# design 1

Design 1, wiring by layer:
(1 px per µm)
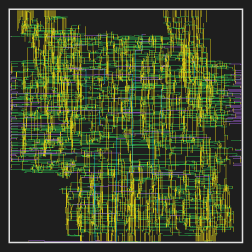

$ cat config.mk
export PLATFORM = sky130hd
export DESIGN_NAME = if_prefetch_unit
export DESIGN_NICKNAME = d
export VERILOG_FILES = /design/src/rtl/ppcpu_pkg.sv /design/src/rtl/if_fifo.sv /design/src/rtl/if_prefetch_unit.sv
export SDC_FILE = /design/constraint.sdc
export NUM_CORES = 1
export LEC_CHECK = 0
export ABC_AREA = 1
export CAP_MARGIN = 20
export CELL_PAD_IN_SITES_DETAIL_PLACEMENT = 0
export CELL_PAD_IN_SITES_GLOBAL_PLACEMENT = 1
export CORE_MARGIN = 5
export CORE_UTILIZATION = 31
export CTS_CLUSTER_DIAMETER = 120
export DETAILED_ROUTE_END_ITERATION = 10
export MAX_ROUTING_LAYER = met4
export PLACE_DENSITY = 0.59
export SLEW_MARGIN = 10
export SYNTH_ARGS = -nofsm -noshare
export SYNTH_HDL_FRONTEND = slang
export SYNTH_HIERARCHICAL = 1
export SYNTH_SLANG_ARGS = --single-unit
export TNS_END_PERCENT = 20
$ cat constraint.sdc
create_clock -name Clock -period 6.55 [get_ports Clock]
set_input_delay 1.31 -clock Clock [delete_from_list [all_inputs] [get_ports Clock]]
set_output_delay 1.31 -clock Clock [all_outputs]
set_load 0.05 [all_outputs]
$ cat src/rtl/ppcpu_pkg.sv
// Shared constants and types for the instruction fetch front end.
package ppcpu_pkg;

  localparam int unsigned XLEN = 32;

  localparam logic [1:0] PCSRC_SEQ = 2'b00;
  localparam logic [1:0] PCSRC_BR  = 2'b01;
  localparam logic [1:0] PCSRC_JMP = 2'b10;

  localparam logic [XLEN-1:0] INST_NOP = 32'h0000_0000;

  typedef enum logic [1:0] {
    FETCH = 2'b00,
    WAIT  = 2'b01,
    DRAIN = 2'b10
  } fetch_state_t;

  // One prefetch queue entry: fetch address plus the word returned for it.
  typedef struct packed {
    logic [XLEN-1:0] pc;
    logic [XLEN-1:0] inst;
  } fetch_entry_t;

endpackage

$ cat src/rtl/if_fifo.sv
// Synchronous prefetch FIFO of {pc, inst}; flush wins over push and pop.
module if_fifo
  import ppcpu_pkg::*;
#(
  parameter int unsigned DEPTH = 4
) (
  input  logic                     clk,
  input  logic                     rst_n,
  input  logic                     push,
  input  logic                     pop,
  input  logic                     flush,
  input  fetch_entry_t             din,
  output fetch_entry_t             dout,
  output logic                     full,
  output logic                     empty,
  output logic [$clog2(DEPTH):0]   count
);

  localparam int unsigned AW = $clog2(DEPTH);
  localparam int unsigned CW = AW + 1;

  fetch_entry_t   mem [DEPTH];
  logic [AW-1:0]  wr_ptr;
  logic [AW-1:0]  rd_ptr;
  logic           do_push;
  logic           do_pop;

  assign full  = (count == CW'(DEPTH));
  assign empty = (count == '0);
  assign dout  = mem[rd_ptr];

  // Effective push/pop; a full queue still accepts a push alongside a pop.
  always_comb begin
    do_pop  = pop & ~empty;
    do_push = push & (~full | do_pop);
  end

  // Pointer and occupancy tracking.
  always_ff @(posedge clk or negedge rst_n) begin
    if (!rst_n) begin
      wr_ptr <= '0;
      rd_ptr <= '0;
      count  <= '0;
    end else if (flush) begin
      wr_ptr <= '0;
      rd_ptr <= '0;
      count  <= '0;
    end else begin
      if (do_push) wr_ptr <= wr_ptr + AW'(1);
      if (do_pop)  rd_ptr <= rd_ptr + AW'(1);
      case ({do_push, do_pop})
        2'b10:   count <= count + CW'(1);
        2'b01:   count <= count - CW'(1);
        default: count <= count;
      endcase
    end
  end

  // Entry storage; contents are only observed through valid pointers.
  always_ff @(posedge clk) begin
    if (do_push && !flush) mem[wr_ptr] <= din;
  end

endmodule

$ cat src/rtl/if_prefetch_unit.sv
// Instruction fetch front end: fetch FSM, redirect mux and prefetch queue feeding ID.
module if_prefetch_unit
  import ppcpu_pkg::*;
#(
  parameter int unsigned DEPTH    = 4,
  parameter logic [31:0] RESET_PC = 32'h0000_0000
) (
  input  logic        Clock,
  input  logic        Resetn,
  input  logic [1:0]  pcsource,
  input  logic [31:0] bpc,
  input  logic [31:0] jpc,
  output logic        imem_req,
  output logic [31:0] imem_addr,
  input  logic        imem_gnt,
  input  logic        imem_rvalid,
  input  logic [31:0] imem_rdata,
  output logic [31:0] Inst,
  output logic [31:0] PC,
  output logic [31:0] pc4,
  output logic        inst_valid,
  input  logic        id_ready
);

  localparam int unsigned CW = $clog2(DEPTH) + 1;

  fetch_state_t   state, state_d;
  logic [31:0]    fetch_pc, fetch_pc_d;
  logic [31:0]    req_pc, req_pc_d;
  logic           req_en;
  logic           redirect;
  logic [31:0]    target;
  logic           fifo_push;
  logic           fifo_pop;
  logic           fifo_full;
  logic           fifo_empty;
  logic [CW-1:0]  fifo_count;
  fetch_entry_t   fifo_din;
  fetch_entry_t   fifo_head;

  // Redirect decode and word-aligned target select.
  always_comb begin
    redirect = (pcsource == PCSRC_BR) || (pcsource == PCSRC_JMP);
    target   = ((pcsource == PCSRC_BR) ? bpc : jpc) & 32'hFFFF_FFFC;
  end

  // State, fetch address and outstanding-request address; req_en keeps the
  // request low until the first clock after reset release.
  always_ff @(posedge Clock or negedge Resetn) begin
    if (!Resetn) begin
      state    <= FETCH;
      fetch_pc <= RESET_PC;
      req_pc   <= '0;
      req_en   <= 1'b0;
    end else begin
      state    <= state_d;
      fetch_pc <= fetch_pc_d;
      req_pc   <= req_pc_d;
      req_en   <= 1'b1;
    end
  end

  // Next state, memory request and queue push; a redirect flushes and retargets.
  always_comb begin
    state_d    = state;
    fetch_pc_d = fetch_pc;
    req_pc_d   = req_pc;
    imem_req   = 1'b0;
    fifo_push  = 1'b0;

    case (state)
      FETCH: begin
        imem_req = req_en && (fifo_count < CW'(DEPTH));
        if (imem_req && imem_gnt) begin
          req_pc_d   = fetch_pc;
          fetch_pc_d = fetch_pc + 32'd4;
          state_d    = redirect ? DRAIN : WAIT;
        end
      end
      WAIT: begin
        if (imem_rvalid) begin
          fifo_push = ~redirect & (~fifo_full | fifo_pop);
          state_d   = FETCH;
        end else if (redirect) begin
          state_d = DRAIN;
        end
      end
      DRAIN: begin
        if (imem_rvalid) state_d = FETCH;
      end
      default: state_d = FETCH;
    endcase

    if (redirect) fetch_pc_d = target;
  end

  assign imem_addr = fetch_pc;
  assign fifo_pop  = inst_valid & id_ready & ~redirect;
  assign fifo_din  = '{pc: req_pc, inst: imem_rdata};

  if_fifo #(.DEPTH(DEPTH)) u_fifo (
    .clk   (Clock),
    .rst_n (Resetn),
    .push  (fifo_push),
    .pop   (fifo_pop),
    .flush (redirect),
    .din   (fifo_din),
    .dout  (fifo_head),
    .full  (fifo_full),
    .empty (fifo_empty),
    .count (fifo_count)
  );

  // Head entry presented to ID; NOP and zero PCs when the queue is empty.
  always_comb begin
    inst_valid = ~fifo_empty;
    Inst       = fifo_empty ? INST_NOP : fifo_head.inst;
    PC         = fifo_empty ? 32'h0 : fifo_head.pc;
    pc4        = fifo_empty ? 32'h0 : fifo_head.pc + 32'd4;
  end

endmodule

# design 2

===== src/rtl/ten_gig_mac_tx_arbiter.sv =====
// Packet-level round-robin arbiter that shares the 10G MAC TX AXI-Stream input
// between two requesters, with an inter-packet idle gap and a runaway-packet watchdog.
module ten_gig_mac_tx_arbiter #(
  parameter int unsigned P_GAP_CYCLES = 1,
  parameter int unsigned P_MAX_BEATS  = 256
) (
  input  logic        i_clk,
  input  logic        i_rst,
  input  logic [63:0] s0_axis_tdata,
  input  logic [79:0] s0_axis_tuser,
  input  logic [7:0]  s0_axis_tkeep,
  input  logic        s0_axis_tlast,
  input  logic        s0_axis_tvalid,
  output logic        s0_axis_tready,
  input  logic [63:0] s1_axis_tdata,
  input  logic [79:0] s1_axis_tuser,
  input  logic [7:0]  s1_axis_tkeep,
  input  logic        s1_axis_tlast,
  input  logic        s1_axis_tvalid,
  output logic        s1_axis_tready,
  output logic [63:0] m_axis_tdata,
  output logic [79:0] m_axis_tuser,
  output logic [7:0]  m_axis_tkeep,
  output logic        m_axis_tlast,
  output logic        m_axis_tvalid,
  input  logic        m_axis_tready,
  output logic [1:0]  o_grant,
  output logic        o_trunc,
  output logic [31:0] o_pkt_cnt0,
  output logic [31:0] o_pkt_cnt1
);

  typedef enum logic [1:0] {IDLE, BUSY, DROP, GAP} state_t;

  localparam logic [3:0]  GAP_LOAD  = (P_GAP_CYCLES == 0) ? 4'd0 : 4'(P_GAP_CYCLES - 1);
  localparam state_t      POST_PKT  = (P_GAP_CYCLES == 0) ? IDLE : GAP;
  localparam logic [16:0] MAX_BEATS = 17'(P_MAX_BEATS);

  state_t      state;
  logic        rr_ptr;      // 0: port0 wins a tie, 1: port1 wins a tie
  logic [15:0] beat_cnt;
  logic [3:0]  gap_cnt;

  logic        sel;
  logic [63:0] sel_tdata;
  logic [79:0] sel_tuser;
  logic [7:0]  sel_tkeep;
  logic        sel_tlast;
  logic        sel_tvalid;
  logic        wd_hit;
  logic        xfer;

  assign sel = o_grant[1];

  // NOTE: every signal written in an always_comb gets a default first, so no path leaves it unassigned and no latch is inferred.
  always_comb begin
    sel_tdata  = s0_axis_tdata;
    sel_tuser  = s0_axis_tuser;
    sel_tkeep  = s0_axis_tkeep;
    sel_tlast  = s0_axis_tlast;
    sel_tvalid = s0_axis_tvalid;
    if (sel) begin
      sel_tdata  = s1_axis_tdata;
      sel_tuser  = s1_axis_tuser;
      sel_tkeep  = s1_axis_tkeep;
      sel_tlast  = s1_axis_tlast;
      sel_tvalid = s1_axis_tvalid;
    end
  end

  // True while the beat currently offered would be beat number P_MAX_BEATS.
  assign wd_hit = ({1'b0, beat_cnt} + 17'd1) == MAX_BEATS;

  always_comb begin
    m_axis_tdata   = '0;
    m_axis_tuser   = '0;
    m_axis_tkeep   = '0;
    m_axis_tlast   = 1'b0;
    m_axis_tvalid  = 1'b0;
    s0_axis_tready = 1'b0;
    s1_axis_tready = 1'b0;
    case (state)
      BUSY: begin
        m_axis_tdata   = sel_tdata;
        m_axis_tuser   = sel_tuser;
        m_axis_tkeep   = sel_tkeep;
        m_axis_tlast   = sel_tlast | wd_hit;
        m_axis_tvalid  = sel_tvalid;
        s0_axis_tready = ~sel & m_axis_tready;
        s1_axis_tready = sel & m_axis_tready;
      end
      DROP: begin
        s0_axis_tready = ~sel;
        s1_axis_tready = sel;
      end
      default: ;
    endcase
  end

  assign xfer = (state == BUSY) && sel_tvalid && m_axis_tready;

  // NOTE: sequential state uses non-blocking assignments so every register samples pre-edge values.
  always_ff @(posedge i_clk or negedge i_rst) begin
    if (!i_rst) begin
      state      <= IDLE;
      rr_ptr     <= 1'b0;
      beat_cnt   <= '0;
      gap_cnt    <= '0;
      o_grant    <= 2'b00;
      o_trunc    <= 1'b0;
      o_pkt_cnt0 <= '0;
      o_pkt_cnt1 <= '0;
    end else begin
      o_trunc <= 1'b0;
      unique case (state)
        IDLE: begin
          if (s0_axis_tvalid || s1_axis_tvalid) begin
            if (s0_axis_tvalid && s1_axis_tvalid) begin
              o_grant <= rr_ptr ? 2'b10 : 2'b01;
              rr_ptr  <= ~rr_ptr;
            end else begin
              o_grant <= s0_axis_tvalid ? 2'b01 : 2'b10;
            end
            beat_cnt <= '0;
            state    <= BUSY;
          end
        end
        BUSY: begin
          if (xfer) begin
            beat_cnt <= beat_cnt + 16'd1;
            if (sel_tlast) begin
              if (sel) o_pkt_cnt1 <= o_pkt_cnt1 + 32'd1;
              else     o_pkt_cnt0 <= o_pkt_cnt0 + 32'd1;
              o_grant <= 2'b00;
              gap_cnt <= GAP_LOAD;
              state   <= POST_PKT;
            end else if (wd_hit) begin
              o_trunc <= 1'b1;
              state   <= DROP;
            end
          end
        end
        DROP: begin
          if (sel_tvalid && sel_tlast) begin
            o_grant <= 2'b00;
            gap_cnt <= GAP_LOAD;
            state   <= POST_PKT;
          end
        end
        GAP: begin
          if (gap_cnt == 4'd0) state <= IDLE;
          else                 gap_cnt <= gap_cnt - 4'd1;
        end
      endcase
    end
  end

endmodule


===== config.mk =====
export PLATFORM = sky130hd
export DESIGN_NAME = ten_gig_mac_tx_arbiter
export DESIGN_NICKNAME = d
export VERILOG_FILES = /design/src/rtl/ten_gig_mac_tx_arbiter.sv
export SDC_FILE = /design/constraint.sdc
export NUM_CORES = 1
export LEC_CHECK = 0
export CAP_MARGIN = 20
export CORE_AREA = 3 3 209 211
export DETAILED_ROUTE_END_ITERATION = 8
export DIE_AREA = 0 0 212 214
export PLACE_DENSITY = 0.55
export SYNTH_ARGS = -nofsm -noshare
export SYNTH_HDL_FRONTEND = slang
export SYNTH_SLANG_ARGS = --single-unit

===== constraint.sdc =====
create_clock -name i_clk -period 4.3 [get_ports i_clk]
set_input_delay 0.86 -clock i_clk [delete_from_list [all_inputs] [get_ports i_clk]]
set_output_delay 0.86 -clock i_clk [all_outputs]
set_load 0.05 [all_outputs]

Design 2, clock distribution:
(2 px per µm)
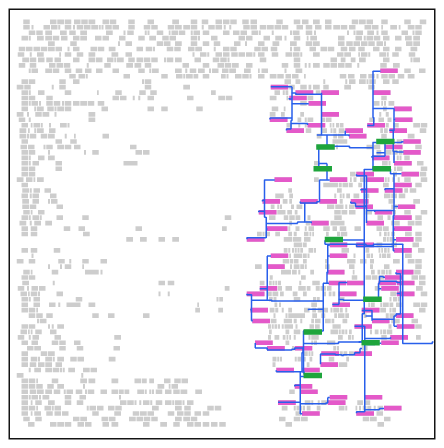
legend:
  clock wires:
    color: blue
    length: 1300 µm
  flip-flops:
    color: magenta
    count: 90
  cells driving clock nets:
    color: green
    count: 9
routed clock nets: 10
worst-skew pair later-pin latency: 0.34 ns
Clock power frac: 0.106
Clk power: 0.000753 W
Layout Skew: 0.007634 ns

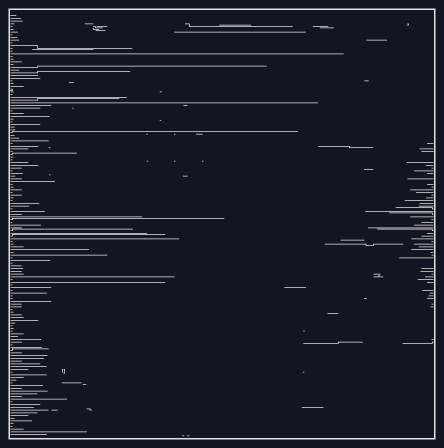
Design 2: signal wires on met3
(2 px per µm)
longest straight run: 166 µm
wire length on this layer: 3290 µm
nets with wire on the layer: 239
GR Util met3: 0.06049
drt total wl: 40.16 mm
total number of vias: 7885

==> metrics.cfg, design 2 <==
[outcome]
outcome=complete, no violations

[logic_synthesis]
ff_type=dfrtp_1
synth-seq-area-share=0.3246
fp_nets=1128
top_cell=nor2_1
synth.area.top_cells=dfrtp_1 32%, mux2i_1 23%, nor2_1 10%
ys_ff=90

[clock_network]
clkSinkCount=90
htreeDepth=3
cts-resized-gates=0
cts_root_buffer=clkbuf_16
clk_pin_slew_ns=0.07
max-clock-path-buffers=2

[finish]
clkbuf_count=9
final_area_um2=13190
area_growth_pct=90.03
logic_area_um2=4458

[worst_setup_path]
slowest_delay_ns=1.10
r2r_start=o_grant[1]$_DFFE_PN0P_
worst-path-buf-inv=2
cp-endpoint=m_axis_tkeep[3]

[placement]
io_buffers=533
hpwl_mm=34.15
place_inst=1847

[sta]
maxSlewViolCount=0
relSlewSlack=0.3167

[min_path]
hold_end=o_pkt_cnt0[31]$_DFFE_PN0P_

[power]
comb_power_share=0.740
ir_drop_mv=0.3001

[routing]
drtPass1Iterations=4

[design 2: sequential cells by signal, summed over array words and instances, names as in the netlist]
| signal | count |
|---|---|
| state | 2 |
| o_trunc | 1 |
| o_grant | 2 |
| beat_cnt | 16 |
| gap_cnt | 4 |
| o_pkt_cnt0 | 32 |
| o_pkt_cnt1 | 32 |
| rr_ptr | 1 |
[design 2: power by group through the flow]
stage	Sequential (W)	Combinational, W	Clock [W]
finish	0.00110	0.00527	0.000753
floorplan	0.00109	0.00336	0
global placement	0.00112	0.00530	0
CTS	0.00110	0.00533	0.000780
detailed placement	0.00112	0.00529	0
global route	0.00112	0.00555	0.000815
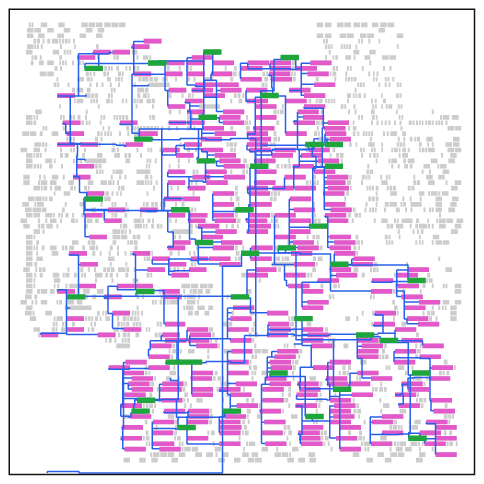
Design 1: clock distribution
(2 px per µm)
legend:
  flip-flops:
    color: magenta
    count: 326
  clock wires:
    color: blue
    length: 4300 µm
  cells driving clock nets:
    color: green
    count: 38
routed clock nets: 39
Clk power: 0.00214 W
Clock power frac: 0.245
worst-skew pair later-pin latency: 0.55 ns

About 'wiring by layer' of design 1:
legend:
  met3:
    color: purple
    wire_length: 2170 µm
  met4:
    color: cyan
    wire_length: 628 µm
  met1:
    color: green
    wire_length: 20.8 mm
  met2:
    color: yellow
    wire_length: 19800 µm
total number of vias: 11469
GRT Util Overall: 0.1630
drt total wl: 43.39 mm

==> metrics.cfg, design 1 <==
[power]
power_switching_w=0.003771
p_per_area_nw_per_um2=448.7

[clock_network]
cts_setup_buffers=0
htreeDepth=2

[finish]
largest_register=u_fifo/mem
fillers=4921
drive_gt1_frac=0.07253

[worst_setup_path]
path_max_fanout=95
crit_arrival_ns=4.69
slowest_stage=clkdlybuf4s50_1
slowest_delay_ns=0.81
startpoint=u_fifo/rd_ptr[0]$_DFFE_PN0P_
r2r_slack_ns=3.22

[grt]
busiest_layer=met2
gr-total-overflow=0
met2_usage=0.2537
met3_usage=0.03204

[routing]
wl_per_cell_um=17.46
avgViaCountPerCell=4.615

[outcome]
outcome=complete, no violations

[placement]
dp_slack_ns=1.014

[logic_synthesis]
top_area_cell=edfxtp_1
synth.area.top_cells=edfxtp_1 50%, dfrtp_1 11%, nor2_1 8.5%
ys_cells=1571
yosysUniqueCellTypes=43
yosysWarnings=6

[sta]
hold_slack_ns=0.5132
rsz0062_at_grt=false

[min_path]
hold_start=req_pc[10]$_DFFE_PN0P_

==> design 1: area by class of cell <==
type,instances,area share
flip-flops and latches,326,0.4862
repair buffers,253,0.1267
multi-input cells,1030,0.2513
diodes,1,0.0001288
inverters,144,0.02796
clock buffers,44,0.05064
clock inverters,23,0.01437
well taps,664,0.04278
==> design 1: power groups by stage <==
stage               clock network, W  registers (W)  logic, W
floorplan                          0        0.00296   0.00235
global placement                   0        0.00284   0.00381
detailed placement                 0        0.00286   0.00381
CTS                          0.00221        0.00282   0.00382
global route                 0.00228        0.00286   0.00404
finish                       0.00214        0.00282   0.00376

# design 3

Design 3, logic cells by family:
(3 px per µm)
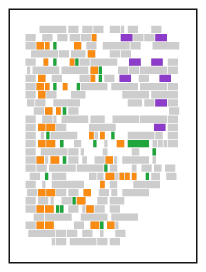

==> config.mk <==
export PLATFORM = sky130hd
export DESIGN_NAME = rtc_bus_arbiter
export DESIGN_NICKNAME = d
export VERILOG_FILES = /design/src/rtl/rtc_bus_arbiter.sv
export SDC_FILE = /design/constraint.sdc
export NUM_CORES = 1
export LEC_CHECK = 0
export CAP_MARGIN = 20
export CORE_AREA = 5 5 57 79
export DETAILED_ROUTE_END_ITERATION = 16
export DIE_AREA = 0 0 62 84
export GPL_TIMING_DRIVEN = 0
export PLACE_DENSITY = 0.84
export SLEW_MARGIN = 20
export SYNTH_ARGS = -nofsm -noshare
export SYNTH_HDL_FRONTEND = slang
export SYNTH_SLANG_ARGS = --single-unit
export TNS_END_PERCENT = 5
==> constraint.sdc <==
create_clock -name clk -period 4.19 [get_ports clk]
set_input_delay 0.6285 -clock clk [delete_from_list [all_inputs] [get_ports clk]]
set_output_delay 0.6285 -clock clk [all_outputs]
set_load 0.05 [all_outputs]
==> src/rtl/rtc_bus_arbiter.sv <==
// Three-way bus arbiter (init / write / read) feeding a single RTC bus-cycle engine.
// Optional abort on a stuck engine: define RTC_ARB_TIMEOUT_EN.
module rtc_bus_arbiter (
   input  logic       clk,
   input  logic       reset,
   input  logic       req_ini,
   input  logic [7:0] addr_ini,
   input  logic [7:0] data_ini,
   input  logic       init_done,
   input  logic       req_wr,
   input  logic [7:0] addr_wr,
   input  logic [7:0] data_wr,
   input  logic       req_rd,
   input  logic [7:0] addr_rd,
   input  logic       bus_busy,
   input  logic [7:0] bus_rdata,
   output logic       bus_start,
   output logic       bus_we,
   output logic [7:0] bus_addr,
   output logic [7:0] bus_wdata,
   output logic       ack_ini,
   output logic       ack_wr,
   output logic       ack_rd,
   output logic [7:0] rd_data,
   output logic       err
);

   typedef enum logic [2:0] {
      S_IDLE      = 3'd0,
      S_LAUNCH    = 3'd1,
      S_WAIT_BSY  = 3'd2,
      S_WAIT_DONE = 3'd3,
      S_ACK       = 3'd4
   } state_t;

   typedef enum logic [1:0] {G_INI = 2'd0, G_WR = 2'd1, G_RD = 2'd2} gnt_t;

   state_t     r_state, w_next;
   gnt_t       r_gnt, w_gnt;
   logic       w_grant;
   logic       w_timeout;
   logic       r_rr_rd;      // 1: rd wins a wr/rd tie
   logic       r_bus_we;
   logic [7:0] r_bus_addr, r_bus_wdata, r_rd_data;

   // Init requests always win; wr/rd are only eligible once init is done.
   always_comb begin
      w_grant = 1'b0;
      w_gnt   = G_INI;
      if (req_ini) begin
         w_grant = 1'b1;
         w_gnt   = G_INI;
      end else if (init_done) begin
         if (req_wr && (!req_rd || !r_rr_rd)) begin
            w_grant = 1'b1;
            w_gnt   = G_WR;
         end else if (req_rd) begin
            w_grant = 1'b1;
            w_gnt   = G_RD;
         end
      end
   end

   always_ff @(posedge clk or posedge reset) begin
      if (reset) r_state <= S_IDLE;
      else       r_state <= w_next;
   end

   always_comb begin
      w_next    = r_state;
      bus_start = 1'b0;
      ack_ini   = 1'b0;
      ack_wr    = 1'b0;
      ack_rd    = 1'b0;
      case (r_state)
         S_IDLE:      if (w_grant) w_next = S_LAUNCH;
         S_LAUNCH: begin
            bus_start = 1'b1;
            w_next    = S_WAIT_BSY;
         end
         S_WAIT_BSY: begin
            if (w_timeout)     w_next = S_ACK;
            else if (bus_busy) w_next = S_WAIT_DONE;
         end
         // A completed transfer takes precedence over a coincident timeout.
         S_WAIT_DONE: begin
            if (!bus_busy)      w_next = S_ACK;
            else if (w_timeout) w_next = S_ACK;
         end
         S_ACK: begin
            ack_ini = (r_gnt == G_INI);
            ack_wr  = (r_gnt == G_WR);
            ack_rd  = (r_gnt == G_RD);
            w_next  = S_IDLE;
         end
         default:     w_next = S_IDLE;
      endcase
   end

   always_ff @(posedge clk or posedge reset) begin
      if (reset) begin
         r_gnt       <= G_INI;
         r_rr_rd     <= 1'b0;
         r_bus_we    <= 1'b0;
         r_bus_addr  <= 8'h00;
         r_bus_wdata <= 8'h00;
      end else if (r_state == S_IDLE && w_grant) begin
         r_gnt <= w_gnt;
         case (w_gnt)
            G_INI: begin
               r_bus_we    <= 1'b1;
               r_bus_addr  <= addr_ini;
               r_bus_wdata <= data_ini;
            end
            G_WR: begin
               r_bus_we    <= 1'b1;
               r_bus_addr  <= addr_wr;
               r_bus_wdata <= data_wr;
               r_rr_rd     <= 1'b1;
            end
            default: begin
               r_bus_we    <= 1'b0;
               r_bus_addr  <= addr_rd;
               r_bus_wdata <= 8'h00;
               r_rr_rd     <= 1'b0;
            end
         endcase
      end
   end

   always_ff @(posedge clk or posedge reset) begin
      if (reset)
         r_rd_data <= 8'h00;
      else if (r_state == S_WAIT_DONE && !bus_busy && r_gnt == G_RD)
         r_rd_data <= bus_rdata;
   end

`ifdef RTC_ARB_TIMEOUT_EN
   logic [7:0] r_to_cnt;
   logic       r_err;

   always_ff @(posedge clk or posedge reset) begin
      if (reset)
         r_to_cnt <= 8'h00;
      else if (r_state == S_LAUNCH)
         r_to_cnt <= 8'h00;
      else if (r_state == S_WAIT_BSY || r_state == S_WAIT_DONE)
         r_to_cnt <= r_to_cnt + 8'h01;
   end

   // Fires on the edge where the counter reaches FF, landing ACK 256 cycles after launch.
   assign w_timeout = (r_to_cnt == 8'hFE);

   always_ff @(posedge clk or posedge reset) begin
      if (reset) r_err <= 1'b0;
      else       r_err <= w_timeout &&
                          (r_state == S_WAIT_BSY || (r_state == S_WAIT_DONE && bus_busy));
   end

   assign err = r_err && (r_state == S_ACK);
`else
   assign w_timeout = 1'b0;
   assign err       = 1'b0;
`endif

   assign bus_we    = r_bus_we;
   assign bus_addr  = r_bus_addr;
   assign bus_wdata = r_bus_wdata;
   assign rd_data   = r_rd_data;

endmodule
# design 4

**src/rtl/ag32gbd_pkg.sv**
```systemverilog
// Shared definitions for the ag32gbd cartridge BRAM path: arbiter states,
// served-side tracking and the configuration/dither memory geometry.
package ag32gbd_pkg;

    localparam int          BRAM_DEPTH       = 1024;
    localparam logic [9:0]  BRAM_DITHER_BASE = 10'h200;

    typedef enum logic [2:0] {
        ST_IDLE  = 3'd0,
        ST_WRITE = 3'd1,
        ST_WDONE = 3'd2,
        ST_READ  = 3'd3,
        ST_RCAP  = 3'd4
    } arb_state_t;

    typedef enum logic {
        SRV_READ  = 1'b0,
        SRV_WRITE = 1'b1
    } served_t;

    // Round-robin pick: a lone eligible side wins; on a tie the side not served last wins.
    function automatic logic pick_write(input logic wr_elig, input logic rd_elig,
                                        input served_t last_served);
        return wr_elig && (!rd_elig || (last_served == SRV_READ));
    endfunction

endpackage

```
**src/rtl/ag32gbd_bram_arb.sv**
```systemverilog
// Arbiter between register-window writes and capture-engine reads on the shared
// single-port BRAM; one transaction at a time, writes held off while the engine is locked.
module ag32gbd_bram_arb
    import ag32gbd_pkg::*;
#(
    parameter int ADDR_W = 10,
    parameter int DATA_W = 8
) (
    input  logic              sys_clock,
    input  logic              sys_resetn,
    input  logic              Bram_Req_Write,
    input  logic [ADDR_W-1:0] Bram_Addr,
    input  logic [DATA_W-1:0] Bram_Data,
    output logic              Bram_WriteRegDone,
    input  logic              Eng_RdReq,
    input  logic [ADDR_W-1:0] Eng_RdAddr,
    input  logic              Eng_Lock,
    output logic              Eng_RdGrant,
    output logic              Eng_RdValid,
    output logic [DATA_W-1:0] Eng_RdData,
    output logic              Mem_En,
    output logic              Mem_We,
    output logic [ADDR_W-1:0] Mem_Addr,
    output logic [DATA_W-1:0] Mem_WData,
    input  logic [DATA_W-1:0] Mem_RData,
    output logic              Arb_Busy
);

    arb_state_t        state_reg,  state_next;
    served_t           last_reg,   last_next;
    logic              en_reg,     en_next;
    logic              we_reg,     we_next;
    logic [ADDR_W-1:0] addr_reg,   addr_next;
    logic [DATA_W-1:0] wdata_reg,  wdata_next;
    logic              done_reg,   done_next;
    logic              grant_reg,  grant_next;
    logic              valid_reg,  valid_next;
    logic [DATA_W-1:0] rdata_reg,  rdata_next;

    logic wr_elig;
    logic rd_elig;

    // A locked engine only blocks acceptance; a write already past IDLE runs to completion.
    assign wr_elig = Bram_Req_Write && !Eng_Lock;
    assign rd_elig = Eng_RdReq;

    always_comb begin
        state_next = state_reg;
        last_next  = last_reg;
        en_next    = 1'b0;
        we_next    = 1'b0;
        addr_next  = '0;
        wdata_next = '0;
        done_next  = 1'b0;
        grant_next = 1'b0;
        valid_next = 1'b0;
        rdata_next = rdata_reg;

        case (state_reg)
            ST_IDLE: begin
                if (pick_write(wr_elig, rd_elig, last_reg)) begin
                    state_next = ST_WRITE;
                    last_next  = SRV_WRITE;
                    en_next    = 1'b1;
                    we_next    = 1'b1;
                    addr_next  = Bram_Addr;
                    wdata_next = Bram_Data;
                end else if (rd_elig) begin
                    state_next = ST_READ;
                    last_next  = SRV_READ;
                    en_next    = 1'b1;
                    addr_next  = Eng_RdAddr;
                    grant_next = 1'b1;
                end
            end
            ST_WRITE: begin
                state_next = ST_WDONE;
                done_next  = 1'b1;
            end
            // Guard cycle: the register block still holds its request while it sees done.
            ST_WDONE: begin
                state_next = ST_IDLE;
            end
            ST_READ: begin
                state_next = ST_RCAP;
            end
            ST_RCAP: begin
                state_next = ST_IDLE;
                rdata_next = Mem_RData;
                valid_next = 1'b1;
            end
            default: begin
                state_next = ST_IDLE;
            end
        endcase
    end

    always_ff @(posedge sys_clock or negedge sys_resetn) begin
        if (!sys_resetn) begin
            state_reg <= ST_IDLE;
            last_reg  <= SRV_READ;
            en_reg    <= 1'b0;
            we_reg    <= 1'b0;
            addr_reg  <= '0;
            wdata_reg <= '0;
            done_reg  <= 1'b0;
            grant_reg <= 1'b0;
            valid_reg <= 1'b0;
            rdata_reg <= '0;
        end else begin
            state_reg <= state_next;
            last_reg  <= last_next;
            en_reg    <= en_next;
            we_reg    <= we_next;
            addr_reg  <= addr_next;
            wdata_reg <= wdata_next;
            done_reg  <= done_next;
            grant_reg <= grant_next;
            valid_reg <= valid_next;
            rdata_reg <= rdata_next;
        end
    end

    assign Mem_En            = en_reg;
    assign Mem_We            = we_reg;
    assign Mem_Addr          = addr_reg;
    assign Mem_WData         = wdata_reg;
    assign Bram_WriteRegDone = done_reg;
    assign Eng_RdGrant       = grant_reg;
    assign Eng_RdValid       = valid_reg;
    assign Eng_RdData        = rdata_reg;
    assign Arb_Busy          = (state_reg != ST_IDLE);

endmodule

```
**config.mk**
```make
export PLATFORM = sky130hd
export DESIGN_NAME = ag32gbd_bram_arb
export DESIGN_NICKNAME = d
export VERILOG_FILES = /design/src/rtl/ag32gbd_pkg.sv /design/src/rtl/ag32gbd_bram_arb.sv
export SDC_FILE = /design/constraint.sdc
export NUM_CORES = 1
export LEC_CHECK = 0
export CORE_MARGIN = 8
export CORE_UTILIZATION = 35
export DETAILED_ROUTE_END_ITERATION = 16
export PLACE_DENSITY_LB_ADDON = 0.15
export SYNTH_ARGS = -nofsm -noshare
export SYNTH_HDL_FRONTEND = slang
export SYNTH_SLANG_ARGS = --single-unit
```
**constraint.sdc**
```tcl
create_clock -name sys_clock -period 2.4 [get_ports sys_clock]
set_input_delay 0.48 -clock sys_clock [delete_from_list [all_inputs] [get_ports sys_clock]]
set_output_delay 0.48 -clock sys_clock [all_outputs]
set_load 0.005 [all_outputs]
```
# design 5

`src/rtl/sm_adder_arbiter.sv`:
```
`default_nettype none
// ============================================================================
// Module      : sm_adder_arbiter
// Description : Shares one registered sign-magnitude adder among NUM_REQ
//               requesters. Round-robin grant, operands sequenced through the
//               adder's one-cycle registered path, equal-magnitude/opposite-
//               sign and negative-zero results forced to +0, result returned
//               with the winner's ID under valid/ready.
//               Build option: define SM_ARB_FIXED_PRIO_EN for fixed priority
//               (lowest index wins, no round-robin pointer).
// Revision    : 1.0 - initial release
// ============================================================================
module sm_adder_arbiter #(
    parameter int DATA_WIDTH = 4,
    parameter int NUM_REQ    = 4,
    parameter int ID_W       = $clog2(NUM_REQ)
) (
    input  logic                          clk,
    input  logic                          rst_n,
    input  logic [NUM_REQ-1:0]            req_valid,
    output logic [NUM_REQ-1:0]            req_ready,
    input  logic [NUM_REQ*DATA_WIDTH-1:0] req_a,
    input  logic [NUM_REQ*DATA_WIDTH-1:0] req_b,
    output logic [DATA_WIDTH-1:0]         adder_a,
    output logic [DATA_WIDTH-1:0]         adder_b,
    input  logic [DATA_WIDTH:0]           adder_sum,
    output logic                          rsp_valid,
    input  logic                          rsp_ready,
    output logic [DATA_WIDTH:0]           rsp_sum,
    output logic [ID_W-1:0]               rsp_id,
    output logic                          busy
);

    typedef enum logic [1:0] {
        S_IDLE    = 2'd0,
        S_ISSUE   = 2'd1,
        S_CAPTURE = 2'd2,
        S_RESP    = 2'd3
    } state_t;

    state_t                  r_state;
    state_t                  w_next_state;
    logic [ID_W-1:0]         w_grant;
    logic                    w_grant_vld;
    logic                    w_take;
    logic [NUM_REQ-1:0]      w_req_ready;
    logic [DATA_WIDTH-1:0]   r_op_a;
    logic [DATA_WIDTH-1:0]   r_op_b;
    logic [ID_W-1:0]         r_rsp_id;
    logic [DATA_WIDTH:0]     r_rsp_sum;
    logic [DATA_WIDTH:0]     w_sum_fix;
    logic                    w_mag_eq;
    logic                    w_sign_ne;

`ifdef SM_ARB_FIXED_PRIO_EN
    // Fixed priority: scan downward so the lowest valid index is the last hit
    always_comb begin
        w_grant     = '0;
        w_grant_vld = 1'b0;
        for (int i = NUM_REQ - 1; i >= 0; i--) begin
            if (req_valid[ID_W'(i)]) begin
                w_grant     = ID_W'(i);
                w_grant_vld = 1'b1;
            end
        end
    end
`else
    logic [ID_W-1:0] r_ptr;

    // Round-robin: scan offsets downward from the pointer so the nearest wins
    always_comb begin
        int idx;
        idx         = 0;
        w_grant     = '0;
        w_grant_vld = 1'b0;
        for (int k = NUM_REQ - 1; k >= 0; k--) begin
            idx = (int'(r_ptr) + k) % NUM_REQ;
            if (req_valid[ID_W'(idx)]) begin
                w_grant     = ID_W'(idx);
                w_grant_vld = 1'b1;
            end
        end
    end

    // Pointer moves to the requester just after the winner on each grant
    always_ff @(posedge clk or negedge rst_n) begin
        if (!rst_n) begin
            r_ptr <= '0;
        end else if (w_take) begin
            r_ptr <= (w_grant == ID_W'(NUM_REQ - 1)) ? '0 : w_grant + ID_W'(1);
        end
    end
`endif

    assign w_take = (r_state == S_IDLE) && w_grant_vld;

    // Accept is only offered to the current winner, and only while idle
    always_comb begin
        w_req_ready = '0;
        if (r_state == S_IDLE && w_grant_vld) begin
            w_req_ready[w_grant] = 1'b1;
        end
    end

    // State register
    always_ff @(posedge clk or negedge rst_n) begin
        if (!rst_n) begin
            r_state <= S_IDLE;
        end else begin
            r_state <= w_next_state;
        end
    end

    // Next-state: fixed walk through the adder pipeline, waiting on the consumer
    always_comb begin
        w_next_state = r_state;
        case (r_state)
            S_IDLE:    if (w_grant_vld) w_next_state = S_ISSUE;
            S_ISSUE:   w_next_state = S_CAPTURE;
            S_CAPTURE: w_next_state = S_RESP;
            S_RESP:    if (rsp_ready) w_next_state = S_IDLE;
            default:   w_next_state = S_IDLE;
        endcase
    end

    // Operands and owner ID are latched on the grant and held until the next one
    always_ff @(posedge clk or negedge rst_n) begin
        if (!rst_n) begin
            r_op_a   <= '0;
            r_op_b   <= '0;
            r_rsp_id <= '0;
        end else if (w_take) begin
            r_op_a   <= req_a[int'(w_grant)*DATA_WIDTH +: DATA_WIDTH];
            r_op_b   <= req_b[int'(w_grant)*DATA_WIDTH +: DATA_WIDTH];
            r_rsp_id <= w_grant;
        end
    end

    // The adder leaves a stale value for x + (-x), and may produce -0
    assign w_mag_eq  = (r_op_a[DATA_WIDTH-2:0] == r_op_b[DATA_WIDTH-2:0]);
    assign w_sign_ne = (r_op_a[DATA_WIDTH-1] != r_op_b[DATA_WIDTH-1]);

    // Force both problem cases to +0; any zero magnitude is emitted as +0
    always_comb begin
        w_sum_fix = adder_sum;
        if ((w_mag_eq && w_sign_ne) || (adder_sum[DATA_WIDTH-1:0] == '0)) begin
            w_sum_fix = '0;
        end
    end

    // Result is captured in the cycle the adder output is valid
    always_ff @(posedge clk or negedge rst_n) begin
        if (!rst_n) begin
            r_rsp_sum <= '0;
        end else if (r_state == S_CAPTURE) begin
            r_rsp_sum <= w_sum_fix;
        end
    end

    assign req_ready = w_req_ready;
    assign adder_a   = r_op_a;
    assign adder_b   = r_op_b;
    assign rsp_valid = (r_state == S_RESP);
    assign rsp_sum   = r_rsp_sum;
    assign rsp_id    = r_rsp_id;
    assign busy      = (r_state != S_IDLE);

endmodule
`default_nettype wire

```
`config.mk`:
```
export PLATFORM = sky130hd
export DESIGN_NAME = sm_adder_arbiter
export DESIGN_NICKNAME = d
export VERILOG_FILES = /design/src/rtl/sm_adder_arbiter.sv
export SDC_FILE = /design/constraint.sdc
export NUM_CORES = 1
export LEC_CHECK = 0
export CAP_MARGIN = 20
export CORE_ASPECT_RATIO = 0.75
export CORE_MARGIN = 10
export CORE_UTILIZATION = 41
export DETAILED_ROUTE_END_ITERATION = 8
export PLACE_DENSITY_LB_ADDON = 0.3
export SLEW_MARGIN = 20
export SYNTH_ARGS = -nofsm -noshare
export SYNTH_HDL_FRONTEND = slang
export SYNTH_SLANG_ARGS = --single-unit
```
`constraint.sdc`:
```
create_clock -name clk -period 2.5 [get_ports clk]
set_input_delay 0.5 -clock clk [delete_from_list [all_inputs] [get_ports clk]]
set_output_delay 0.5 -clock clk [all_outputs]
set_load 0.01 [all_outputs]
```
Design 4, clock distribution:
(6 px per µm)
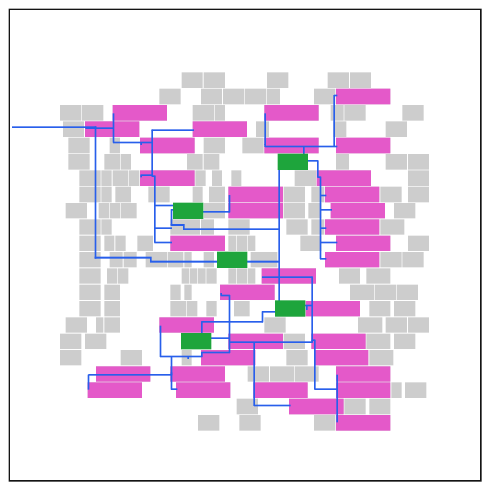
legend:
  cells driving clock nets:
    color: green
    count: 5
  flip-flops:
    color: magenta
    count: 35
  clock wires:
    color: blue
    length: 378 µm
routed clock nets: 6
Layout Skew: 0.003674 ns
Clock power frac: 0.203
worst-skew pair later-pin latency: 0.27 ns

==> metrics.cfg, design 4 <==
[power]
p_int_w=0.001433
pg_seq_w=0.000881
comb_power_w=0.000710

[placement]
place_inst=224
io_buffers=72

[worst_setup_path]
path_class=flop to primary output
r2r-end=Mem_WData[2]$_DFF_PN0_
cp.depth=3
rr_worst_depth=3

[grt]
use_met1=0.1245

[clock_network]
cts_tree=built

[outcome]
outcome=complete, no violations

[sta]
relSlewSlack=0.4951
maxSlewViolCount=0

[routing]
drtPass1Iterations=4

[logic_synthesis]
synthArstFlopShare=1.000

design 4: cell type report:
cell class | instances | area (µm²) | share of cell area
inverters | 2 | 7.507 | 0.003438
well taps | 48 | 60.06 | 0.02751
clock buffers | 6 | 82.58 | 0.03782
clock inverters | 1 | 5.005 | 0.002292
flip-flops and latches | 35 | 875.8 | 0.4011
multi-input cells | 65 | 421.7 | 0.1931
repair buffers | 74 | 730.7 | 0.3347
design 4: cell families after synthesis:
family,after synthesis,share of synthesized area
and+or+nand+nor,33,0.1334
muxes,8,0.06624
DFF,35,0.6440
buffers and inverters,10,0.04600
AOI/OAI and AO/OA,24,0.1104
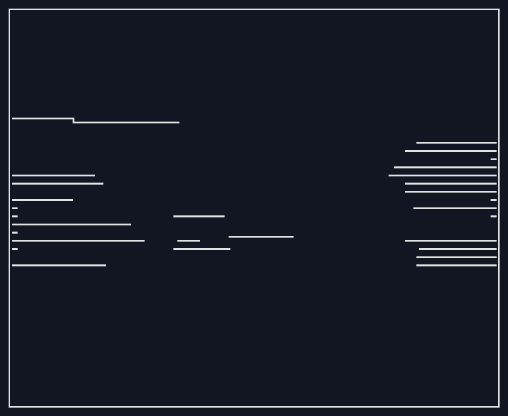
Design 5: signal wires on met3
(6 px per µm)
share of all routed wire: 8.3%
longest straight run: 21.8 µm
drt total wl: 3.841 mm
GR Util met3: 0.06114
total number of vias: 1156

==> metrics.cfg, design 5 <==
[outcome]
outcome=complete, no violations

[power]
p_per_area_nw_per_um2=1046

[finish]
final_util=0.7199
flop_area_um2=475.5
nNetsFinal=244
clock_area_frac=0.02415

[floorplanning]
num_rows=16

[logic_synthesis]
ys_cells=121
fp_nets=170
yosys_area_um2=1157
simple_gate_share=0.1416
yosys.area_share.aoi=0.1557

[sta]
relSlewSlack=0.4475
maxSlewViolCount=0
fin_ws_ns=0.08493
finalClockSkew_ns=0.009114

[clock_network]
clk_latency_ns=0.26

[placement]
place_inst=223
io_buffers=64

[flow_run]
maxCapViolCount=0

[routing]
drtPass1Iterations=4
drt_iter0_drc=35

[worst_setup_path]
slowest_stage=dlygate4sd2_1

design 5: power breakdown:
part           leakage [nW]  internal [W]  switching, W
logic                 0.649      0.000629      0.000580
clock network        0.0255      0.000111      0.000103
registers             0.234      0.000464      0.000118
design 5: what timing repair did:
item,CTS,global route
gates resized,16,0
hold endpoints to repair,0,0
buffers inserted,3,0
setup endpoints to repair,4,0
design 5: registers in the layout (all words and copies together), names as in the netlist:
register	count
rsp_sum	5
rsp_id	2
adder_a	4
adder_b	4
r_state	2
r_ptr	2
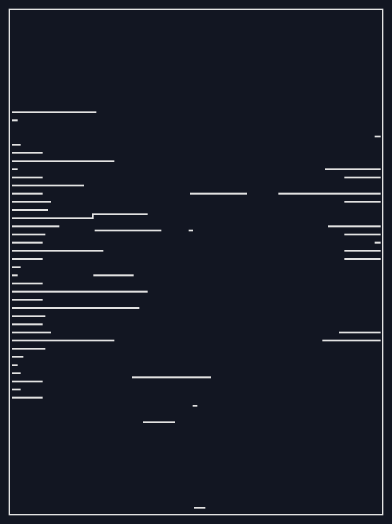
Design 3: signal wires on met3
(6 px per µm)
longest straight run: 22.3 µm
main direction: horizontal
wire length on this layer: 366 µm
total number of vias: 1337
drt total wl: 3.868 mm
GR Util met3: 0.06502

Notes on 'logic cells by family' of design 3 above:
legend:
  inverting AOI/OAI gates:
    color: orange
    cells: 42
  multiplexers:
    color: purple
    cells: 8
    where: top right
  NAND gates:
    color: green
    cells: 22

==> metrics.cfg, design 3 <==
[outcome]
outcome=complete, no violations

[finish]
nNonClkInverters=13
seq_share=0.3183
area_share_nonclk_buffers=0.3568

[grt]
grt_pass1_vias=1425
antenna_found_initial=0

[logic_synthesis]
yosysWarnings=0
top_cell=dfrtp_1
synthArstFlopShare=1.000
yosysUniqueCellTypes=27
ff_type=dfrtp_1
yosys_area_um2=1435
synth.area.top_cells=dfrtp_1 54%, a22oi_1 8.4%, mux2_2 6.3%

[floorplanning]
die_x_um=62
dieArea_um2=5208
die_h_um=84

[placement]
gp_congestion=0.7306
dp_slack_ns=1.745

[flow_run]
tool_warnings=26

[worst_setup_path]
cp.depth=4
critPathTopFamily=buffers and inverters

[clock_network]
postCtsHoldBufs=0
max-clock-path-buffers=2
cts-resized-gates=0
cts_root_buffer=clkbuf_8

[min_path]
hold_start=bus_wdata[7]$_DFFE_PP0P_
hold_depth=2

[sta]
hold_slack_ns=0.4793
fmaxAchievable_ghz=0.3740
maxSlewViolCount=0

design 3: through the flow:
step / utilization / cells
CTS: 0.6442 / 271
finish: 0.6442 / 271
global route: 0.6442 / 271
detailed placement: 0.6131 / 263
floorplan: - / 137
global placement: 0.6131 / 263
design 3: power by group through the flow:
stage | Sequential, W | Clock, W | Combinational, W
detailed placement | 0.000527 | 0 | 0.000970
global placement | 0.000519 | 0 | 0.000957
floorplan | 0.000908 | 0 | 0.000234
CTS | 0.000523 | 0.000311 | 0.000973
finish | 0.000521 | 0.000304 | 0.000962
global route | 0.000541 | 0.000327 | 0.00102

# design 6

Design 6, clock wiring as the flow saved it:
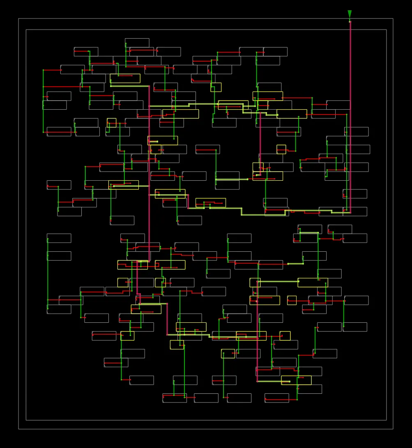

[src/rtl/load_merge_unit_if.sv]
// rtl/load_merge_unit_if.sv - load request, store-forward, D-cache and writeback bundle
// master: load issue / store buffer / D-cache / writeback side (drives requests, responses, wb_ready)
// slave : load_merge_unit (drives load_req_ready and the wb_* result)
interface load_merge_unit_if #(
    parameter int ROB_IDX_WIDTH  = 5,
    parameter int PHYS_REG_WIDTH = 6
);
    logic                      flush;
    logic                      load_req_valid;
    logic                      load_req_ready;
    logic [31:0]               load_addr;
    logic [2:0]                load_funct3;
    logic [ROB_IDX_WIDTH-1:0]  load_rob_idx;
    logic [PHYS_REG_WIDTH-1:0] load_pd;
    logic                      fwd_hit;
    logic [3:0]                fwd_wmask;
    logic [31:0]               fwd_data;
    logic                      dcache_resp;
    logic [31:0]               dcache_rdata;
    logic                      wb_valid;
    logic                      wb_ready;
    logic [31:0]               wb_data;
    logic [ROB_IDX_WIDTH-1:0]  wb_rob_idx;
    logic [PHYS_REG_WIDTH-1:0] wb_pd;

    modport master (
        output flush, load_req_valid, load_addr, load_funct3, load_rob_idx, load_pd,
        output fwd_hit, fwd_wmask, fwd_data, dcache_resp, dcache_rdata, wb_ready,
        input  load_req_ready, wb_valid, wb_data, wb_rob_idx, wb_pd
    );

    modport slave (
        input  flush, load_req_valid, load_addr, load_funct3, load_rob_idx, load_pd,
        input  fwd_hit, fwd_wmask, fwd_data, dcache_resp, dcache_rdata, wb_ready,
        output load_req_ready, wb_valid, wb_data, wb_rob_idx, wb_pd
    );
endinterface

[src/rtl/load_merge_unit.sv]
// rtl/load_merge_unit.sv - merges store-buffer forwarding with D-cache data for one outstanding load
// clk, rst : clock and synchronous active-high reset
// bus      : slave side of load_merge_unit_if (load request, forward result, D-cache response, writeback)
module load_merge_unit #(
    parameter int ROB_IDX_WIDTH  = 5,
    parameter int PHYS_REG_WIDTH = 6
) (
    input logic            clk,
    input logic            rst,
    load_merge_unit_if.slave bus
);

    typedef enum logic [2:0] {
        IDLE    = 3'd0,
        FWD     = 3'd1,
        WAIT_DC = 3'd2,
        DRAIN   = 3'd3,
        DONE    = 3'd4
    } state_t;

    state_t                    state_q, state_d;
    logic                      discard_q;
    logic [1:0]                off_q;
    logic [2:0]                funct3_q;
    logic [3:0]                rmask_q;
    logic [ROB_IDX_WIDTH-1:0]  rob_q;
    logic [PHYS_REG_WIDTH-1:0] pd_q;
    logic                      fwd_hit_q;
    logic [3:0]                fwd_wmask_q;
    logic [31:0]               fwd_data_q;
    logic [31:0]               dc_data_q;
    logic [31:0]               wb_data_q;
    logic [ROB_IDX_WIDTH-1:0]  wb_rob_q;
    logic [PHYS_REG_WIDTH-1:0] wb_pd_q;

    logic        accept;
    logic        dc_live;
    logic        eff_hit;
    logic [3:0]  eff_wmask;
    logic [31:0] eff_fwd_data;
    logic [31:0] eff_dc_data;
    logic [31:0] merged;
    logic [31:0] shifted;
    logic [31:0] result;
    logic        full_cover;
    logic        take_result;
    logic        set_discard;

    function automatic logic [3:0] rmask_of(input logic [2:0] f3, input logic [1:0] off);
        case (f3)
            3'd0, 3'd4: return 4'b0001 << off;
            3'd1, 3'd5: return 4'b0011 << off;
            default:    return 4'b1111;
        endcase
    endfunction

    assign bus.load_req_ready = (state_q == IDLE) && !discard_q && !bus.flush;
    assign accept             = bus.load_req_valid && bus.load_req_ready;

    // A response arriving while discard_q is set belongs to an already
    // completed full-cover load and must not touch the current one.
    assign dc_live = bus.dcache_resp && !discard_q;

    // In FWD the forward result is only on the inputs this cycle; later
    // states use the captured copy. Same for a D-cache word arriving now.
    assign eff_hit      = (state_q == FWD) ? bus.fwd_hit   : fwd_hit_q;
    assign eff_wmask    = (state_q == FWD) ? bus.fwd_wmask : fwd_wmask_q;
    assign eff_fwd_data = (state_q == FWD) ? bus.fwd_data  : fwd_data_q;
    assign eff_dc_data  = dc_live ? bus.dcache_rdata : dc_data_q;

    assign full_cover = eff_hit && ((eff_wmask & rmask_q) == rmask_q);

    always_comb begin
        merged = eff_dc_data;
        for (int i = 0; i < 4; i++) begin
            if (eff_hit && eff_wmask[i]) begin
                merged[8*i +: 8] = eff_fwd_data[8*i +: 8];
            end
        end
    end

    assign shifted = merged >> {off_q, 3'b000};

    always_comb begin
        result = shifted;
        case (funct3_q)
            3'd0:    result = {{24{shifted[7]}}, shifted[7:0]};
            3'd1:    result = {{16{shifted[15]}}, shifted[15:0]};
            3'd4:    result = {24'b0, shifted[7:0]};
            3'd5:    result = {16'b0, shifted[15:0]};
            default: result = shifted;
        endcase
    end

    always_comb begin
        state_d     = state_q;
        take_result = 1'b0;
        set_discard = 1'b0;
        case (state_q)
            IDLE: begin
                if (accept) state_d = FWD;
            end
            FWD: begin
                if (bus.flush) begin
                    state_d = dc_live ? IDLE : DRAIN;
                end else if (full_cover) begin
                    state_d     = DONE;
                    take_result = 1'b1;
                    set_discard = !dc_live;
                end else if (dc_live) begin
                    state_d     = DONE;
                    take_result = 1'b1;
                end else begin
                    state_d = WAIT_DC;
                end
            end
            WAIT_DC: begin
                if (bus.flush) begin
                    state_d = dc_live ? IDLE : DRAIN;
                end else if (dc_live) begin
                    state_d     = DONE;
                    take_result = 1'b1;
                end
            end
            DRAIN: begin
                if (dc_live) state_d = IDLE;
            end
            DONE: begin
                if (bus.flush || bus.wb_ready) state_d = IDLE;
            end
            default: state_d = IDLE;
        endcase
    end

    always_ff @(posedge clk) begin
        if (rst) begin
            state_q     <= IDLE;
            discard_q   <= 1'b0;
            off_q       <= '0;
            funct3_q    <= '0;
            rmask_q     <= '0;
            rob_q       <= '0;
            pd_q        <= '0;
            fwd_hit_q   <= 1'b0;
            fwd_wmask_q <= '0;
            fwd_data_q  <= '0;
            dc_data_q   <= '0;
            wb_data_q   <= '0;
            wb_rob_q    <= '0;
            wb_pd_q     <= '0;
        end else begin
            state_q <= state_d;
            if (accept) begin
                off_q    <= bus.load_addr[1:0];
                funct3_q <= bus.load_funct3;
                rmask_q  <= rmask_of(bus.load_funct3, bus.load_addr[1:0]);
                rob_q    <= bus.load_rob_idx;
                pd_q     <= bus.load_pd;
            end
            if (state_q == FWD) begin
                fwd_hit_q   <= bus.fwd_hit;
                fwd_wmask_q <= bus.fwd_wmask;
                fwd_data_q  <= bus.fwd_data;
            end
            if (dc_live && (state_q == FWD || state_q == WAIT_DC)) begin
                dc_data_q <= bus.dcache_rdata;
            end
            if (take_result) begin
                wb_data_q <= result;
                wb_rob_q  <= rob_q;
                wb_pd_q   <= pd_q;
            end
            if (set_discard) begin
                discard_q <= 1'b1;
            end else if (discard_q && bus.dcache_resp) begin
                discard_q <= 1'b0;
            end
        end
    end

    assign bus.wb_valid   = (state_q == DONE);
    assign bus.wb_data    = wb_data_q;
    assign bus.wb_rob_idx = wb_rob_q;
    assign bus.wb_pd      = wb_pd_q;

endmodule

[src/flat_wrapper.sv]
// flat-port wrapper written by rule: the top's interface ports become plain ports
module load_merge_unit_flat 
#(
    parameter int ROB_IDX_WIDTH  = 5,
    parameter int PHYS_REG_WIDTH = 6
)
  (clk, rst, bus_flush, bus_load_req_valid, bus_load_addr, bus_load_funct3, bus_load_rob_idx, bus_load_pd, bus_fwd_hit, bus_fwd_wmask, bus_fwd_data, bus_dcache_resp, bus_dcache_rdata, bus_wb_ready, bus_load_req_ready, bus_wb_valid, bus_wb_data, bus_wb_rob_idx, bus_wb_pd);
  load_merge_unit_if #(.ROB_IDX_WIDTH(ROB_IDX_WIDTH), .PHYS_REG_WIDTH(PHYS_REG_WIDTH)) bus_i ();
  input logic clk;
  input logic rst;
  input wire logic [$bits(bus_i.flush)-1:0] bus_flush;
  input wire logic [$bits(bus_i.load_req_valid)-1:0] bus_load_req_valid;
  input wire logic [$bits(bus_i.load_addr)-1:0] bus_load_addr;
  input wire logic [$bits(bus_i.load_funct3)-1:0] bus_load_funct3;
  input wire logic [$bits(bus_i.load_rob_idx)-1:0] bus_load_rob_idx;
  input wire logic [$bits(bus_i.load_pd)-1:0] bus_load_pd;
  input wire logic [$bits(bus_i.fwd_hit)-1:0] bus_fwd_hit;
  input wire logic [$bits(bus_i.fwd_wmask)-1:0] bus_fwd_wmask;
  input wire logic [$bits(bus_i.fwd_data)-1:0] bus_fwd_data;
  input wire logic [$bits(bus_i.dcache_resp)-1:0] bus_dcache_resp;
  input wire logic [$bits(bus_i.dcache_rdata)-1:0] bus_dcache_rdata;
  input wire logic [$bits(bus_i.wb_ready)-1:0] bus_wb_ready;
  output wire logic [$bits(bus_i.load_req_ready)-1:0] bus_load_req_ready;
  output wire logic [$bits(bus_i.wb_valid)-1:0] bus_wb_valid;
  output wire logic [$bits(bus_i.wb_data)-1:0] bus_wb_data;
  output wire logic [$bits(bus_i.wb_rob_idx)-1:0] bus_wb_rob_idx;
  output wire logic [$bits(bus_i.wb_pd)-1:0] bus_wb_pd;
  assign bus_i.flush = bus_flush;
  assign bus_i.load_req_valid = bus_load_req_valid;
  assign bus_i.load_addr = bus_load_addr;
  assign bus_i.load_funct3 = bus_load_funct3;
  assign bus_i.load_rob_idx = bus_load_rob_idx;
  assign bus_i.load_pd = bus_load_pd;
  assign bus_i.fwd_hit = bus_fwd_hit;
  assign bus_i.fwd_wmask = bus_fwd_wmask;
  assign bus_i.fwd_data = bus_fwd_data;
  assign bus_i.dcache_resp = bus_dcache_resp;
  assign bus_i.dcache_rdata = bus_dcache_rdata;
  assign bus_i.wb_ready = bus_wb_ready;
  assign bus_load_req_ready = bus_i.load_req_ready;
  assign bus_wb_valid = bus_i.wb_valid;
  assign bus_wb_data = bus_i.wb_data;
  assign bus_wb_rob_idx = bus_i.wb_rob_idx;
  assign bus_wb_pd = bus_i.wb_pd;
  load_merge_unit #(.ROB_IDX_WIDTH(ROB_IDX_WIDTH), .PHYS_REG_WIDTH(PHYS_REG_WIDTH)) u_core (.clk(clk), .rst(rst), .bus(bus_i));
endmodule
[config.mk]
export PLATFORM = sky130hd
export DESIGN_NAME = load_merge_unit_flat
export DESIGN_NICKNAME = d
export VERILOG_FILES = /design/src/rtl/load_merge_unit_if.sv /design/src/rtl/load_merge_unit.sv /design/src/flat_wrapper.sv
export SDC_FILE = /design/constraint.sdc
export NUM_CORES = 1
export LEC_CHECK = 0
export CORE_ASPECT_RATIO = 1.1
export CORE_MARGIN = 2
export CORE_UTILIZATION = 50
export DETAILED_ROUTE_END_ITERATION = 10
export GPL_TIMING_DRIVEN = 0
export PLACE_DENSITY = 0.93
export SLEW_MARGIN = 0
export SYNTH_ARGS = -nofsm -noshare
export SYNTH_HDL_FRONTEND = slang
export SYNTH_SLANG_ARGS = --single-unit
[constraint.sdc]
create_clock -name clk -period 3.8 [get_ports clk]
set_input_delay 0.76 -clock clk [delete_from_list [all_inputs] [get_ports clk]]
set_output_delay 0.76 -clock clk [all_outputs]
set_load 0.02 [all_outputs]
# design 7

File: config.mk
export PLATFORM = sky130hd
export DESIGN_NAME = uart_rx
export DESIGN_NICKNAME = d
export VERILOG_FILES = /design/src/rtl/uart_rx_pkg.sv /design/src/rtl/uart_rx_sampler.sv /design/src/rtl/uart_rx.sv
export SDC_FILE = /design/constraint.sdc
export NUM_CORES = 1
export LEC_CHECK = 0
export CAP_MARGIN = 5
export CORE_UTILIZATION = 50
export CTS_BUF_LIST = sky130_fd_sc_hd__clkbuf_4
export CTS_CLUSTER_SIZE = 24
export DETAILED_ROUTE_END_ITERATION = 8
export GPL_TIMING_DRIVEN = 0
export PLACE_DENSITY = 0.79
export SETUP_SLACK_MARGIN = 0.1
export SLEW_MARGIN = 10
export SYNTH_ARGS = -nofsm -noshare
export SYNTH_HDL_FRONTEND = slang
export SYNTH_SLANG_ARGS = --single-unit
File: constraint.sdc
create_clock -name clk -period 4.2 [get_ports clk]
set_input_delay 0.84 -clock clk [delete_from_list [all_inputs] [get_ports clk]]
set_output_delay 0.84 -clock clk [all_outputs]
set_load 0.005 [all_outputs]
File: src/rtl/uart_rx_pkg.sv
// Shared types, legal prescale values and the parity helper for the UART receiver.
package uart_rx_pkg;

    typedef enum logic [2:0] {
        IDLE,
        START,
        DATA,
        PARITY,
        STOP
    } rx_state_e;

    localparam int unsigned PRESCALE_8      = 8;
    localparam int unsigned PRESCALE_16     = 16;
    localparam int unsigned PRESCALE_32     = 32;
    localparam int unsigned MAX_DATA_WIDTH  = 32;

    // Zero-extension is harmless: extra zero bits do not change the XOR.
    function automatic logic expected_parity(input logic [MAX_DATA_WIDTH-1:0] data,
                                             input logic                      par_typ);
        return (^data) ^ par_typ;
    endfunction

endpackage

File: src/rtl/uart_rx_sampler.sv
// Per-bit oversampling counter and 3-sample majority vote around the bit centre.
module uart_rx_sampler #(
    parameter int unsigned PRESCALE_WIDTH = 6
) (
    input  logic                      clk_i,
    input  logic                      res_i,
    input  logic                      start_i,
    input  logic                      run_i,
    input  logic                      rx_s_i,
    input  logic [PRESCALE_WIDTH-1:0] prescale_i,
    output logic                      sample_done_o,
    output logic                      bit_end_o,
    output logic                      bit_val_o
);

    localparam logic [PRESCALE_WIDTH-1:0] ONE = PRESCALE_WIDTH'(1);

    logic [PRESCALE_WIDTH-1:0] edge_cnt_q, edge_cnt_d;
    logic [PRESCALE_WIDTH-1:0] half, last;
    logic                      s0_q, s0_d;
    logic                      s1_q, s1_d;

    always_comb begin
        half          = prescale_i >> 1;
        last          = prescale_i - ONE;
        edge_cnt_d    = '0;
        s0_d          = s0_q;
        s1_d          = s1_q;
        sample_done_o = 1'b0;
        bit_end_o     = 1'b0;
        // Start detection happens on count 0, so the first START cycle is count 1.
        if (start_i) begin
            edge_cnt_d = ONE;
        end else if (run_i) begin
            edge_cnt_d = (edge_cnt_q == last) ? '0 : edge_cnt_q + ONE;
            if (edge_cnt_q == half - ONE) s0_d = rx_s_i;
            if (edge_cnt_q == half)       s1_d = rx_s_i;
            sample_done_o = (edge_cnt_q == half + ONE);
            bit_end_o     = (edge_cnt_q == last);
        end
        bit_val_o = (s0_q & s1_q) | (s0_q & rx_s_i) | (s1_q & rx_s_i);
    end

    always_ff @(posedge clk_i) begin
        if (res_i) begin
            edge_cnt_q <= '0;
            s0_q       <= 1'b0;
            s1_q       <= 1'b0;
        end else begin
            edge_cnt_q <= edge_cnt_d;
            s0_q       <= s0_d;
            s1_q       <= s1_d;
        end
    end

endmodule

File: src/rtl/uart_rx.sv
// UART receiver: input synchronizer, frame FSM, LSB-first shift register and
// mutually exclusive result strobes (stp_err > par_err > data_valid).
module uart_rx
    import uart_rx_pkg::*;
#(
    parameter int unsigned DATA_WIDTH     = 8,
    parameter int unsigned PRESCALE_WIDTH = 6
) (
    input  logic                      clk,
    input  logic                      res,
    input  logic                      rx_in,
    input  logic [PRESCALE_WIDTH-1:0] prescale,
    input  logic                      par_en,
    input  logic                      par_typ,
    output logic [DATA_WIDTH-1:0]     p_data,
    output logic                      data_valid,
    output logic                      par_err,
    output logic                      stp_err,
    output logic                      busy
);

    localparam int unsigned       CNT_W    = (DATA_WIDTH > 1) ? $clog2(DATA_WIDTH) : 1;
    localparam logic [CNT_W-1:0]  LAST_BIT = CNT_W'(DATA_WIDTH - 1);

    rx_state_e                 state_q, state_d;
    logic                      sync1_q, rx_s_q, rx_prev_q;
    logic [1:0]                sync_vld_q;
    logic [CNT_W-1:0]          bit_cnt_q, bit_cnt_d;
    logic [DATA_WIDTH-1:0]     shift_q, shift_d;
    logic                      err_q, err_d;
    logic [PRESCALE_WIDTH-1:0] prescale_q, prescale_d;
    logic                      par_en_q, par_en_d;
    logic                      par_typ_q, par_typ_d;
    logic [DATA_WIDTH-1:0]     p_data_q, p_data_d;
    logic                      data_valid_q, data_valid_d;
    logic                      par_err_q, par_err_d;
    logic                      stp_err_q, stp_err_d;

    logic start_det;
    logic sample_done, bit_end, bit_val;

    // rx_prev only reports a genuine high once post-reset data has filled the
    // synchronizer, so a line held low through reset cannot fake a start edge.
    always_ff @(posedge clk) begin
        if (res) begin
            sync1_q    <= 1'b1;
            rx_s_q     <= 1'b1;
            sync_vld_q <= '0;
            rx_prev_q  <= 1'b0;
        end else begin
            sync1_q    <= rx_in;
            rx_s_q     <= sync1_q;
            sync_vld_q <= {sync_vld_q[0], 1'b1};
            rx_prev_q  <= sync_vld_q[1] & rx_s_q;
        end
    end

    assign start_det = (state_q == IDLE) && rx_prev_q && !rx_s_q;

    uart_rx_sampler #(
        .PRESCALE_WIDTH(PRESCALE_WIDTH)
    ) u_sampler (
        .clk_i        (clk),
        .res_i        (res),
        .start_i      (start_det),
        .run_i        (state_q != IDLE),
        .rx_s_i       (rx_s_q),
        .prescale_i   (prescale_q),
        .sample_done_o(sample_done),
        .bit_end_o    (bit_end),
        .bit_val_o    (bit_val)
    );

    always_comb begin
        state_d      = state_q;
        bit_cnt_d    = bit_cnt_q;
        shift_d      = shift_q;
        err_d        = err_q;
        prescale_d   = prescale_q;
        par_en_d     = par_en_q;
        par_typ_d    = par_typ_q;
        p_data_d     = p_data_q;
        data_valid_d = 1'b0;
        par_err_d    = 1'b0;
        stp_err_d    = 1'b0;

        unique case (state_q)
            IDLE: begin
                if (start_det) begin
                    state_d    = START;
                    bit_cnt_d  = '0;
                    err_d      = 1'b0;
                    prescale_d = prescale;
                    par_en_d   = par_en;
                    par_typ_d  = par_typ;
                end
            end
            START: begin
                if (sample_done && bit_val) begin
                    state_d = IDLE;
                end else if (bit_end) begin
                    state_d = DATA;
                end
            end
            DATA: begin
                if (sample_done) shift_d[bit_cnt_q] = bit_val;
                if (bit_end) begin
                    if (bit_cnt_q == LAST_BIT) begin
                        state_d = par_en_q ? PARITY : STOP;
                    end else begin
                        bit_cnt_d = bit_cnt_q + CNT_W'(1);
                    end
                end
            end
            PARITY: begin
                if (sample_done &&
                    (bit_val != expected_parity(MAX_DATA_WIDTH'(shift_q), par_typ_q))) begin
                    err_d = 1'b1;
                end
                if (bit_end) state_d = STOP;
            end
            STOP: begin
                // Leaving at mid-bit lets a back-to-back start edge be caught.
                if (sample_done) begin
                    state_d = IDLE;
                    if (!bit_val) begin
                        stp_err_d = 1'b1;
                    end else if (err_q) begin
                        par_err_d = 1'b1;
                    end else begin
                        data_valid_d = 1'b1;
                        p_data_d     = shift_q;
                    end
                end
            end
            default: state_d = IDLE;
        endcase
    end

    always_ff @(posedge clk) begin
        if (res) begin
            state_q      <= IDLE;
            bit_cnt_q    <= '0;
            shift_q      <= '0;
            err_q        <= 1'b0;
            prescale_q   <= '0;
            par_en_q     <= 1'b0;
            par_typ_q    <= 1'b0;
            p_data_q     <= '0;
            data_valid_q <= 1'b0;
            par_err_q    <= 1'b0;
            stp_err_q    <= 1'b0;
        end else begin
            state_q      <= state_d;
            bit_cnt_q    <= bit_cnt_d;
            shift_q      <= shift_d;
            err_q        <= err_d;
            prescale_q   <= prescale_d;
            par_en_q     <= par_en_d;
            par_typ_q    <= par_typ_d;
            p_data_q     <= p_data_d;
            data_valid_q <= data_valid_d;
            par_err_q    <= par_err_d;
            stp_err_q    <= stp_err_d;
        end
    end

    assign p_data     = p_data_q;
    assign data_valid = data_valid_q;
    assign par_err    = par_err_q;
    assign stp_err    = stp_err_q;
    assign busy       = (state_q != IDLE);

endmodule

Design 7, clock wiring as the flow saved it:
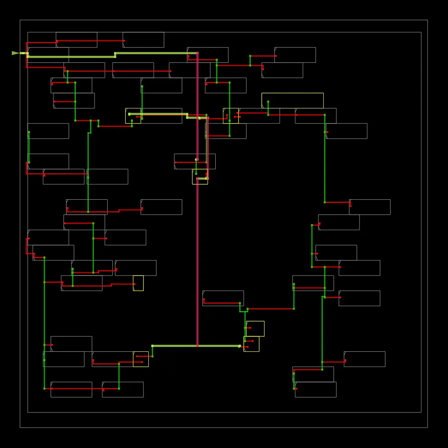
CTS Sinks: 47
total CTS buffers: 5

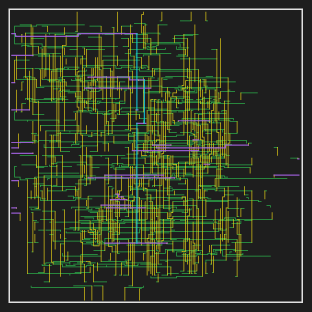
Design 7: wiring by layer
(4 px per µm)
legend:
  met2:
    color: yellow
    wire_length: 2440 µm
  met3:
    color: purple
    wire_length: 231 µm
  met1:
    color: green
    wire_length: 2560 µm
  met4:
    color: cyan
    wire_length: 59.8 µm

==> metrics.cfg, design 7 <==
[min_path]
hold_path_class=flop to flop
hold_depth=1

[finish]
nNetsFinal=328
flop_area_um2=940.9
area_share_nonclk_buffers=0.09581

[power]
pg_seq_w=0.000451

[grt]
grt_start_max_net_pins=16
met2_usage=0.3728
track_usage=0.2264

[worst_setup_path]
slowest_delay_ns=0.58
cp.required_ns=3.36
r2r_start=prescale_q[1]$_SDFFE_PP0P_

[sta]
fmaxAchievable_ghz=0.3423

[outcome]
outcome=complete, no violations

[clock_network]
clk_latency_ns=0.38
cts_root_buffer=clkbuf_4
cts_tree=built

[floorplanning]
num_rows=25

## design 7: cells by family (layout without fill, tap and decap cells)
logic type | Yosys count | after routing | synth area share
buffers and inverters | 24 | 54 | 0.03932
muxes | 25 | 25 | 0.09955
adders and majority gates | 8 | 8 | 0.03882
DFF | 47 | 47 | 0.3743
and+or+nand+nor | 110 | 110 | 0.2290
AOI/OAI and AO/OA | 37 | 37 | 0.1085
xor gates and xnor gates | 30 | 30 | 0.1105
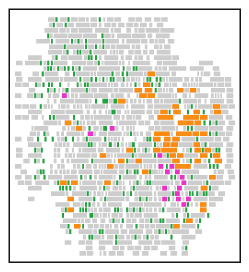
Design 6: logic cells by family
(2 px per µm)
legend:
  AND-OR and OR-AND gates:
    color: magenta
    cells: 17
  multiplexers:
    color: orange
    cells: 62
  NAND gates:
    color: green
    cells: 223
    where: all over the die
final cell count without fillers: 1195
most used logic cell in the final layout: nand2_1

## Picture notes: 'clock wiring as the flow saved it' of design 6
flop count: 136
clkbuf count: 17

==> metrics.cfg, design 6 <==
[logic_synthesis]
synth-seq-area-share=0.4038
simple_gate_share=0.2140
yosysTopAreaCellShare=0.4038
top_area_cell=dfxtp_1
ys_ff=136

[power]
seq_power_share=0.405
p_per_area_nw_per_um2=423.6
pg_seq_w=0.00152

[finish]
seq_share=0.3081
logic_gates=663
area_share_nonclk_buffers=0.1785
logic_area_um2=3739

[worst_setup_path]
startpoint=bus_dcache_resp
r2r_slack_ns=0.53

[clock_network]
cts_tree=built

[grt]
gr-total-overflow=0

[placement]
dp_slack_ns=0.1921

[outcome]
outcome=complete, no violations

[routing]
vias=7286
wl_met2_mm=10.42

[sta]
worst_pin_slew_ns=0.6909

[floorplanning]
dieArea_um2=14430

==> design 6: synth_stat cells (all sizes together) <==
cell type	count
a2111oi	7
a211o	1
a211oi	25
a21o	14
a21oi	131
a221oi	4
a222oi	1
a22oi	1
and2	9
and3	1
and3b	4
buf	11
clkbuf	57
dfxtp	136
inv	4
mux2	21
mux2i	34
mux4	7
nand2	215
nand2b	3
nand3	3
nand4	1
nand4b	1
nor2	60
nor2b	5
nor3	22
nor3b	2
nor4	2
nor4b	2
o21a	2
o21ai	40
o21bai	16
o221ai	1
o22ai	11
o2bb2ai	6
o31ai	1
or2	6
or3	1
or3b	1
or4	1
xor2	1

# design 8

Design 8, signal wires on met3:
(4 px per µm)
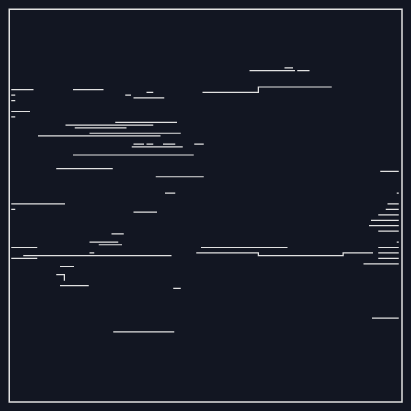

**config.mk**
```make
export PLATFORM = sky130hd
export DESIGN_NAME = stream_checksum_flat
export DESIGN_NICKNAME = d
export VERILOG_FILES = /design/src/rtl/stream_checksum_if.sv /design/src/rtl/stream_checksum.sv /design/src/flat_wrapper.sv
export SDC_FILE = /design/constraint.sdc
export NUM_CORES = 1
export LEC_CHECK = 0
export CORE_MARGIN = 3
export CORE_UTILIZATION = 50
export DETAILED_ROUTE_END_ITERATION = 12
export GPL_ROUTABILITY_DRIVEN = 0
export PLACE_DENSITY = 0.81
export SLEW_MARGIN = 0
export SYNTH_ARGS = -nofsm -noshare
export SYNTH_HDL_FRONTEND = slang
export SYNTH_SLANG_ARGS = --single-unit
```
**constraint.sdc**
```tcl
create_clock -name clk_in -period 7.4 [get_ports clk_in]
set_input_delay 0.74 -clock clk_in [delete_from_list [all_inputs] [get_ports clk_in]]
set_output_delay 0.74 -clock clk_in [all_outputs]
set_load 0.005 [all_outputs]
```
**src/rtl/stream_checksum_if.sv**
```systemverilog
// Upstream byte handshake plus host control/readback for stream_checksum.
// The block itself uses the slave modport; the driving side uses master.
interface stream_checksum_if;
   logic [3:0]  ceiling_in;
   logic        clear_in;
   logic        snap_in;
   logic [7:0]  inData_in;
   logic        inValid_in;
   logic        inReady_out;
   logic [2:0]  sel_in;
   logic [7:0]  result_out;
   logic [15:0] sumLive_out;

   modport master (
      output ceiling_in, clear_in, snap_in, inData_in, inValid_in, sel_in,
      input  inReady_out, result_out, sumLive_out
   );

   modport slave (
      input  ceiling_in, clear_in, snap_in, inData_in, inValid_in, sel_in,
      output inReady_out, result_out, sumLive_out
   );
endinterface

```
**src/rtl/stream_checksum.sv**
```systemverilog
// Paced byte sink computing a Fletcher-16 checksum and a byte count,
// with a host-triggered snapshot that is read back one byte at a time.
module stream_checksum (
   input  logic             clk_in,
   input  logic             reset_in,
   stream_checksum_if.slave bus
);
   logic [3:0]  pace_reg,  pace_next;
   logic [15:0] count_reg, count_next;
   logic [7:0]  sumA_reg,  sumA_next;
   logic [7:0]  sumB_reg,  sumB_next;
   logic        overflow_reg, overflow_next;

   logic [15:0] snapCount_reg;
   logic [7:0]  snapSumA_reg;
   logic [7:0]  snapSumB_reg;
   logic        snapOverflow_reg;

   logic        inReady;
   logic        transfer;
   logic [7:0]  snapByte [8];

   // Operands never exceed 254 + 255, so a single conditional subtract
   // is enough to keep the result in 0..254.
   function automatic logic [7:0] modAdd255(input logic [7:0] x, input logic [7:0] y);
      logic [8:0] s;
      s = {1'b0, x} + {1'b0, y};
      if (s >= 9'd255) begin
         s = s - 9'd255;
      end
      return s[7:0];
   endfunction

   assign inReady         = reset_in && !bus.clear_in && (pace_reg == 4'd0);
   assign transfer        = bus.inValid_in && inReady;
   assign bus.inReady_out = inReady;
   assign bus.sumLive_out = {sumB_reg, sumA_reg};

   always_comb begin
      pace_next     = pace_reg;
      count_next    = count_reg;
      sumA_next     = sumA_reg;
      sumB_next     = sumB_reg;
      overflow_next = overflow_reg;
      if (bus.clear_in) begin
         pace_next     = 4'd0;
         count_next    = 16'd0;
         sumA_next     = 8'd0;
         sumB_next     = 8'd0;
         overflow_next = 1'b0;
      end else if (transfer) begin
         sumA_next  = modAdd255(sumA_reg, bus.inData_in);
         sumB_next  = modAdd255(sumB_reg, sumA_next);
         count_next = count_reg + 16'd1;
         if (count_reg == 16'hFFFF) begin
            overflow_next = 1'b1;
         end
         pace_next  = bus.ceiling_in;
      end else if (pace_reg != 4'd0) begin
         pace_next = pace_reg - 4'd1;
      end
   end

   always_ff @(posedge clk_in) begin
      if (!reset_in) begin
         pace_reg         <= 4'd0;
         count_reg        <= 16'd0;
         sumA_reg         <= 8'd0;
         sumB_reg         <= 8'd0;
         overflow_reg     <= 1'b0;
         snapCount_reg    <= 16'd0;
         snapSumA_reg     <= 8'd0;
         snapSumB_reg     <= 8'd0;
         snapOverflow_reg <= 1'b0;
      end else begin
         pace_reg     <= pace_next;
         count_reg    <= count_next;
         sumA_reg     <= sumA_next;
         sumB_reg     <= sumB_next;
         overflow_reg <= overflow_next;
         // Snapshot takes the pre-edge live values, so a same-edge byte or clear is excluded.
         if (bus.snap_in) begin
            snapCount_reg    <= count_reg;
            snapSumA_reg     <= sumA_reg;
            snapSumB_reg     <= sumB_reg;
            snapOverflow_reg <= overflow_reg;
         end
      end
   end

   genvar gi;
   generate
      for (gi = 0; gi < 8; gi++) begin : gSnapByte
         if (gi == 0) begin : gCountLo
            assign snapByte[gi] = snapCount_reg[7:0];
         end else if (gi == 1) begin : gCountHi
            assign snapByte[gi] = snapCount_reg[15:8];
         end else if (gi == 2) begin : gSumA
            assign snapByte[gi] = snapSumA_reg;
         end else if (gi == 3) begin : gSumB
            assign snapByte[gi] = snapSumB_reg;
         end else if (gi == 4) begin : gOverflow
            assign snapByte[gi] = {7'd0, snapOverflow_reg};
         end else begin : gZero
            assign snapByte[gi] = 8'h00;
         end
      end
   endgenerate

   assign bus.result_out = snapByte[bus.sel_in];
endmodule

```
**src/flat_wrapper.sv**
```systemverilog
// flat-port wrapper written by rule: the top's interface ports become plain ports
module stream_checksum_flat 
  (clk_in, reset_in, bus_ceiling_in, bus_clear_in, bus_snap_in, bus_inData_in, bus_inValid_in, bus_sel_in, bus_inReady_out, bus_result_out, bus_sumLive_out);
  stream_checksum_if bus_i ();
  input  logic clk_in;
  input  logic reset_in;
  input wire logic [$bits(bus_i.ceiling_in)-1:0] bus_ceiling_in;
  input wire logic [$bits(bus_i.clear_in)-1:0] bus_clear_in;
  input wire logic [$bits(bus_i.snap_in)-1:0] bus_snap_in;
  input wire logic [$bits(bus_i.inData_in)-1:0] bus_inData_in;
  input wire logic [$bits(bus_i.inValid_in)-1:0] bus_inValid_in;
  input wire logic [$bits(bus_i.sel_in)-1:0] bus_sel_in;
  output wire logic [$bits(bus_i.inReady_out)-1:0] bus_inReady_out;
  output wire logic [$bits(bus_i.result_out)-1:0] bus_result_out;
  output wire logic [$bits(bus_i.sumLive_out)-1:0] bus_sumLive_out;
  assign bus_i.ceiling_in = bus_ceiling_in;
  assign bus_i.clear_in = bus_clear_in;
  assign bus_i.snap_in = bus_snap_in;
  assign bus_i.inData_in = bus_inData_in;
  assign bus_i.inValid_in = bus_inValid_in;
  assign bus_i.sel_in = bus_sel_in;
  assign bus_inReady_out = bus_i.inReady_out;
  assign bus_result_out = bus_i.result_out;
  assign bus_sumLive_out = bus_i.sumLive_out;
  stream_checksum u_core (.clk_in(clk_in), .reset_in(reset_in), .bus(bus_i));
endmodule
```
# design 9

===== src/rtl/btn_pkg.sv =====
// Shared types and default 100 MHz timing constants for the push-button conditioner.
package btn_pkg;

  typedef enum logic [1:0] {
    IDLE   = 2'd0,
    HELD   = 2'd1,
    REPEAT = 2'd2
  } btn_state_e;

  localparam int unsigned DEB_10MS   = 1_000_000;
  localparam int unsigned HOLD_500MS = 50_000_000;
  localparam int unsigned REP_200MS  = 20_000_000;

endpackage


===== src/rtl/btn_conditioner_if.sv =====
// Button bus: raw pads in, conditioned level/press/release strobes out.
interface btn_conditioner_if #(
  parameter int unsigned N_BTN = 5
);
  logic [N_BTN-1:0] btn_raw;
  logic [N_BTN-1:0] btn_level;
  logic [N_BTN-1:0] btn_pulse;
  logic [N_BTN-1:0] btn_release;

  modport master (output btn_raw, input btn_level, input btn_pulse, input btn_release);
  modport slave  (input btn_raw, output btn_level, output btn_pulse, output btn_release);
endinterface


===== src/rtl/btn_channel.sv =====
// One button: 2-FF synchroniser, debounce counter, press/hold/repeat FSM.
module btn_channel
  import btn_pkg::*;
#(
  parameter int unsigned DEB_CYCLES  = DEB_10MS,
  parameter int unsigned HOLD_CYCLES = HOLD_500MS,
  parameter int unsigned REP_CYCLES  = REP_200MS,
  parameter bit          REP_EN      = 1'b0
) (
  input  logic clk,
  input  logic rst,
  input  logic raw,
  output logic level,
  output logic pulse,
  output logic rel
);

  localparam int unsigned DW = $clog2(DEB_CYCLES + 1);
  localparam int unsigned HW = $clog2(HOLD_CYCLES + 1);
  localparam int unsigned RW = $clog2(REP_CYCLES + 1);

  logic [1:0]    sync_q;
  logic          sync;
  logic [DW-1:0] deb_cnt;
  logic          mismatch;
  logic          deb_done;
  logic          accept_rise;
  logic          accept_fall;
  logic [HW-1:0] hold_cnt;
  logic [RW-1:0] rep_cnt;
  logic          hold_done;
  logic          rep_done;
  btn_state_e    state_q;
  btn_state_e    state_d;
  logic          pulse_d;
  logic          rel_d;

  always_ff @(posedge clk) begin
    if (rst) sync_q <= 2'b00;
    else     sync_q <= {sync_q[0], raw};
  end

  assign sync        = sync_q[1];
  assign mismatch    = (sync != level);
  assign deb_done    = mismatch && (deb_cnt == DW'(DEB_CYCLES - 1));
  assign accept_rise = deb_done && sync;
  assign accept_fall = deb_done && !sync;

  // Level only flips after DEB_CYCLES consecutive disagreeing samples.
  always_ff @(posedge clk) begin
    if (rst) begin
      deb_cnt <= '0;
      level   <= 1'b0;
    end else if (!mismatch) begin
      deb_cnt <= '0;
    end else if (deb_done) begin
      deb_cnt <= '0;
      level   <= ~level;
    end else begin
      deb_cnt <= deb_cnt + DW'(1);
    end
  end

  assign hold_done = (hold_cnt == HW'(HOLD_CYCLES - 1));
  assign rep_done  = (rep_cnt == RW'(REP_CYCLES - 1));

  // Hold counter saturates so a long non-repeating hold never wraps.
  always_ff @(posedge clk) begin
    if (rst || state_q != HELD) hold_cnt <= '0;
    else if (!hold_done)        hold_cnt <= hold_cnt + HW'(1);
  end

  always_ff @(posedge clk) begin
    if (rst || state_q != REPEAT || rep_done) rep_cnt <= '0;
    else                                      rep_cnt <= rep_cnt + RW'(1);
  end

  always_ff @(posedge clk) begin
    if (rst) state_q <= IDLE;
    else     state_q <= state_d;
  end

  always_comb begin
    state_d = state_q;
    case (state_q)
      IDLE:    if (accept_rise) state_d = HELD;
      HELD: begin
        if (accept_fall)              state_d = IDLE;
        else if (REP_EN && hold_done) state_d = REPEAT;
      end
      REPEAT:  if (accept_fall) state_d = IDLE;
      default: state_d = IDLE;
    endcase
  end

  // A release always wins over a repeat tick landing in the same cycle.
  always_comb begin
    pulse_d = 1'b0;
    rel_d   = 1'b0;
    case (state_q)
      IDLE:    pulse_d = accept_rise;
      HELD: begin
        if (accept_fall) rel_d   = 1'b1;
        else             pulse_d = REP_EN && hold_done;
      end
      REPEAT: begin
        if (accept_fall) rel_d   = 1'b1;
        else             pulse_d = rep_done;
      end
      default: ;
    endcase
  end

  always_ff @(posedge clk) begin
    if (rst) begin
      pulse <= 1'b0;
      rel   <= 1'b0;
    end else begin
      pulse <= pulse_d;
      rel   <= rel_d;
    end
  end

endmodule


===== src/rtl/btn_conditioner.sv =====
// Conditions N_BTN independent push-buttons into debounced levels and 1-cycle press/release strobes.
module btn_conditioner
  import btn_pkg::*;
#(
  parameter int unsigned      N_BTN       = 5,
  parameter int unsigned      DEB_CYCLES  = DEB_10MS,
  parameter int unsigned      HOLD_CYCLES = HOLD_500MS,
  parameter int unsigned      REP_CYCLES  = REP_200MS,
  parameter logic [N_BTN-1:0] REP_MASK    = '0
) (
  input logic               clk,
  input logic               rst,
  btn_conditioner_if.slave  bus
);

  logic [N_BTN-1:0] level_v;
  logic [N_BTN-1:0] pulse_v;
  logic [N_BTN-1:0] rel_v;

  for (genvar i = 0; i < N_BTN; i++) begin : g_ch
    btn_channel #(
      .DEB_CYCLES  (DEB_CYCLES),
      .HOLD_CYCLES (HOLD_CYCLES),
      .REP_CYCLES  (REP_CYCLES),
      .REP_EN      (REP_MASK[i])
    ) u_ch (
      .clk   (clk),
      .rst   (rst),
      .raw   (bus.btn_raw[i]),
      .level (level_v[i]),
      .pulse (pulse_v[i]),
      .rel   (rel_v[i])
    );
  end

  assign bus.btn_level   = level_v;
  assign bus.btn_pulse   = pulse_v;
  assign bus.btn_release = rel_v;

endmodule

===== src/flat_wrapper.sv =====
// flat-port wrapper written by rule: the top's interface ports become plain ports
module btn_conditioner_flat import btn_pkg::*;
#(
  parameter int unsigned      N_BTN       = 5,
  parameter int unsigned      DEB_CYCLES  = DEB_10MS,
  parameter int unsigned      HOLD_CYCLES = HOLD_500MS,
  parameter int unsigned      REP_CYCLES  = REP_200MS,
  parameter logic [N_BTN-1:0] REP_MASK    = '0
)
  (clk, rst, bus_btn_raw, bus_btn_level, bus_btn_pulse, bus_btn_release);
  btn_conditioner_if #(.N_BTN(N_BTN)) bus_i ();
  input logic clk;
  input logic rst;
  input wire logic [$bits(bus_i.btn_raw)-1:0] bus_btn_raw;
  output wire logic [$bits(bus_i.btn_level)-1:0] bus_btn_level;
  output wire logic [$bits(bus_i.btn_pulse)-1:0] bus_btn_pulse;
  output wire logic [$bits(bus_i.btn_release)-1:0] bus_btn_release;
  assign bus_i.btn_raw = bus_btn_raw;
  assign bus_btn_level = bus_i.btn_level;
  assign bus_btn_pulse = bus_i.btn_pulse;
  assign bus_btn_release = bus_i.btn_release;
  btn_conditioner #(.N_BTN(N_BTN), .DEB_CYCLES(DEB_CYCLES), .HOLD_CYCLES(HOLD_CYCLES), .REP_CYCLES(REP_CYCLES), .REP_MASK(REP_MASK)) u_core (.clk(clk), .rst(rst), .bus(bus_i));
endmodule

===== config.mk =====
export PLATFORM = sky130hd
export DESIGN_NAME = btn_conditioner_flat
export DESIGN_NICKNAME = d
export VERILOG_FILES = /design/src/rtl/btn_pkg.sv /design/src/rtl/btn_conditioner_if.sv /design/src/rtl/btn_channel.sv /design/src/rtl/btn_conditioner.sv /design/src/flat_wrapper.sv
export SDC_FILE = /design/constraint.sdc
export NUM_CORES = 1
export LEC_CHECK = 0
export ABC_AREA = 1
export CORE_MARGIN = 5
export CORE_UTILIZATION = 60
export DETAILED_ROUTE_END_ITERATION = 7
export PLACE_DENSITY_LB_ADDON = 0.12
export SYNTH_ARGS = -nofsm -noshare
export SYNTH_HDL_FRONTEND = slang
export SYNTH_HIERARCHICAL = 1
export SYNTH_SLANG_ARGS = --single-unit

===== constraint.sdc =====
create_clock -name clk -period 2.5 [get_ports clk]
set_input_delay 0.375 -clock clk [delete_from_list [all_inputs] [get_ports clk]]
set_output_delay 0.375 -clock clk [all_outputs]
set_load 0.02 [all_outputs]

Design 8, logic cells by family:
(3 px per µm)
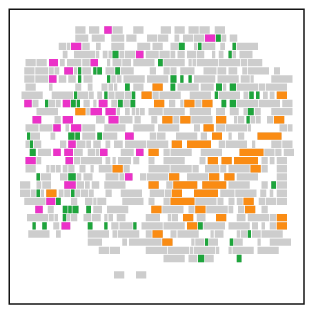
legend:
  NAND gates:
    color: green
    cells: 63
  AND-OR and OR-AND gates:
    color: magenta
    cells: 31
  multiplexers:
    color: orange
    cells: 44
final cell count without fillers: 614
most used logic cell in the final layout: dfxtp_1
Comb area share: 0.5491

About 'signal wires on met3' of design 8:
wire length on this layer: 503 µm
share of all routed wire: 5.0%
nets with wire on the layer: 49
longest straight run: 36.8 µm

==> metrics.cfg, design 8 <==
[grt]
antenna_found_initial=0
met3_usage=0.05000
use_met1=0.2782

[placement]
place_area_um2=4722

[sta]
setup_viol=0
finalClockSkew_ns=0.006823
relSlewSlack=0.3160
hold_viol_final=0
worst_pin_slew_ns=1.024

[logic_synthesis]
avgSynthCellArea_um2=9.002
simple_gate_share=0.2308
xor_share=0.04990
synth-seq-area-share=0.3326

[finish]
flop_area_um2=1401
fillers=689
final_area_um2=4920

[flow_run]
maxCapViolCount=0
tool_warnings=28

[worst_setup_path]
cp-end-kind=flop
cp-endpoint=u_core.sumB_reg[2]$_SDFFE_PP0P_

[min_path]
hold_end=u_core.overflow_reg$_SDFFE_PP0P_

[outcome]
outcome=complete, no violations

[clock_network]
htreeDepth=3

[design 8: Yosys cell counts (10+ instances only)]
library cell	n
dfxtp_1	70
nor3_1	10
clkbuf_1	15
mux2i_1	36
nand2_1	30
o21ai_0	14
nor2b_1	45
inv_1	11
ha_1	22
nand3_1	21
xor2_1	16
nor2_1	34
a21o_1	11
a21oi_1	25
[design 8: tightest hold or removal path, delay by kind of cell (launching register included)]
family           cells  cell delay, ns
AND-OR/OR-AND        1            0.04
AND/OR/NAND/NOR      1            0.07
flip-flops           1            0.33
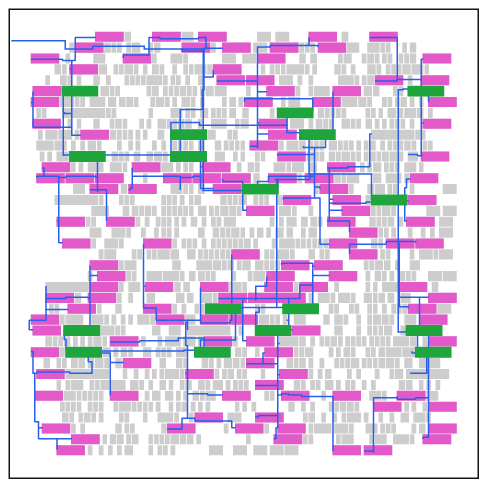
Design 9: clock distribution
(4 px per µm)
legend:
  clock wires:
    color: blue
    length: 1580 µm
  flip-flops:
    color: magenta
    count: 130
  cells driving clock nets:
    color: green
    count: 17
flops lie: all over the die
routed clock nets: 18

==> metrics.cfg, design 9 <==
[power]
p_int_w=0.004102
power.total_w=0.005048
leakage_nw=2.481
pg_seq_w=0.00209

[worst_setup_path]
cp.required_ns=2.12
r2r_slack_ns=0.88
start_kind=flop
r2r_start=u_core/g_ch[3].u_ch/deb_cnt[0]$_SDFF_PP0_
cp-end-kind=primary output

[clock_network]
cts_buffers=17

[sta]
finalClockSkew_ns=0.007123
final.setup.tns_ns=0

[finish]
area_growth_pct=14.98
final_common_cell=nor2_1
antennaDiodeCount=0
top_regs=u_core/g_ch.u_ch/deb_cnt: 100 flops, u_core/g_ch.u_ch/sync_q: 10 flops

[placement]
hpwl_mm=9.917
place_inst=1177
gp_congestion=0.8986

[logic_synthesis]
synth-seq-area-share=0.3799
fp_nets=1036
ys_cells=1024
xor_share=0.06137
ys_ff=130

[routing]
ant_nets=0

[min_path]
hold_path_class=flop to flop

[outcome]
outcome=complete, no violations

[grt]
gr-total-overflow=0

design 9: final timing paths:
kind | end | cells past startpoint
min | u_core/g_ch[2].u_ch/sync_q[1]$_SDFF_PP0_ | 2
max reg2reg | u_core/g_ch[3].u_ch/deb_cnt[15]$_SDFF_PP0_ | 7
max | bus_btn_level[2] | 1
min reg2reg | u_core/g_ch[2].u_ch/sync_q[1]$_SDFF_PP0_ | 2
design 9: cell type report:
cell class              count  area (µm²)
clock buffers              19       442.9
clock inverters            13       256.5
fillers                   985        3445
inverters                  97       364.1
multi-input cells         779        3769
flip-flops and latches    130        2603
well taps                 143       178.9
repair buffers             28       262.8

==> notes/layouts.md <==
Pictures saved along the way, in no particular order.

Wiring by layer.
image #1
(2 px per µm)
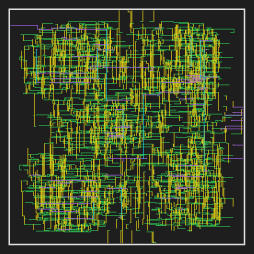
image #2
(3 px per µm)
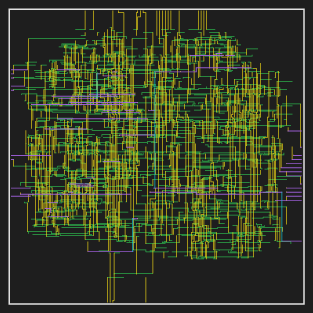
Image #2 is design 8.
Image #1 is design 9.

Key to image #2:
legend:
  met3:
    color: purple
    wire_length: 503 µm
  met1:
    color: green
    wire_length: 4490 µm
  met4:
    color: cyan
    wire_length: 74.1 µm
  met2:
    color: yellow
    wire_length: 4960 µm


# design 10

Design 10, flops by top-level scope:
(3 px per µm) Other sequential cells in the stronger gray, the rest of the logic in the fainter gray.
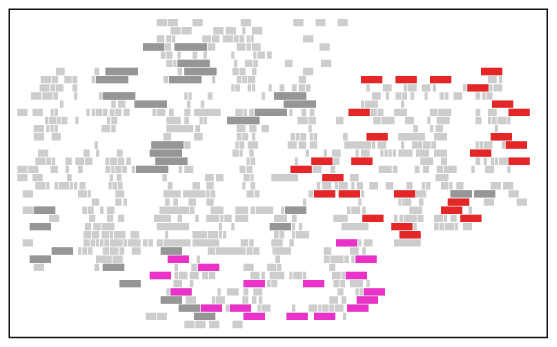

==> src/rtl/seg_pkg.sv <==
// Shared constants for the 7-segment counter display path: digit width,
// active-low segment patterns (bit order a..g) and the decode helper.
package seg_pkg;

  localparam int DIGIT_W = 4;

  localparam logic [6:0] BLANK = 7'b1111111;

  localparam logic [6:0] SEG_TABLE [16] = '{
    7'b0000001, 7'b1001111, 7'b0010010, 7'b0000110,
    7'b1001100, 7'b0100100, 7'b0100000, 7'b0001111,
    7'b0000000, 7'b0000100, 7'b0001000, 7'b1100000,
    7'b0110001, 7'b1000010, 7'b0110000, 7'b0111000
  };

  function automatic logic [6:0] seg_decode(input logic [DIGIT_W-1:0] d);
    return SEG_TABLE[d];
  endfunction

endpackage

==> src/rtl/tick_gen.sv <==
// Clock-enable tick generator: counts while en=1 and pulses tick for one cycle
// when the count reaches the run-time limit, then restarts from zero.
module tick_gen #(
  parameter int DIV = 4,
  parameter int W   = (DIV > 1) ? $clog2(DIV) : 1
) (
  input  logic         clk,
  input  logic         rst,
  input  logic         en,
  input  logic [W-1:0] limit,
  output logic         tick
);

  logic [W-1:0] cnt_q;
  logic [W-1:0] cnt_d;

  // >= rather than == so that lowering the limit mid-count fires at once
  // instead of running all the way around the counter.
  always_comb begin
    tick  = en && (cnt_q >= limit);
    cnt_d = cnt_q + 1'b1;
    if (rst || !en || tick) begin
      cnt_d = '0;
    end
  end

  always_ff @(posedge clk) begin
    cnt_q <= cnt_d;
  end

endmodule

==> src/rtl/seg_counter_mux.sv <==
// Multi-digit up/down BCD or hex counter driving a time-multiplexed
// common-anode 7-segment display; all pacing comes from clock-enable ticks.
import seg_pkg::*;

module seg_counter_mux #(
  parameter int DIGITS    = 4,
  parameter int RADIX_BCD = 1,
  parameter int SLOW_DIV  = 67_000_000,
  parameter int FAST_DIV  = 20_000_000,
  parameter int SCAN_DIV  = 100_000
) (
  input  logic                        clk,
  input  logic                        rst,
  input  logic                        en,
  input  logic                        speed,
  input  logic                        mode,
  input  logic                        load,
  input  logic [DIGIT_W*DIGITS-1:0]   load_val,
  output logic [DIGIT_W*DIGITS-1:0]   count,
  output logic                        tc,
  output logic [6:0]                  a_to_g,
  output logic [DIGITS-1:0]           an,
  output logic                        dp
);

  localparam int N       = DIGIT_W * DIGITS;
  localparam int CNT_DIV = (SLOW_DIV > FAST_DIV) ? SLOW_DIV : FAST_DIV;
  localparam int CW      = (CNT_DIV > 1) ? $clog2(CNT_DIV) : 1;
  localparam int SW      = (SCAN_DIV > 1) ? $clog2(SCAN_DIV) : 1;
  localparam int IW      = (DIGITS > 1) ? $clog2(DIGITS) : 1;
  localparam logic [DIGIT_W-1:0] MAX_DIG = (RADIX_BCD != 0) ? 4'd9 : 4'hF;

  logic [CW-1:0]        cnt_limit;
  logic                 cnt_tick;
  logic                 scan_tick;

  logic [N-1:0]         count_q, count_d;
  logic [N-1:0]         step_val, load_sat, rst_val;
  logic                 carry;
  logic                 tc_q, tc_d;

  logic [IW-1:0]        idx_q, idx_d;
  logic [DIGIT_W-1:0]   dig_sel;
  logic                 dig_ok;
  logic [DIGITS-1:0]    an_q, an_d;
  logic [6:0]           seg_q, seg_d;
  logic                 dp_q, dp_d;

  assign cnt_limit = speed ? CW'(FAST_DIV - 1) : CW'(SLOW_DIV - 1);

  tick_gen #(.DIV(CNT_DIV), .W(CW)) u_cnt_tick (
    .clk   (clk),
    .rst   (rst),
    .en    (en),
    .limit (cnt_limit),
    .tick  (cnt_tick)
  );

  tick_gen #(.DIV(SCAN_DIV), .W(SW)) u_scan_tick (
    .clk   (clk),
    .rst   (rst),
    .en    (1'b1),
    .limit (SW'(SCAN_DIV - 1)),
    .tick  (scan_tick)
  );

  // Ripple step: carry/borrow propagates while each digit wraps; a carry out
  // of the top digit means the whole count wrapped.
  always_comb begin
    step_val = count_q;
    carry    = 1'b1;
    for (int i = 0; i < DIGITS; i++) begin
      if (carry) begin
        if (!mode) begin
          if (count_q[i*DIGIT_W +: DIGIT_W] == MAX_DIG) begin
            step_val[i*DIGIT_W +: DIGIT_W] = '0;
          end else begin
            step_val[i*DIGIT_W +: DIGIT_W] = count_q[i*DIGIT_W +: DIGIT_W] + 1'b1;
            carry = 1'b0;
          end
        end else begin
          if (count_q[i*DIGIT_W +: DIGIT_W] == '0) begin
            step_val[i*DIGIT_W +: DIGIT_W] = MAX_DIG;
          end else begin
            step_val[i*DIGIT_W +: DIGIT_W] = count_q[i*DIGIT_W +: DIGIT_W] - 1'b1;
            carry = 1'b0;
          end
        end
      end
    end
  end

  always_comb begin
    load_sat = load_val;
    rst_val  = '0;
    for (int i = 0; i < DIGITS; i++) begin
      if ((RADIX_BCD != 0) && (load_val[i*DIGIT_W +: DIGIT_W] > 4'd9)) begin
        load_sat[i*DIGIT_W +: DIGIT_W] = 4'd9;
      end
      if (mode) begin
        rst_val[i*DIGIT_W +: DIGIT_W] = MAX_DIG;
      end
    end
  end

  always_comb begin
    count_d = count_q;
    tc_d    = 1'b0;
    if (rst) begin
      count_d = rst_val;
    end else if (load) begin
      count_d = load_sat;
    end else if (cnt_tick && en) begin
      count_d = step_val;
      tc_d    = carry;
    end
  end

  // Display registers are fed from the next index so anode and segments
  // switch on the same edge; segments follow the registered count.
  always_comb begin
    idx_d = idx_q;
    if (rst) begin
      idx_d = '0;
    end else if (scan_tick) begin
      idx_d = (idx_q == IW'(DIGITS - 1)) ? '0 : idx_q + 1'b1;
    end

    dig_sel = '0;
    dig_ok  = 1'b0;
    an_d    = '1;
    for (int i = 0; i < DIGITS; i++) begin
      if (idx_d == IW'(i)) begin
        dig_sel = count_q[i*DIGIT_W +: DIGIT_W];
        dig_ok  = 1'b1;
        an_d[i] = 1'b0;
      end
    end

    if (rst) begin
      seg_d = seg_decode(mode ? MAX_DIG : 4'd0);
    end else begin
      seg_d = dig_ok ? seg_decode(dig_sel) : BLANK;
    end
    dp_d = !(speed && (idx_d == '0));
  end

  always_ff @(posedge clk) begin
    count_q <= count_d;
    tc_q    <= tc_d;
    idx_q   <= idx_d;
    an_q    <= an_d;
    seg_q   <= seg_d;
    dp_q    <= dp_d;
  end

  assign count  = count_q;
  assign tc     = tc_q;
  assign a_to_g = seg_q;
  assign an     = an_q;
  assign dp     = dp_q;

endmodule

==> config.mk <==
export PLATFORM = sky130hd
export DESIGN_NAME = seg_counter_mux
export DESIGN_NICKNAME = d
export VERILOG_FILES = /design/src/rtl/seg_pkg.sv /design/src/rtl/tick_gen.sv /design/src/rtl/seg_counter_mux.sv
export SDC_FILE = /design/constraint.sdc
export NUM_CORES = 1
export LEC_CHECK = 0
export CAP_MARGIN = 30
export CORE_ASPECT_RATIO = 0.6
export CORE_MARGIN = 2
export CORE_UTILIZATION = 25
export DETAILED_ROUTE_END_ITERATION = 8
export PLACE_DENSITY_LB_ADDON = 0.12
export SLEW_MARGIN = 20
export SYNTH_ARGS = -nofsm -noshare
export SYNTH_HDL_FRONTEND = slang
export SYNTH_SLANG_ARGS = --single-unit
==> constraint.sdc <==
create_clock -name clk -period 4 [get_ports clk]
set_input_delay 1 -clock clk [delete_from_list [all_inputs] [get_ports clk]]
set_output_delay 1 -clock clk [all_outputs]
set_load 0.01 [all_outputs]
# design 11

$ cat src/rtl/trading_pkg.sv
// Shared definitions for the trade-report transmit framer: frame FSM states,
// message-type constant, frame lengths and a payload byte selector.
package trading_pkg;

    localparam logic [7:0] MSG_TYPE_TRADE  = 8'h54;
    localparam int         FRAME_LEN_SEQ   = 7;
    localparam int         FRAME_LEN_NOSEQ = 5;

    typedef enum logic [2:0] {
        ST_IDLE   = 3'd0,
        ST_TYPE   = 3'd1,
        ST_SEQ_HI = 3'd2,
        ST_SEQ_LO = 3'd3,
        ST_PAY0   = 3'd4,
        ST_PAY1   = 3'd5,
        ST_PAY2   = 3'd6,
        ST_PAY3   = 3'd7
    } frame_state_e;

    // Payload bytes go out most-significant first (network order).
    function automatic logic [7:0] trade_byte(input logic [31:0] info, input logic [1:0] idx);
        logic [7:0] b;
        case (idx)
            2'd0:    b = info[31:24];
            2'd1:    b = info[23:16];
            2'd2:    b = info[15:8];
            default: b = info[7:0];
        endcase
        return b;
    endfunction

endpackage

$ cat src/rtl/sync_fifo.sv
// Single-clock FIFO with registered full/empty flags; DEPTH must be a power of two.
module sync_fifo #(
    parameter int WIDTH = 32,
    parameter int DEPTH = 8
) (
    input  logic             clk,
    input  logic             rst_n,
    input  logic             i_push,
    input  logic             i_pop,
    input  logic [WIDTH-1:0] i_wdata,
    output logic [WIDTH-1:0] o_rdata,
    output logic             o_full,
    output logic             o_empty
);

    localparam int AW = $clog2(DEPTH);

    logic [WIDTH-1:0] r_mem [DEPTH];
    logic [AW-1:0]    r_wr_ptr;
    logic [AW-1:0]    r_rd_ptr;
    logic [AW:0]      r_count;
    logic             r_full;
    logic             r_empty;
    logic             w_push_ok;
    logic             w_pop_ok;
    logic [AW:0]      w_count_nxt;

    // A push against a full buffer is refused even if a pop happens on the same edge.
    assign w_push_ok   = i_push && !r_full;
    assign w_pop_ok    = i_pop && !r_empty;
    assign w_count_nxt = r_count + (AW+1)'(w_push_ok) - (AW+1)'(w_pop_ok);

    // NOTE: storage has no reset; validity is carried entirely by the pointers and count.
    always_ff @(posedge clk) begin
        if (w_push_ok) begin
            r_mem[r_wr_ptr] <= i_wdata;
        end
    end

    // NOTE: sequential state uses non-blocking assignments so every register samples pre-edge values.
    always_ff @(posedge clk or negedge rst_n) begin
        if (!rst_n) begin
            r_wr_ptr <= '0;
            r_rd_ptr <= '0;
            r_count  <= '0;
            r_full   <= 1'b0;
            r_empty  <= 1'b1;
        end else begin
            if (w_push_ok) r_wr_ptr <= r_wr_ptr + 1'b1;
            if (w_pop_ok)  r_rd_ptr <= r_rd_ptr + 1'b1;
            r_count <= w_count_nxt;
            r_full  <= (w_count_nxt == (AW+1)'(DEPTH));
            r_empty <= (w_count_nxt == '0);
        end
    end

    assign o_rdata = r_mem[r_rd_ptr];
    assign o_full  = r_full;
    assign o_empty = r_empty;

endmodule

$ cat src/rtl/trade_tx_framer.sv
// Buffers trade reports and serialises each into an AXI-Stream byte frame.
// Define TRADE_TX_SEQNUM_EN to insert a 16-bit sequence number after the type byte.
module trade_tx_framer
    import trading_pkg::*;
#(
    parameter int         FIFO_DEPTH = 8,
    parameter logic [7:0] MSG_TYPE   = MSG_TYPE_TRADE
) (
    input  logic        clk,
    input  logic        rst_n,
    input  logic        trade_valid,
    input  logic [31:0] trade_info,
    output logic [7:0]  tx_axis_tdata,
    output logic        tx_axis_tvalid,
    input  logic        tx_axis_tready,
    output logic        tx_axis_tlast,
    output logic        fifo_full,
    output logic [15:0] drop_count
);

    frame_state_e r_state;
    frame_state_e w_state_nxt;
    logic [31:0]  r_frame;
    logic [7:0]   r_tdata;
    logic         r_tvalid;
    logic         r_tlast;
    logic [15:0]  r_drop_count;
    logic [31:0]  w_fifo_rdata;
    logic         w_fifo_full;
    logic         w_fifo_empty;
    logic         w_pop;
    logic         w_hs;
    logic [7:0]   w_tdata_nxt;
    logic         w_tvalid_nxt;
    logic         w_tlast_nxt;

    sync_fifo #(
        .WIDTH (32),
        .DEPTH (FIFO_DEPTH)
    ) u_fifo (
        .clk     (clk),
        .rst_n   (rst_n),
        .i_push  (trade_valid),
        .i_pop   (w_pop),
        .i_wdata (trade_info),
        .o_rdata (w_fifo_rdata),
        .o_full  (w_fifo_full),
        .o_empty (w_fifo_empty)
    );

    assign w_hs = r_tvalid && tx_axis_tready;

`ifdef TRADE_TX_SEQNUM_EN
    logic [15:0] r_seq;

    always_ff @(posedge clk or negedge rst_n) begin
        if (!rst_n) begin
            r_seq <= 16'h0000;
        end else if (r_state == ST_PAY3 && w_hs) begin
            r_seq <= r_seq + 16'd1;
        end
    end
`endif

    always_ff @(posedge clk or negedge rst_n) begin
        if (!rst_n) begin
            r_state <= ST_IDLE;
        end else begin
            r_state <= w_state_nxt;
        end
    end

    // NOTE: every comb output gets a default first so no path can infer a latch.
    always_comb begin
        w_state_nxt = r_state;
        w_pop       = 1'b0;
        case (r_state)
            ST_IDLE: begin
                if (!w_fifo_empty) begin
                    w_state_nxt = ST_TYPE;
                    w_pop       = 1'b1;
                end
            end
`ifdef TRADE_TX_SEQNUM_EN
            ST_TYPE:   if (w_hs) w_state_nxt = ST_SEQ_HI;
            ST_SEQ_HI: if (w_hs) w_state_nxt = ST_SEQ_LO;
            ST_SEQ_LO: if (w_hs) w_state_nxt = ST_PAY0;
`else
            ST_TYPE:   if (w_hs) w_state_nxt = ST_PAY0;
`endif
            ST_PAY0:   if (w_hs) w_state_nxt = ST_PAY1;
            ST_PAY1:   if (w_hs) w_state_nxt = ST_PAY2;
            ST_PAY2:   if (w_hs) w_state_nxt = ST_PAY3;
            ST_PAY3: begin
                // Chain straight into the next frame so back-to-back reports leave no gap.
                if (w_hs) begin
                    if (!w_fifo_empty) begin
                        w_state_nxt = ST_TYPE;
                        w_pop       = 1'b1;
                    end else begin
                        w_state_nxt = ST_IDLE;
                    end
                end
            end
            default: w_state_nxt = ST_IDLE;
        endcase
    end

    // Outputs are decoded from the next state and registered, so tready never reaches them combinationally.
    always_comb begin
        w_tvalid_nxt = (w_state_nxt != ST_IDLE);
        w_tlast_nxt  = (w_state_nxt == ST_PAY3);
        w_tdata_nxt  = 8'h00;
        case (w_state_nxt)
            ST_TYPE:   w_tdata_nxt = MSG_TYPE;
`ifdef TRADE_TX_SEQNUM_EN
            ST_SEQ_HI: w_tdata_nxt = r_seq[15:8];
            ST_SEQ_LO: w_tdata_nxt = r_seq[7:0];
`endif
            ST_PAY0:   w_tdata_nxt = trade_byte(r_frame, 2'd0);
            ST_PAY1:   w_tdata_nxt = trade_byte(r_frame, 2'd1);
            ST_PAY2:   w_tdata_nxt = trade_byte(r_frame, 2'd2);
            ST_PAY3:   w_tdata_nxt = trade_byte(r_frame, 2'd3);
            default:   w_tdata_nxt = 8'h00;
        endcase
    end

    always_ff @(posedge clk or negedge rst_n) begin
        if (!rst_n) begin
            r_frame      <= 32'h0;
            r_tdata      <= 8'h00;
            r_tvalid     <= 1'b0;
            r_tlast      <= 1'b0;
            r_drop_count <= 16'h0000;
        end else begin
            if (w_pop) r_frame <= w_fifo_rdata;
            r_tdata  <= w_tdata_nxt;
            r_tvalid <= w_tvalid_nxt;
            r_tlast  <= w_tlast_nxt;
            if (trade_valid && w_fifo_full && (r_drop_count != 16'hFFFF)) begin
                r_drop_count <= r_drop_count + 16'd1;
            end
        end
    end

    assign tx_axis_tdata  = r_tdata;
    assign tx_axis_tvalid = r_tvalid;
    assign tx_axis_tlast  = r_tlast;
    assign fifo_full      = w_fifo_full;
    assign drop_count     = r_drop_count;

endmodule

$ cat config.mk
export PLATFORM = sky130hd
export DESIGN_NAME = trade_tx_framer
export DESIGN_NICKNAME = d
export VERILOG_FILES = /design/src/rtl/trading_pkg.sv /design/src/rtl/sync_fifo.sv /design/src/rtl/trade_tx_framer.sv
export SDC_FILE = /design/constraint.sdc
export NUM_CORES = 1
export LEC_CHECK = 0
export CAP_MARGIN = 20
export CORE_AREA = 2 2 143 180
export DETAILED_ROUTE_END_ITERATION = 8
export DIE_AREA = 0 0 145 182
export PLACE_DENSITY_LB_ADDON = 0.08
export SLEW_MARGIN = 5
export SYNTH_ARGS = -nofsm -noshare
export SYNTH_HDL_FRONTEND = slang
export SYNTH_HIERARCHICAL = 1
export SYNTH_SLANG_ARGS = --single-unit
$ cat constraint.sdc
create_clock -name clk -period 3.5 [get_ports clk]
set_input_delay 0.525 -clock clk [delete_from_list [all_inputs] [get_ports clk]]
set_output_delay 0.525 -clock clk [all_outputs]
set_load 0.01 [all_outputs]
# design 12

## src/rtl/sha3_miner_pkg.sv

```systemverilog
// Shared constants and state encoding for the SHA3 miner chunk scheduler.
package sha3_miner_pkg;

   localparam int unsigned DRAIN_DEF  = 16;
   localparam int unsigned SETTLE_DEF = 4;
   localparam logic [7:0]  PADF_DEF   = 8'h06;
   localparam logic [7:0]  PADL_DEF   = 8'h80;

   typedef enum logic [2:0] {
      ST_IDLE      = 3'd0,
      ST_LOAD      = 3'd1,
      ST_SETTLE    = 3'd2,
      ST_RUN       = 3'd3,
      ST_DONE      = 3'd4,
      ST_EXHAUSTED = 3'd5
   } state_t;

endpackage

```

## src/rtl/sha3_miner_sched.sv

```systemverilog
// Chunk scheduler for an external SHA3-256 miner: hands out nonce chunks,
// double-buffers the header and latches the first reported solution.
module sha3_miner_sched
   import sha3_miner_pkg::*;
#(
   parameter int unsigned DRAIN  = DRAIN_DEF,
   parameter int unsigned SETTLE = SETTLE_DEF,
   parameter logic [7:0]  PADF   = PADF_DEF,
   parameter logic [7:0]  PADL   = PADL_DEF
) (
   input  logic           clk,
   input  logic           rst_n,
   input  logic           go,
   input  logic           abort,
   input  logic [63:0]    base_nonce,
   input  logic [31:0]    chunk_len,
   input  logic [15:0]    max_chunks,
   input  logic           test,
   input  logic [255:0]   hdr_in,
   input  logic           hdr_wr,
   output logic [17:0]    m_control,
   output logic [63:0]    m_start_nonce,
   output logic [255:0]   m_header,
   input  logic [63:0]    m_solution,
   input  logic           m_irq,
   output logic           busy,
   output logic           found,
   output logic [63:0]    result_nonce,
   output logic [15:0]    chunks_done,
   output logic           exhausted,
   output state_t         state_dbg
);

   localparam logic [7:0]  SETTLE_INIT = 8'(SETTLE - 1);
   localparam logic [64:0] DRAIN_EXT   = 65'(DRAIN);

   state_t         state, state_next;
   logic [7:0]     settle_cnt;
   logic [63:0]    cur_start;
   logic [31:0]    len_r;
   logic [15:0]    max_r;
   logic [255:0]   hdr_shadow;
   logic           hdr_pending;

   logic [64:0]    span;
   logic [64:0]    limit;
   logic           span_done;
   logic           last_chunk;
   logic           take_go;
   logic           do_load;
   logic           hit;
   logic           end_chunk;

   // Distance is taken modulo 2^64 so a chunk that straddles the nonce wrap
   // still measures correctly; the compare is one bit wider than the operands.
   assign span       = {1'b0, m_solution - cur_start};
   assign limit      = {33'd0, len_r} + DRAIN_EXT;
   assign span_done  = (span >= limit);
   assign last_chunk = (max_r != 16'd0) && (({1'b0, chunks_done} + 17'd1) == {1'b0, max_r});

   assign take_go   = go && !abort &&
                      ((state == ST_IDLE) || (state == ST_DONE) || (state == ST_EXHAUSTED));
   assign do_load   = (state == ST_LOAD) && !abort;
   assign hit       = (state == ST_RUN) && m_irq && !abort;
   assign end_chunk = (state == ST_RUN) && !m_irq && span_done && !abort;

   always_comb begin
      state_next = state;
      case (state)
         ST_IDLE, ST_DONE, ST_EXHAUSTED: if (go) state_next = ST_LOAD;
         ST_LOAD:                        state_next = ST_SETTLE;
         ST_SETTLE:                      if (settle_cnt == 8'd0) state_next = ST_RUN;
         ST_RUN: begin
            if (m_irq)          state_next = ST_DONE;
            else if (span_done) state_next = last_chunk ? ST_EXHAUSTED : ST_LOAD;
         end
         default:                        state_next = ST_IDLE;
      endcase
      if (abort) state_next = ST_IDLE;
   end

   always_ff @(posedge clk or negedge rst_n) begin
      if (!rst_n) state <= ST_IDLE;
      else        state <= state_next;
   end

   always_ff @(posedge clk or negedge rst_n) begin
      if (!rst_n) begin
         settle_cnt    <= 8'd0;
         cur_start     <= 64'd0;
         len_r         <= 32'd0;
         max_r         <= 16'd0;
         m_start_nonce <= 64'd0;
         m_header      <= 256'd0;
         hdr_shadow    <= 256'd0;
         hdr_pending   <= 1'b0;
         result_nonce  <= 64'd0;
         chunks_done   <= 16'd0;
      end else begin
         if (take_go) begin
            cur_start   <= base_nonce;
            len_r       <= chunk_len;
            max_r       <= max_chunks;
            chunks_done <= 16'd0;
         end
         if (do_load) begin
            m_start_nonce <= cur_start;
            settle_cnt    <= SETTLE_INIT;
            if (hdr_pending) begin
               m_header    <= hdr_shadow;
               hdr_pending <= 1'b0;
            end
         end
         if ((state == ST_SETTLE) && (settle_cnt != 8'd0)) settle_cnt <= settle_cnt - 8'd1;
         if (hit) result_nonce <= m_solution;
         if (end_chunk) begin
            cur_start <= cur_start + {32'd0, len_r};
            if (chunks_done != 16'hFFFF) chunks_done <= chunks_done + 16'd1;
         end
         // A host write always wins over the LOAD consuming the previous value.
         if (hdr_wr) begin
            hdr_shadow  <= hdr_in;
            hdr_pending <= 1'b1;
         end
      end
   end

   assign m_control = {PADF, PADL, test, (state == ST_RUN)};
   assign busy      = (state == ST_LOAD) || (state == ST_SETTLE) || (state == ST_RUN);
   assign found     = (state == ST_DONE);
   assign exhausted = (state == ST_EXHAUSTED);
   assign state_dbg = state;

endmodule
```

## config.mk

```make
export PLATFORM = sky130hd
export DESIGN_NAME = sha3_miner_sched
export DESIGN_NICKNAME = d
export VERILOG_FILES = /design/src/rtl/sha3_miner_pkg.sv /design/src/rtl/sha3_miner_sched.sv
export SDC_FILE = /design/constraint.sdc
export NUM_CORES = 1
export LEC_CHECK = 0
export ABC_AREA = 0
export CAP_MARGIN = 20
export CORE_AREA = 2 2 332 334
export CTS_CLUSTER_DIAMETER = 60
export CTS_CLUSTER_SIZE = 20
export DETAILED_ROUTE_END_ITERATION = 16
export DIE_AREA = 0 0 334 336
export PLACE_DENSITY = 0.64
export SKIP_LAST_GASP = 1
export SLEW_MARGIN = 20
export SYNTH_ARGS = -nofsm -noshare
export SYNTH_HDL_FRONTEND = slang
export SYNTH_SLANG_ARGS = --single-unit
```

## constraint.sdc

```tcl
create_clock -name clk -period 6.25 [get_ports clk]
set_input_delay 1.25 -clock clk [delete_from_list [all_inputs] [get_ports clk]]
set_output_delay 1.25 -clock clk [all_outputs]
set_load 0.1 [all_outputs]
```


## Gallery

Clock distribution.
panel A
(2 px per µm)
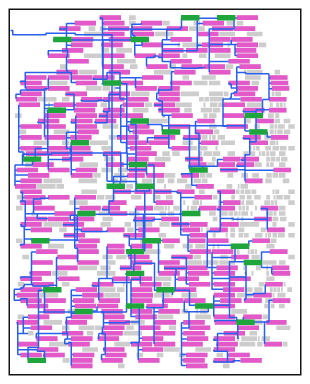
panel B
(3 px per µm)
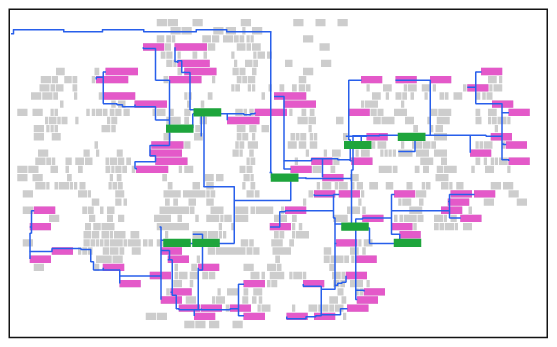
panel C
(1.5 px per µm)
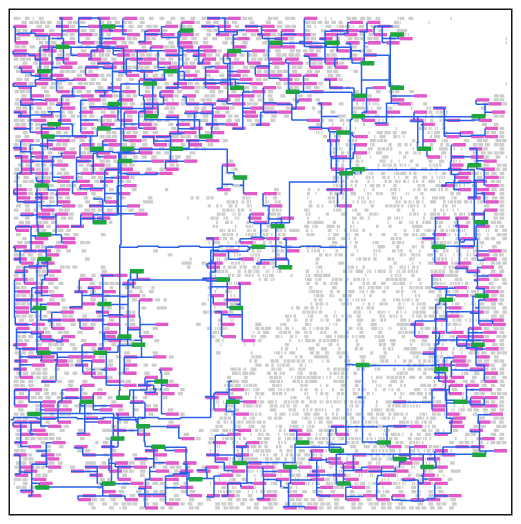
The one with the most sequential cells is panel C.
The one with the smallest die is panel B.
For design 10, see panel B.
For design 12, see panel C.
For design 11, see panel A.

Design 11, wiring by layer:
(1.5 px per µm)
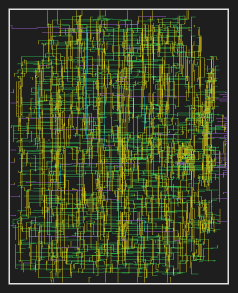
legend:
  met1:
    color: green
    wire_length: 10500 µm
  met2:
    color: yellow
    wire_length: 13000 µm
  met4:
    color: cyan
    wire_length: 335 µm
  met3:
    color: purple
    wire_length: 822 µm
drt total wl: 24.68 mm
total number of vias: 6189
routed len/inst: 22.81 µm
GRT Util Overall: 0.1929

==> metrics.cfg, design 11 <==
[finish]
logic_gates=273
seq_share=0.6284

[flow_run]
tool_warnings=26

[min_path]
hold_path_class=input port to async pin

[logic_synthesis]
yosysTopAreaCellShare=0.5853
synthArstFlopShare=0.2219

[sta]
fin_crit_ns=3.130
fin_crit_sh=0.8943
maxSlewViolCount=0
setup_viol=0

[worst_setup_path]
cp-end-kind=flop
r2r_start=r_state[2]$_DFF_PN0_

[clock_network]
clk_pin_slew_ns=0.07
cts_root_buffer=clkbuf_16
cts_buffers=31
clk_latency_ns=0.54

[routing]
drt_iter0_drc=317

[outcome]
outcome=complete, no violations

## design 11: worst max-delay path: cells and delay by family, from the launching register on
| family | cells | cell delay, ns |
|---|---|---|
| AND-OR/OR-AND | 2 | 0.32 |
| buffers and inverters | 1 | 0.06 |
| flip-flops | 1 | 0.49 |
| adder cells (fa/ha/maj) | 3 | 0.88 |
| AND/OR/NAND/NOR | 3 | 1.33 |
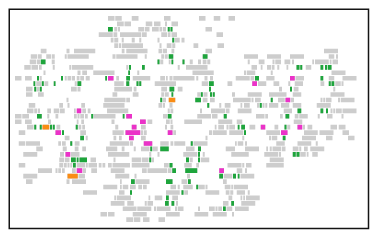
Design 10: logic cells by family
(2 px per µm)
legend:
  multiplexers:
    color: orange
    cells: 3
  NAND gates:
    color: green
    cells: 101
  AND-OR and OR-AND gates:
    color: magenta
    cells: 19

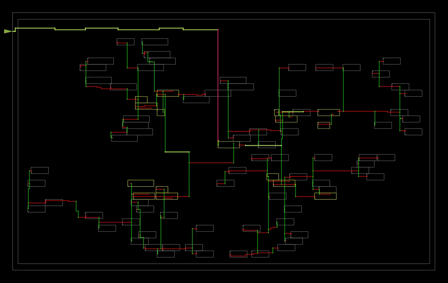
Design 10: clock wiring as the flow saved it
clkbuf count: 13
total CTS buffers: 9
flop count: 74
Clk power: 0.000866 W
CTS Sinks: 74

## Picture notes: 'flops by top-level scope' of design 10
legend:
  `u_scan_tick`:
    color: magenta
    sequential_cells: 17
    where: bottom middle
  `u_cnt_tick`:
    color: red
    sequential_cells: 26

==> metrics.cfg, design 10 <==
[floorplanning]
num_rows=38
tap-cell-count=240
dieArea_um2=19480

[finish]
n_all_buffers=60
seq_share=0.2899
nNonClkInverters=22
nNetsFinal=640
clock_area_frac=0.05722

[clock_network]
postCtsHoldBufs=0

[logic_synthesis]
simple_gate_share=0.2633
fp_nets=598
xor_share=0.08213
ff_type=dfxtp_1

[grt]
antenna_found_initial=0

[outcome]
outcome=complete, no violations

[sta]
worst_pin_slew_ns=0.8342
relSlewSlack=0.4421
fin_ws_ns=0.4882

[worst_setup_path]
slowest_delay_ns=0.48

[routing]
drtPass1Iterations=4

design 10: registers in the layout, summed over array words and instances (netlist names):
register	flops
count	16
dp	1
an	4
a_to_g	7
u_scan_tick.cnt_q	17
idx_q	2
tc	1
u_cnt_tick.cnt_q	26
design 10: metal layers:
layer  vias up  track usage  share of wire
li1       2060            -              -
met1      1794       0.2047           0.56
met2        68       0.1838           0.39
met3         2      0.02999          0.043
met4         0      0.03484         0.0037
met5         -            0              0
design 10: power by group:
part,switching (W),total [W],internal (W)
clock network,0.000314,0.000866,0.000552
logic,0.000153,0.000302,0.000149
registers,0.0000597,0.000856,0.000797
total,0.000526,0.00202,0.00150
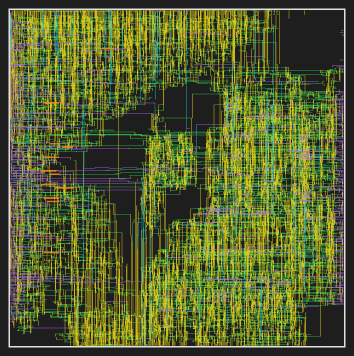
Design 12: wiring by layer
(1 px per µm)
legend:
  met5:
    color: orange
    wire_length: 144 µm
  met2:
    color: yellow
    wire_length: 70.8 mm
  met1:
    color: green
    wire_length: 54.7 mm
  met4:
    color: cyan
    wire_length: 4660 µm
  met3:
    color: purple
    wire_length: 10300 µm
total number of vias: 31011
GRT Util Overall: 0.2443
routed len/inst: 24.01 µm

==> metrics.cfg, design 12 <==
[power]
comb_power_w=0.0199
leakage_nw=22.72
largestPowerGroup=combinational cells
p_clk_frac=0.158
p_int_w=0.01517
comb_power_share=0.604

[routing]
routed-wl-met3_mm=10.29
ant_nets=0
drt_iter0_drc=1996

[logic_synthesis]
ys_ff=780
top_area_cell=dfrtp_1
ff_type=dfrtp_1
postSynthCellCount=3415
xor_share=0.02656
synthArstFlopShare=1.000
yosysUniqueCellTypes=82
mux_share=0.1714

[outcome]
outcome=complete, no violations

[finish]
final_cell_mix=821 x clkdlybuf4s50_1, 780 x dfrtp_1, 578 x mux2_2
final_area_um2=52460
layout.cells.non_filler=5856

[worst_setup_path]
startpoint=m_solution[0]
slowest_delay_ns=0.42

[sta]
final.setup.tns_ns=0
relSlewSlack=0.1726
hold_slack_ns=0.4791

[min_path]
hold_path_class=flop to flop

[placement]
io_buffers=844

[clock_network]
clkSinkCount=780

[grt]
use_met1=0.2886

-- design 12: critical path, delay by kind of cell --
kind,cells,cell delay [ns]
AND-OR/OR-AND,13,2.09
XOR/XNOR,1,0.15
adder cells (fa/ha/maj),3,0.73
buffers and inverters,8,1.27
AND/OR/NAND/NOR,4,0.95
-- design 12: final cells by class --
cell class	instances	area, µm²
Antenna cell	11	27.53
Multi-Input combinational cell	2354	17740
Fill cell	9992	55940
Timing Repair Buffer	1056	10180
Sequential cell	780	19520
Tap cell	1414	1769
Inverter	100	375.4
Clock inverter	57	820.8
Clock buffer	84	2037


==> gallery <==
Clock wiring as the flow saved it.
(a)
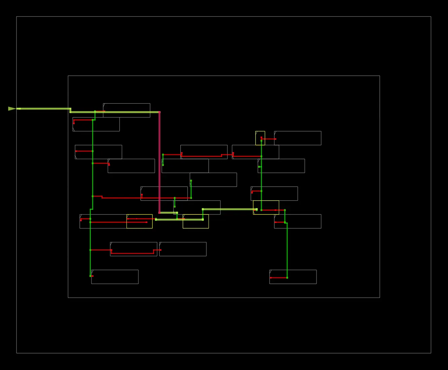
(b)
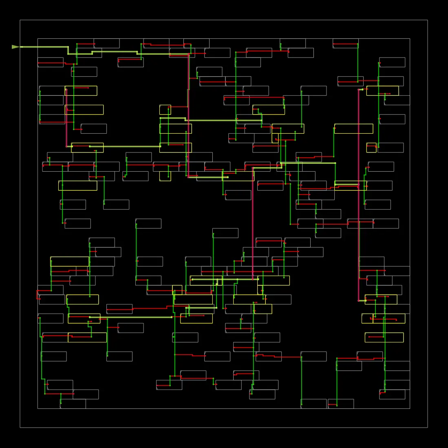
(c)
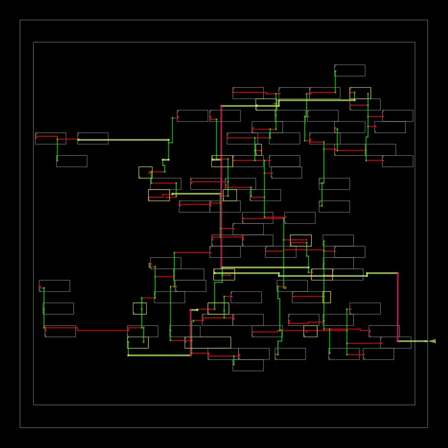
(d)
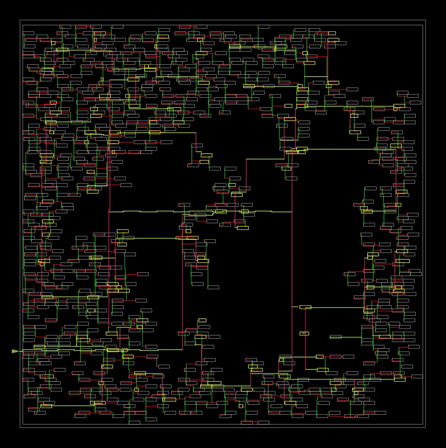
(e)
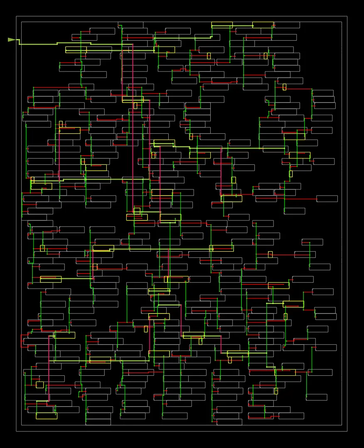
(f)
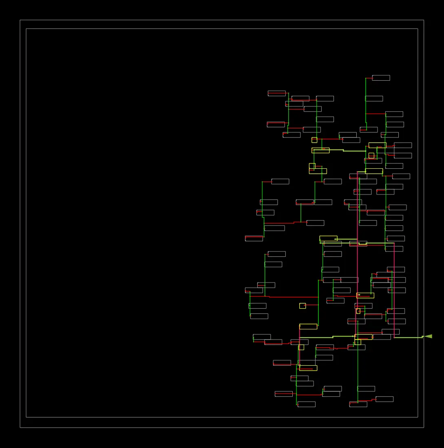
- (d) = design 12
- (e) = design 11
- (f) = design 2
- (c) = design 8
- (a) = design 5
- (b) = design 9
Of these, fewest sequential cells: (a)


==> gallery <==
Clock wiring as the flow saved it.
Plate I
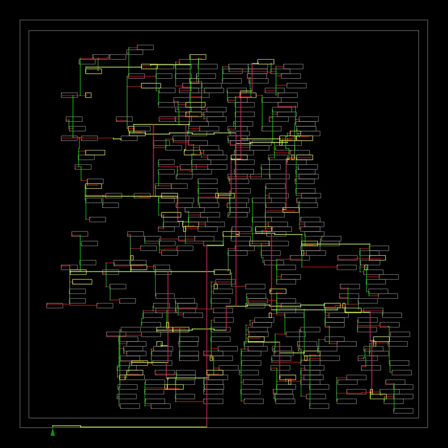
Plate II
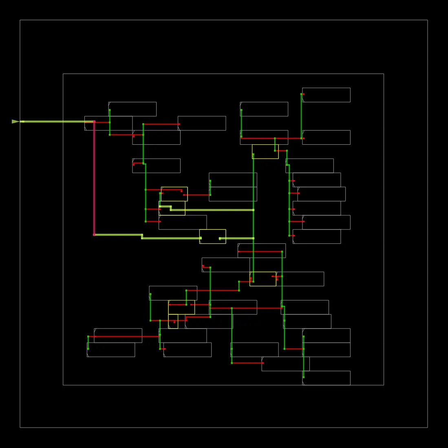
Plate III
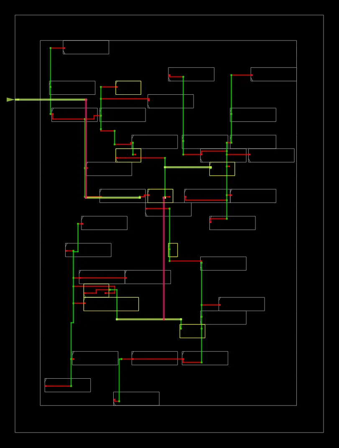
Plate II comes from design 4.
Plate I comes from design 1.
Plate III comes from design 3.

Power is estimated from default activity; no workload was simulated.
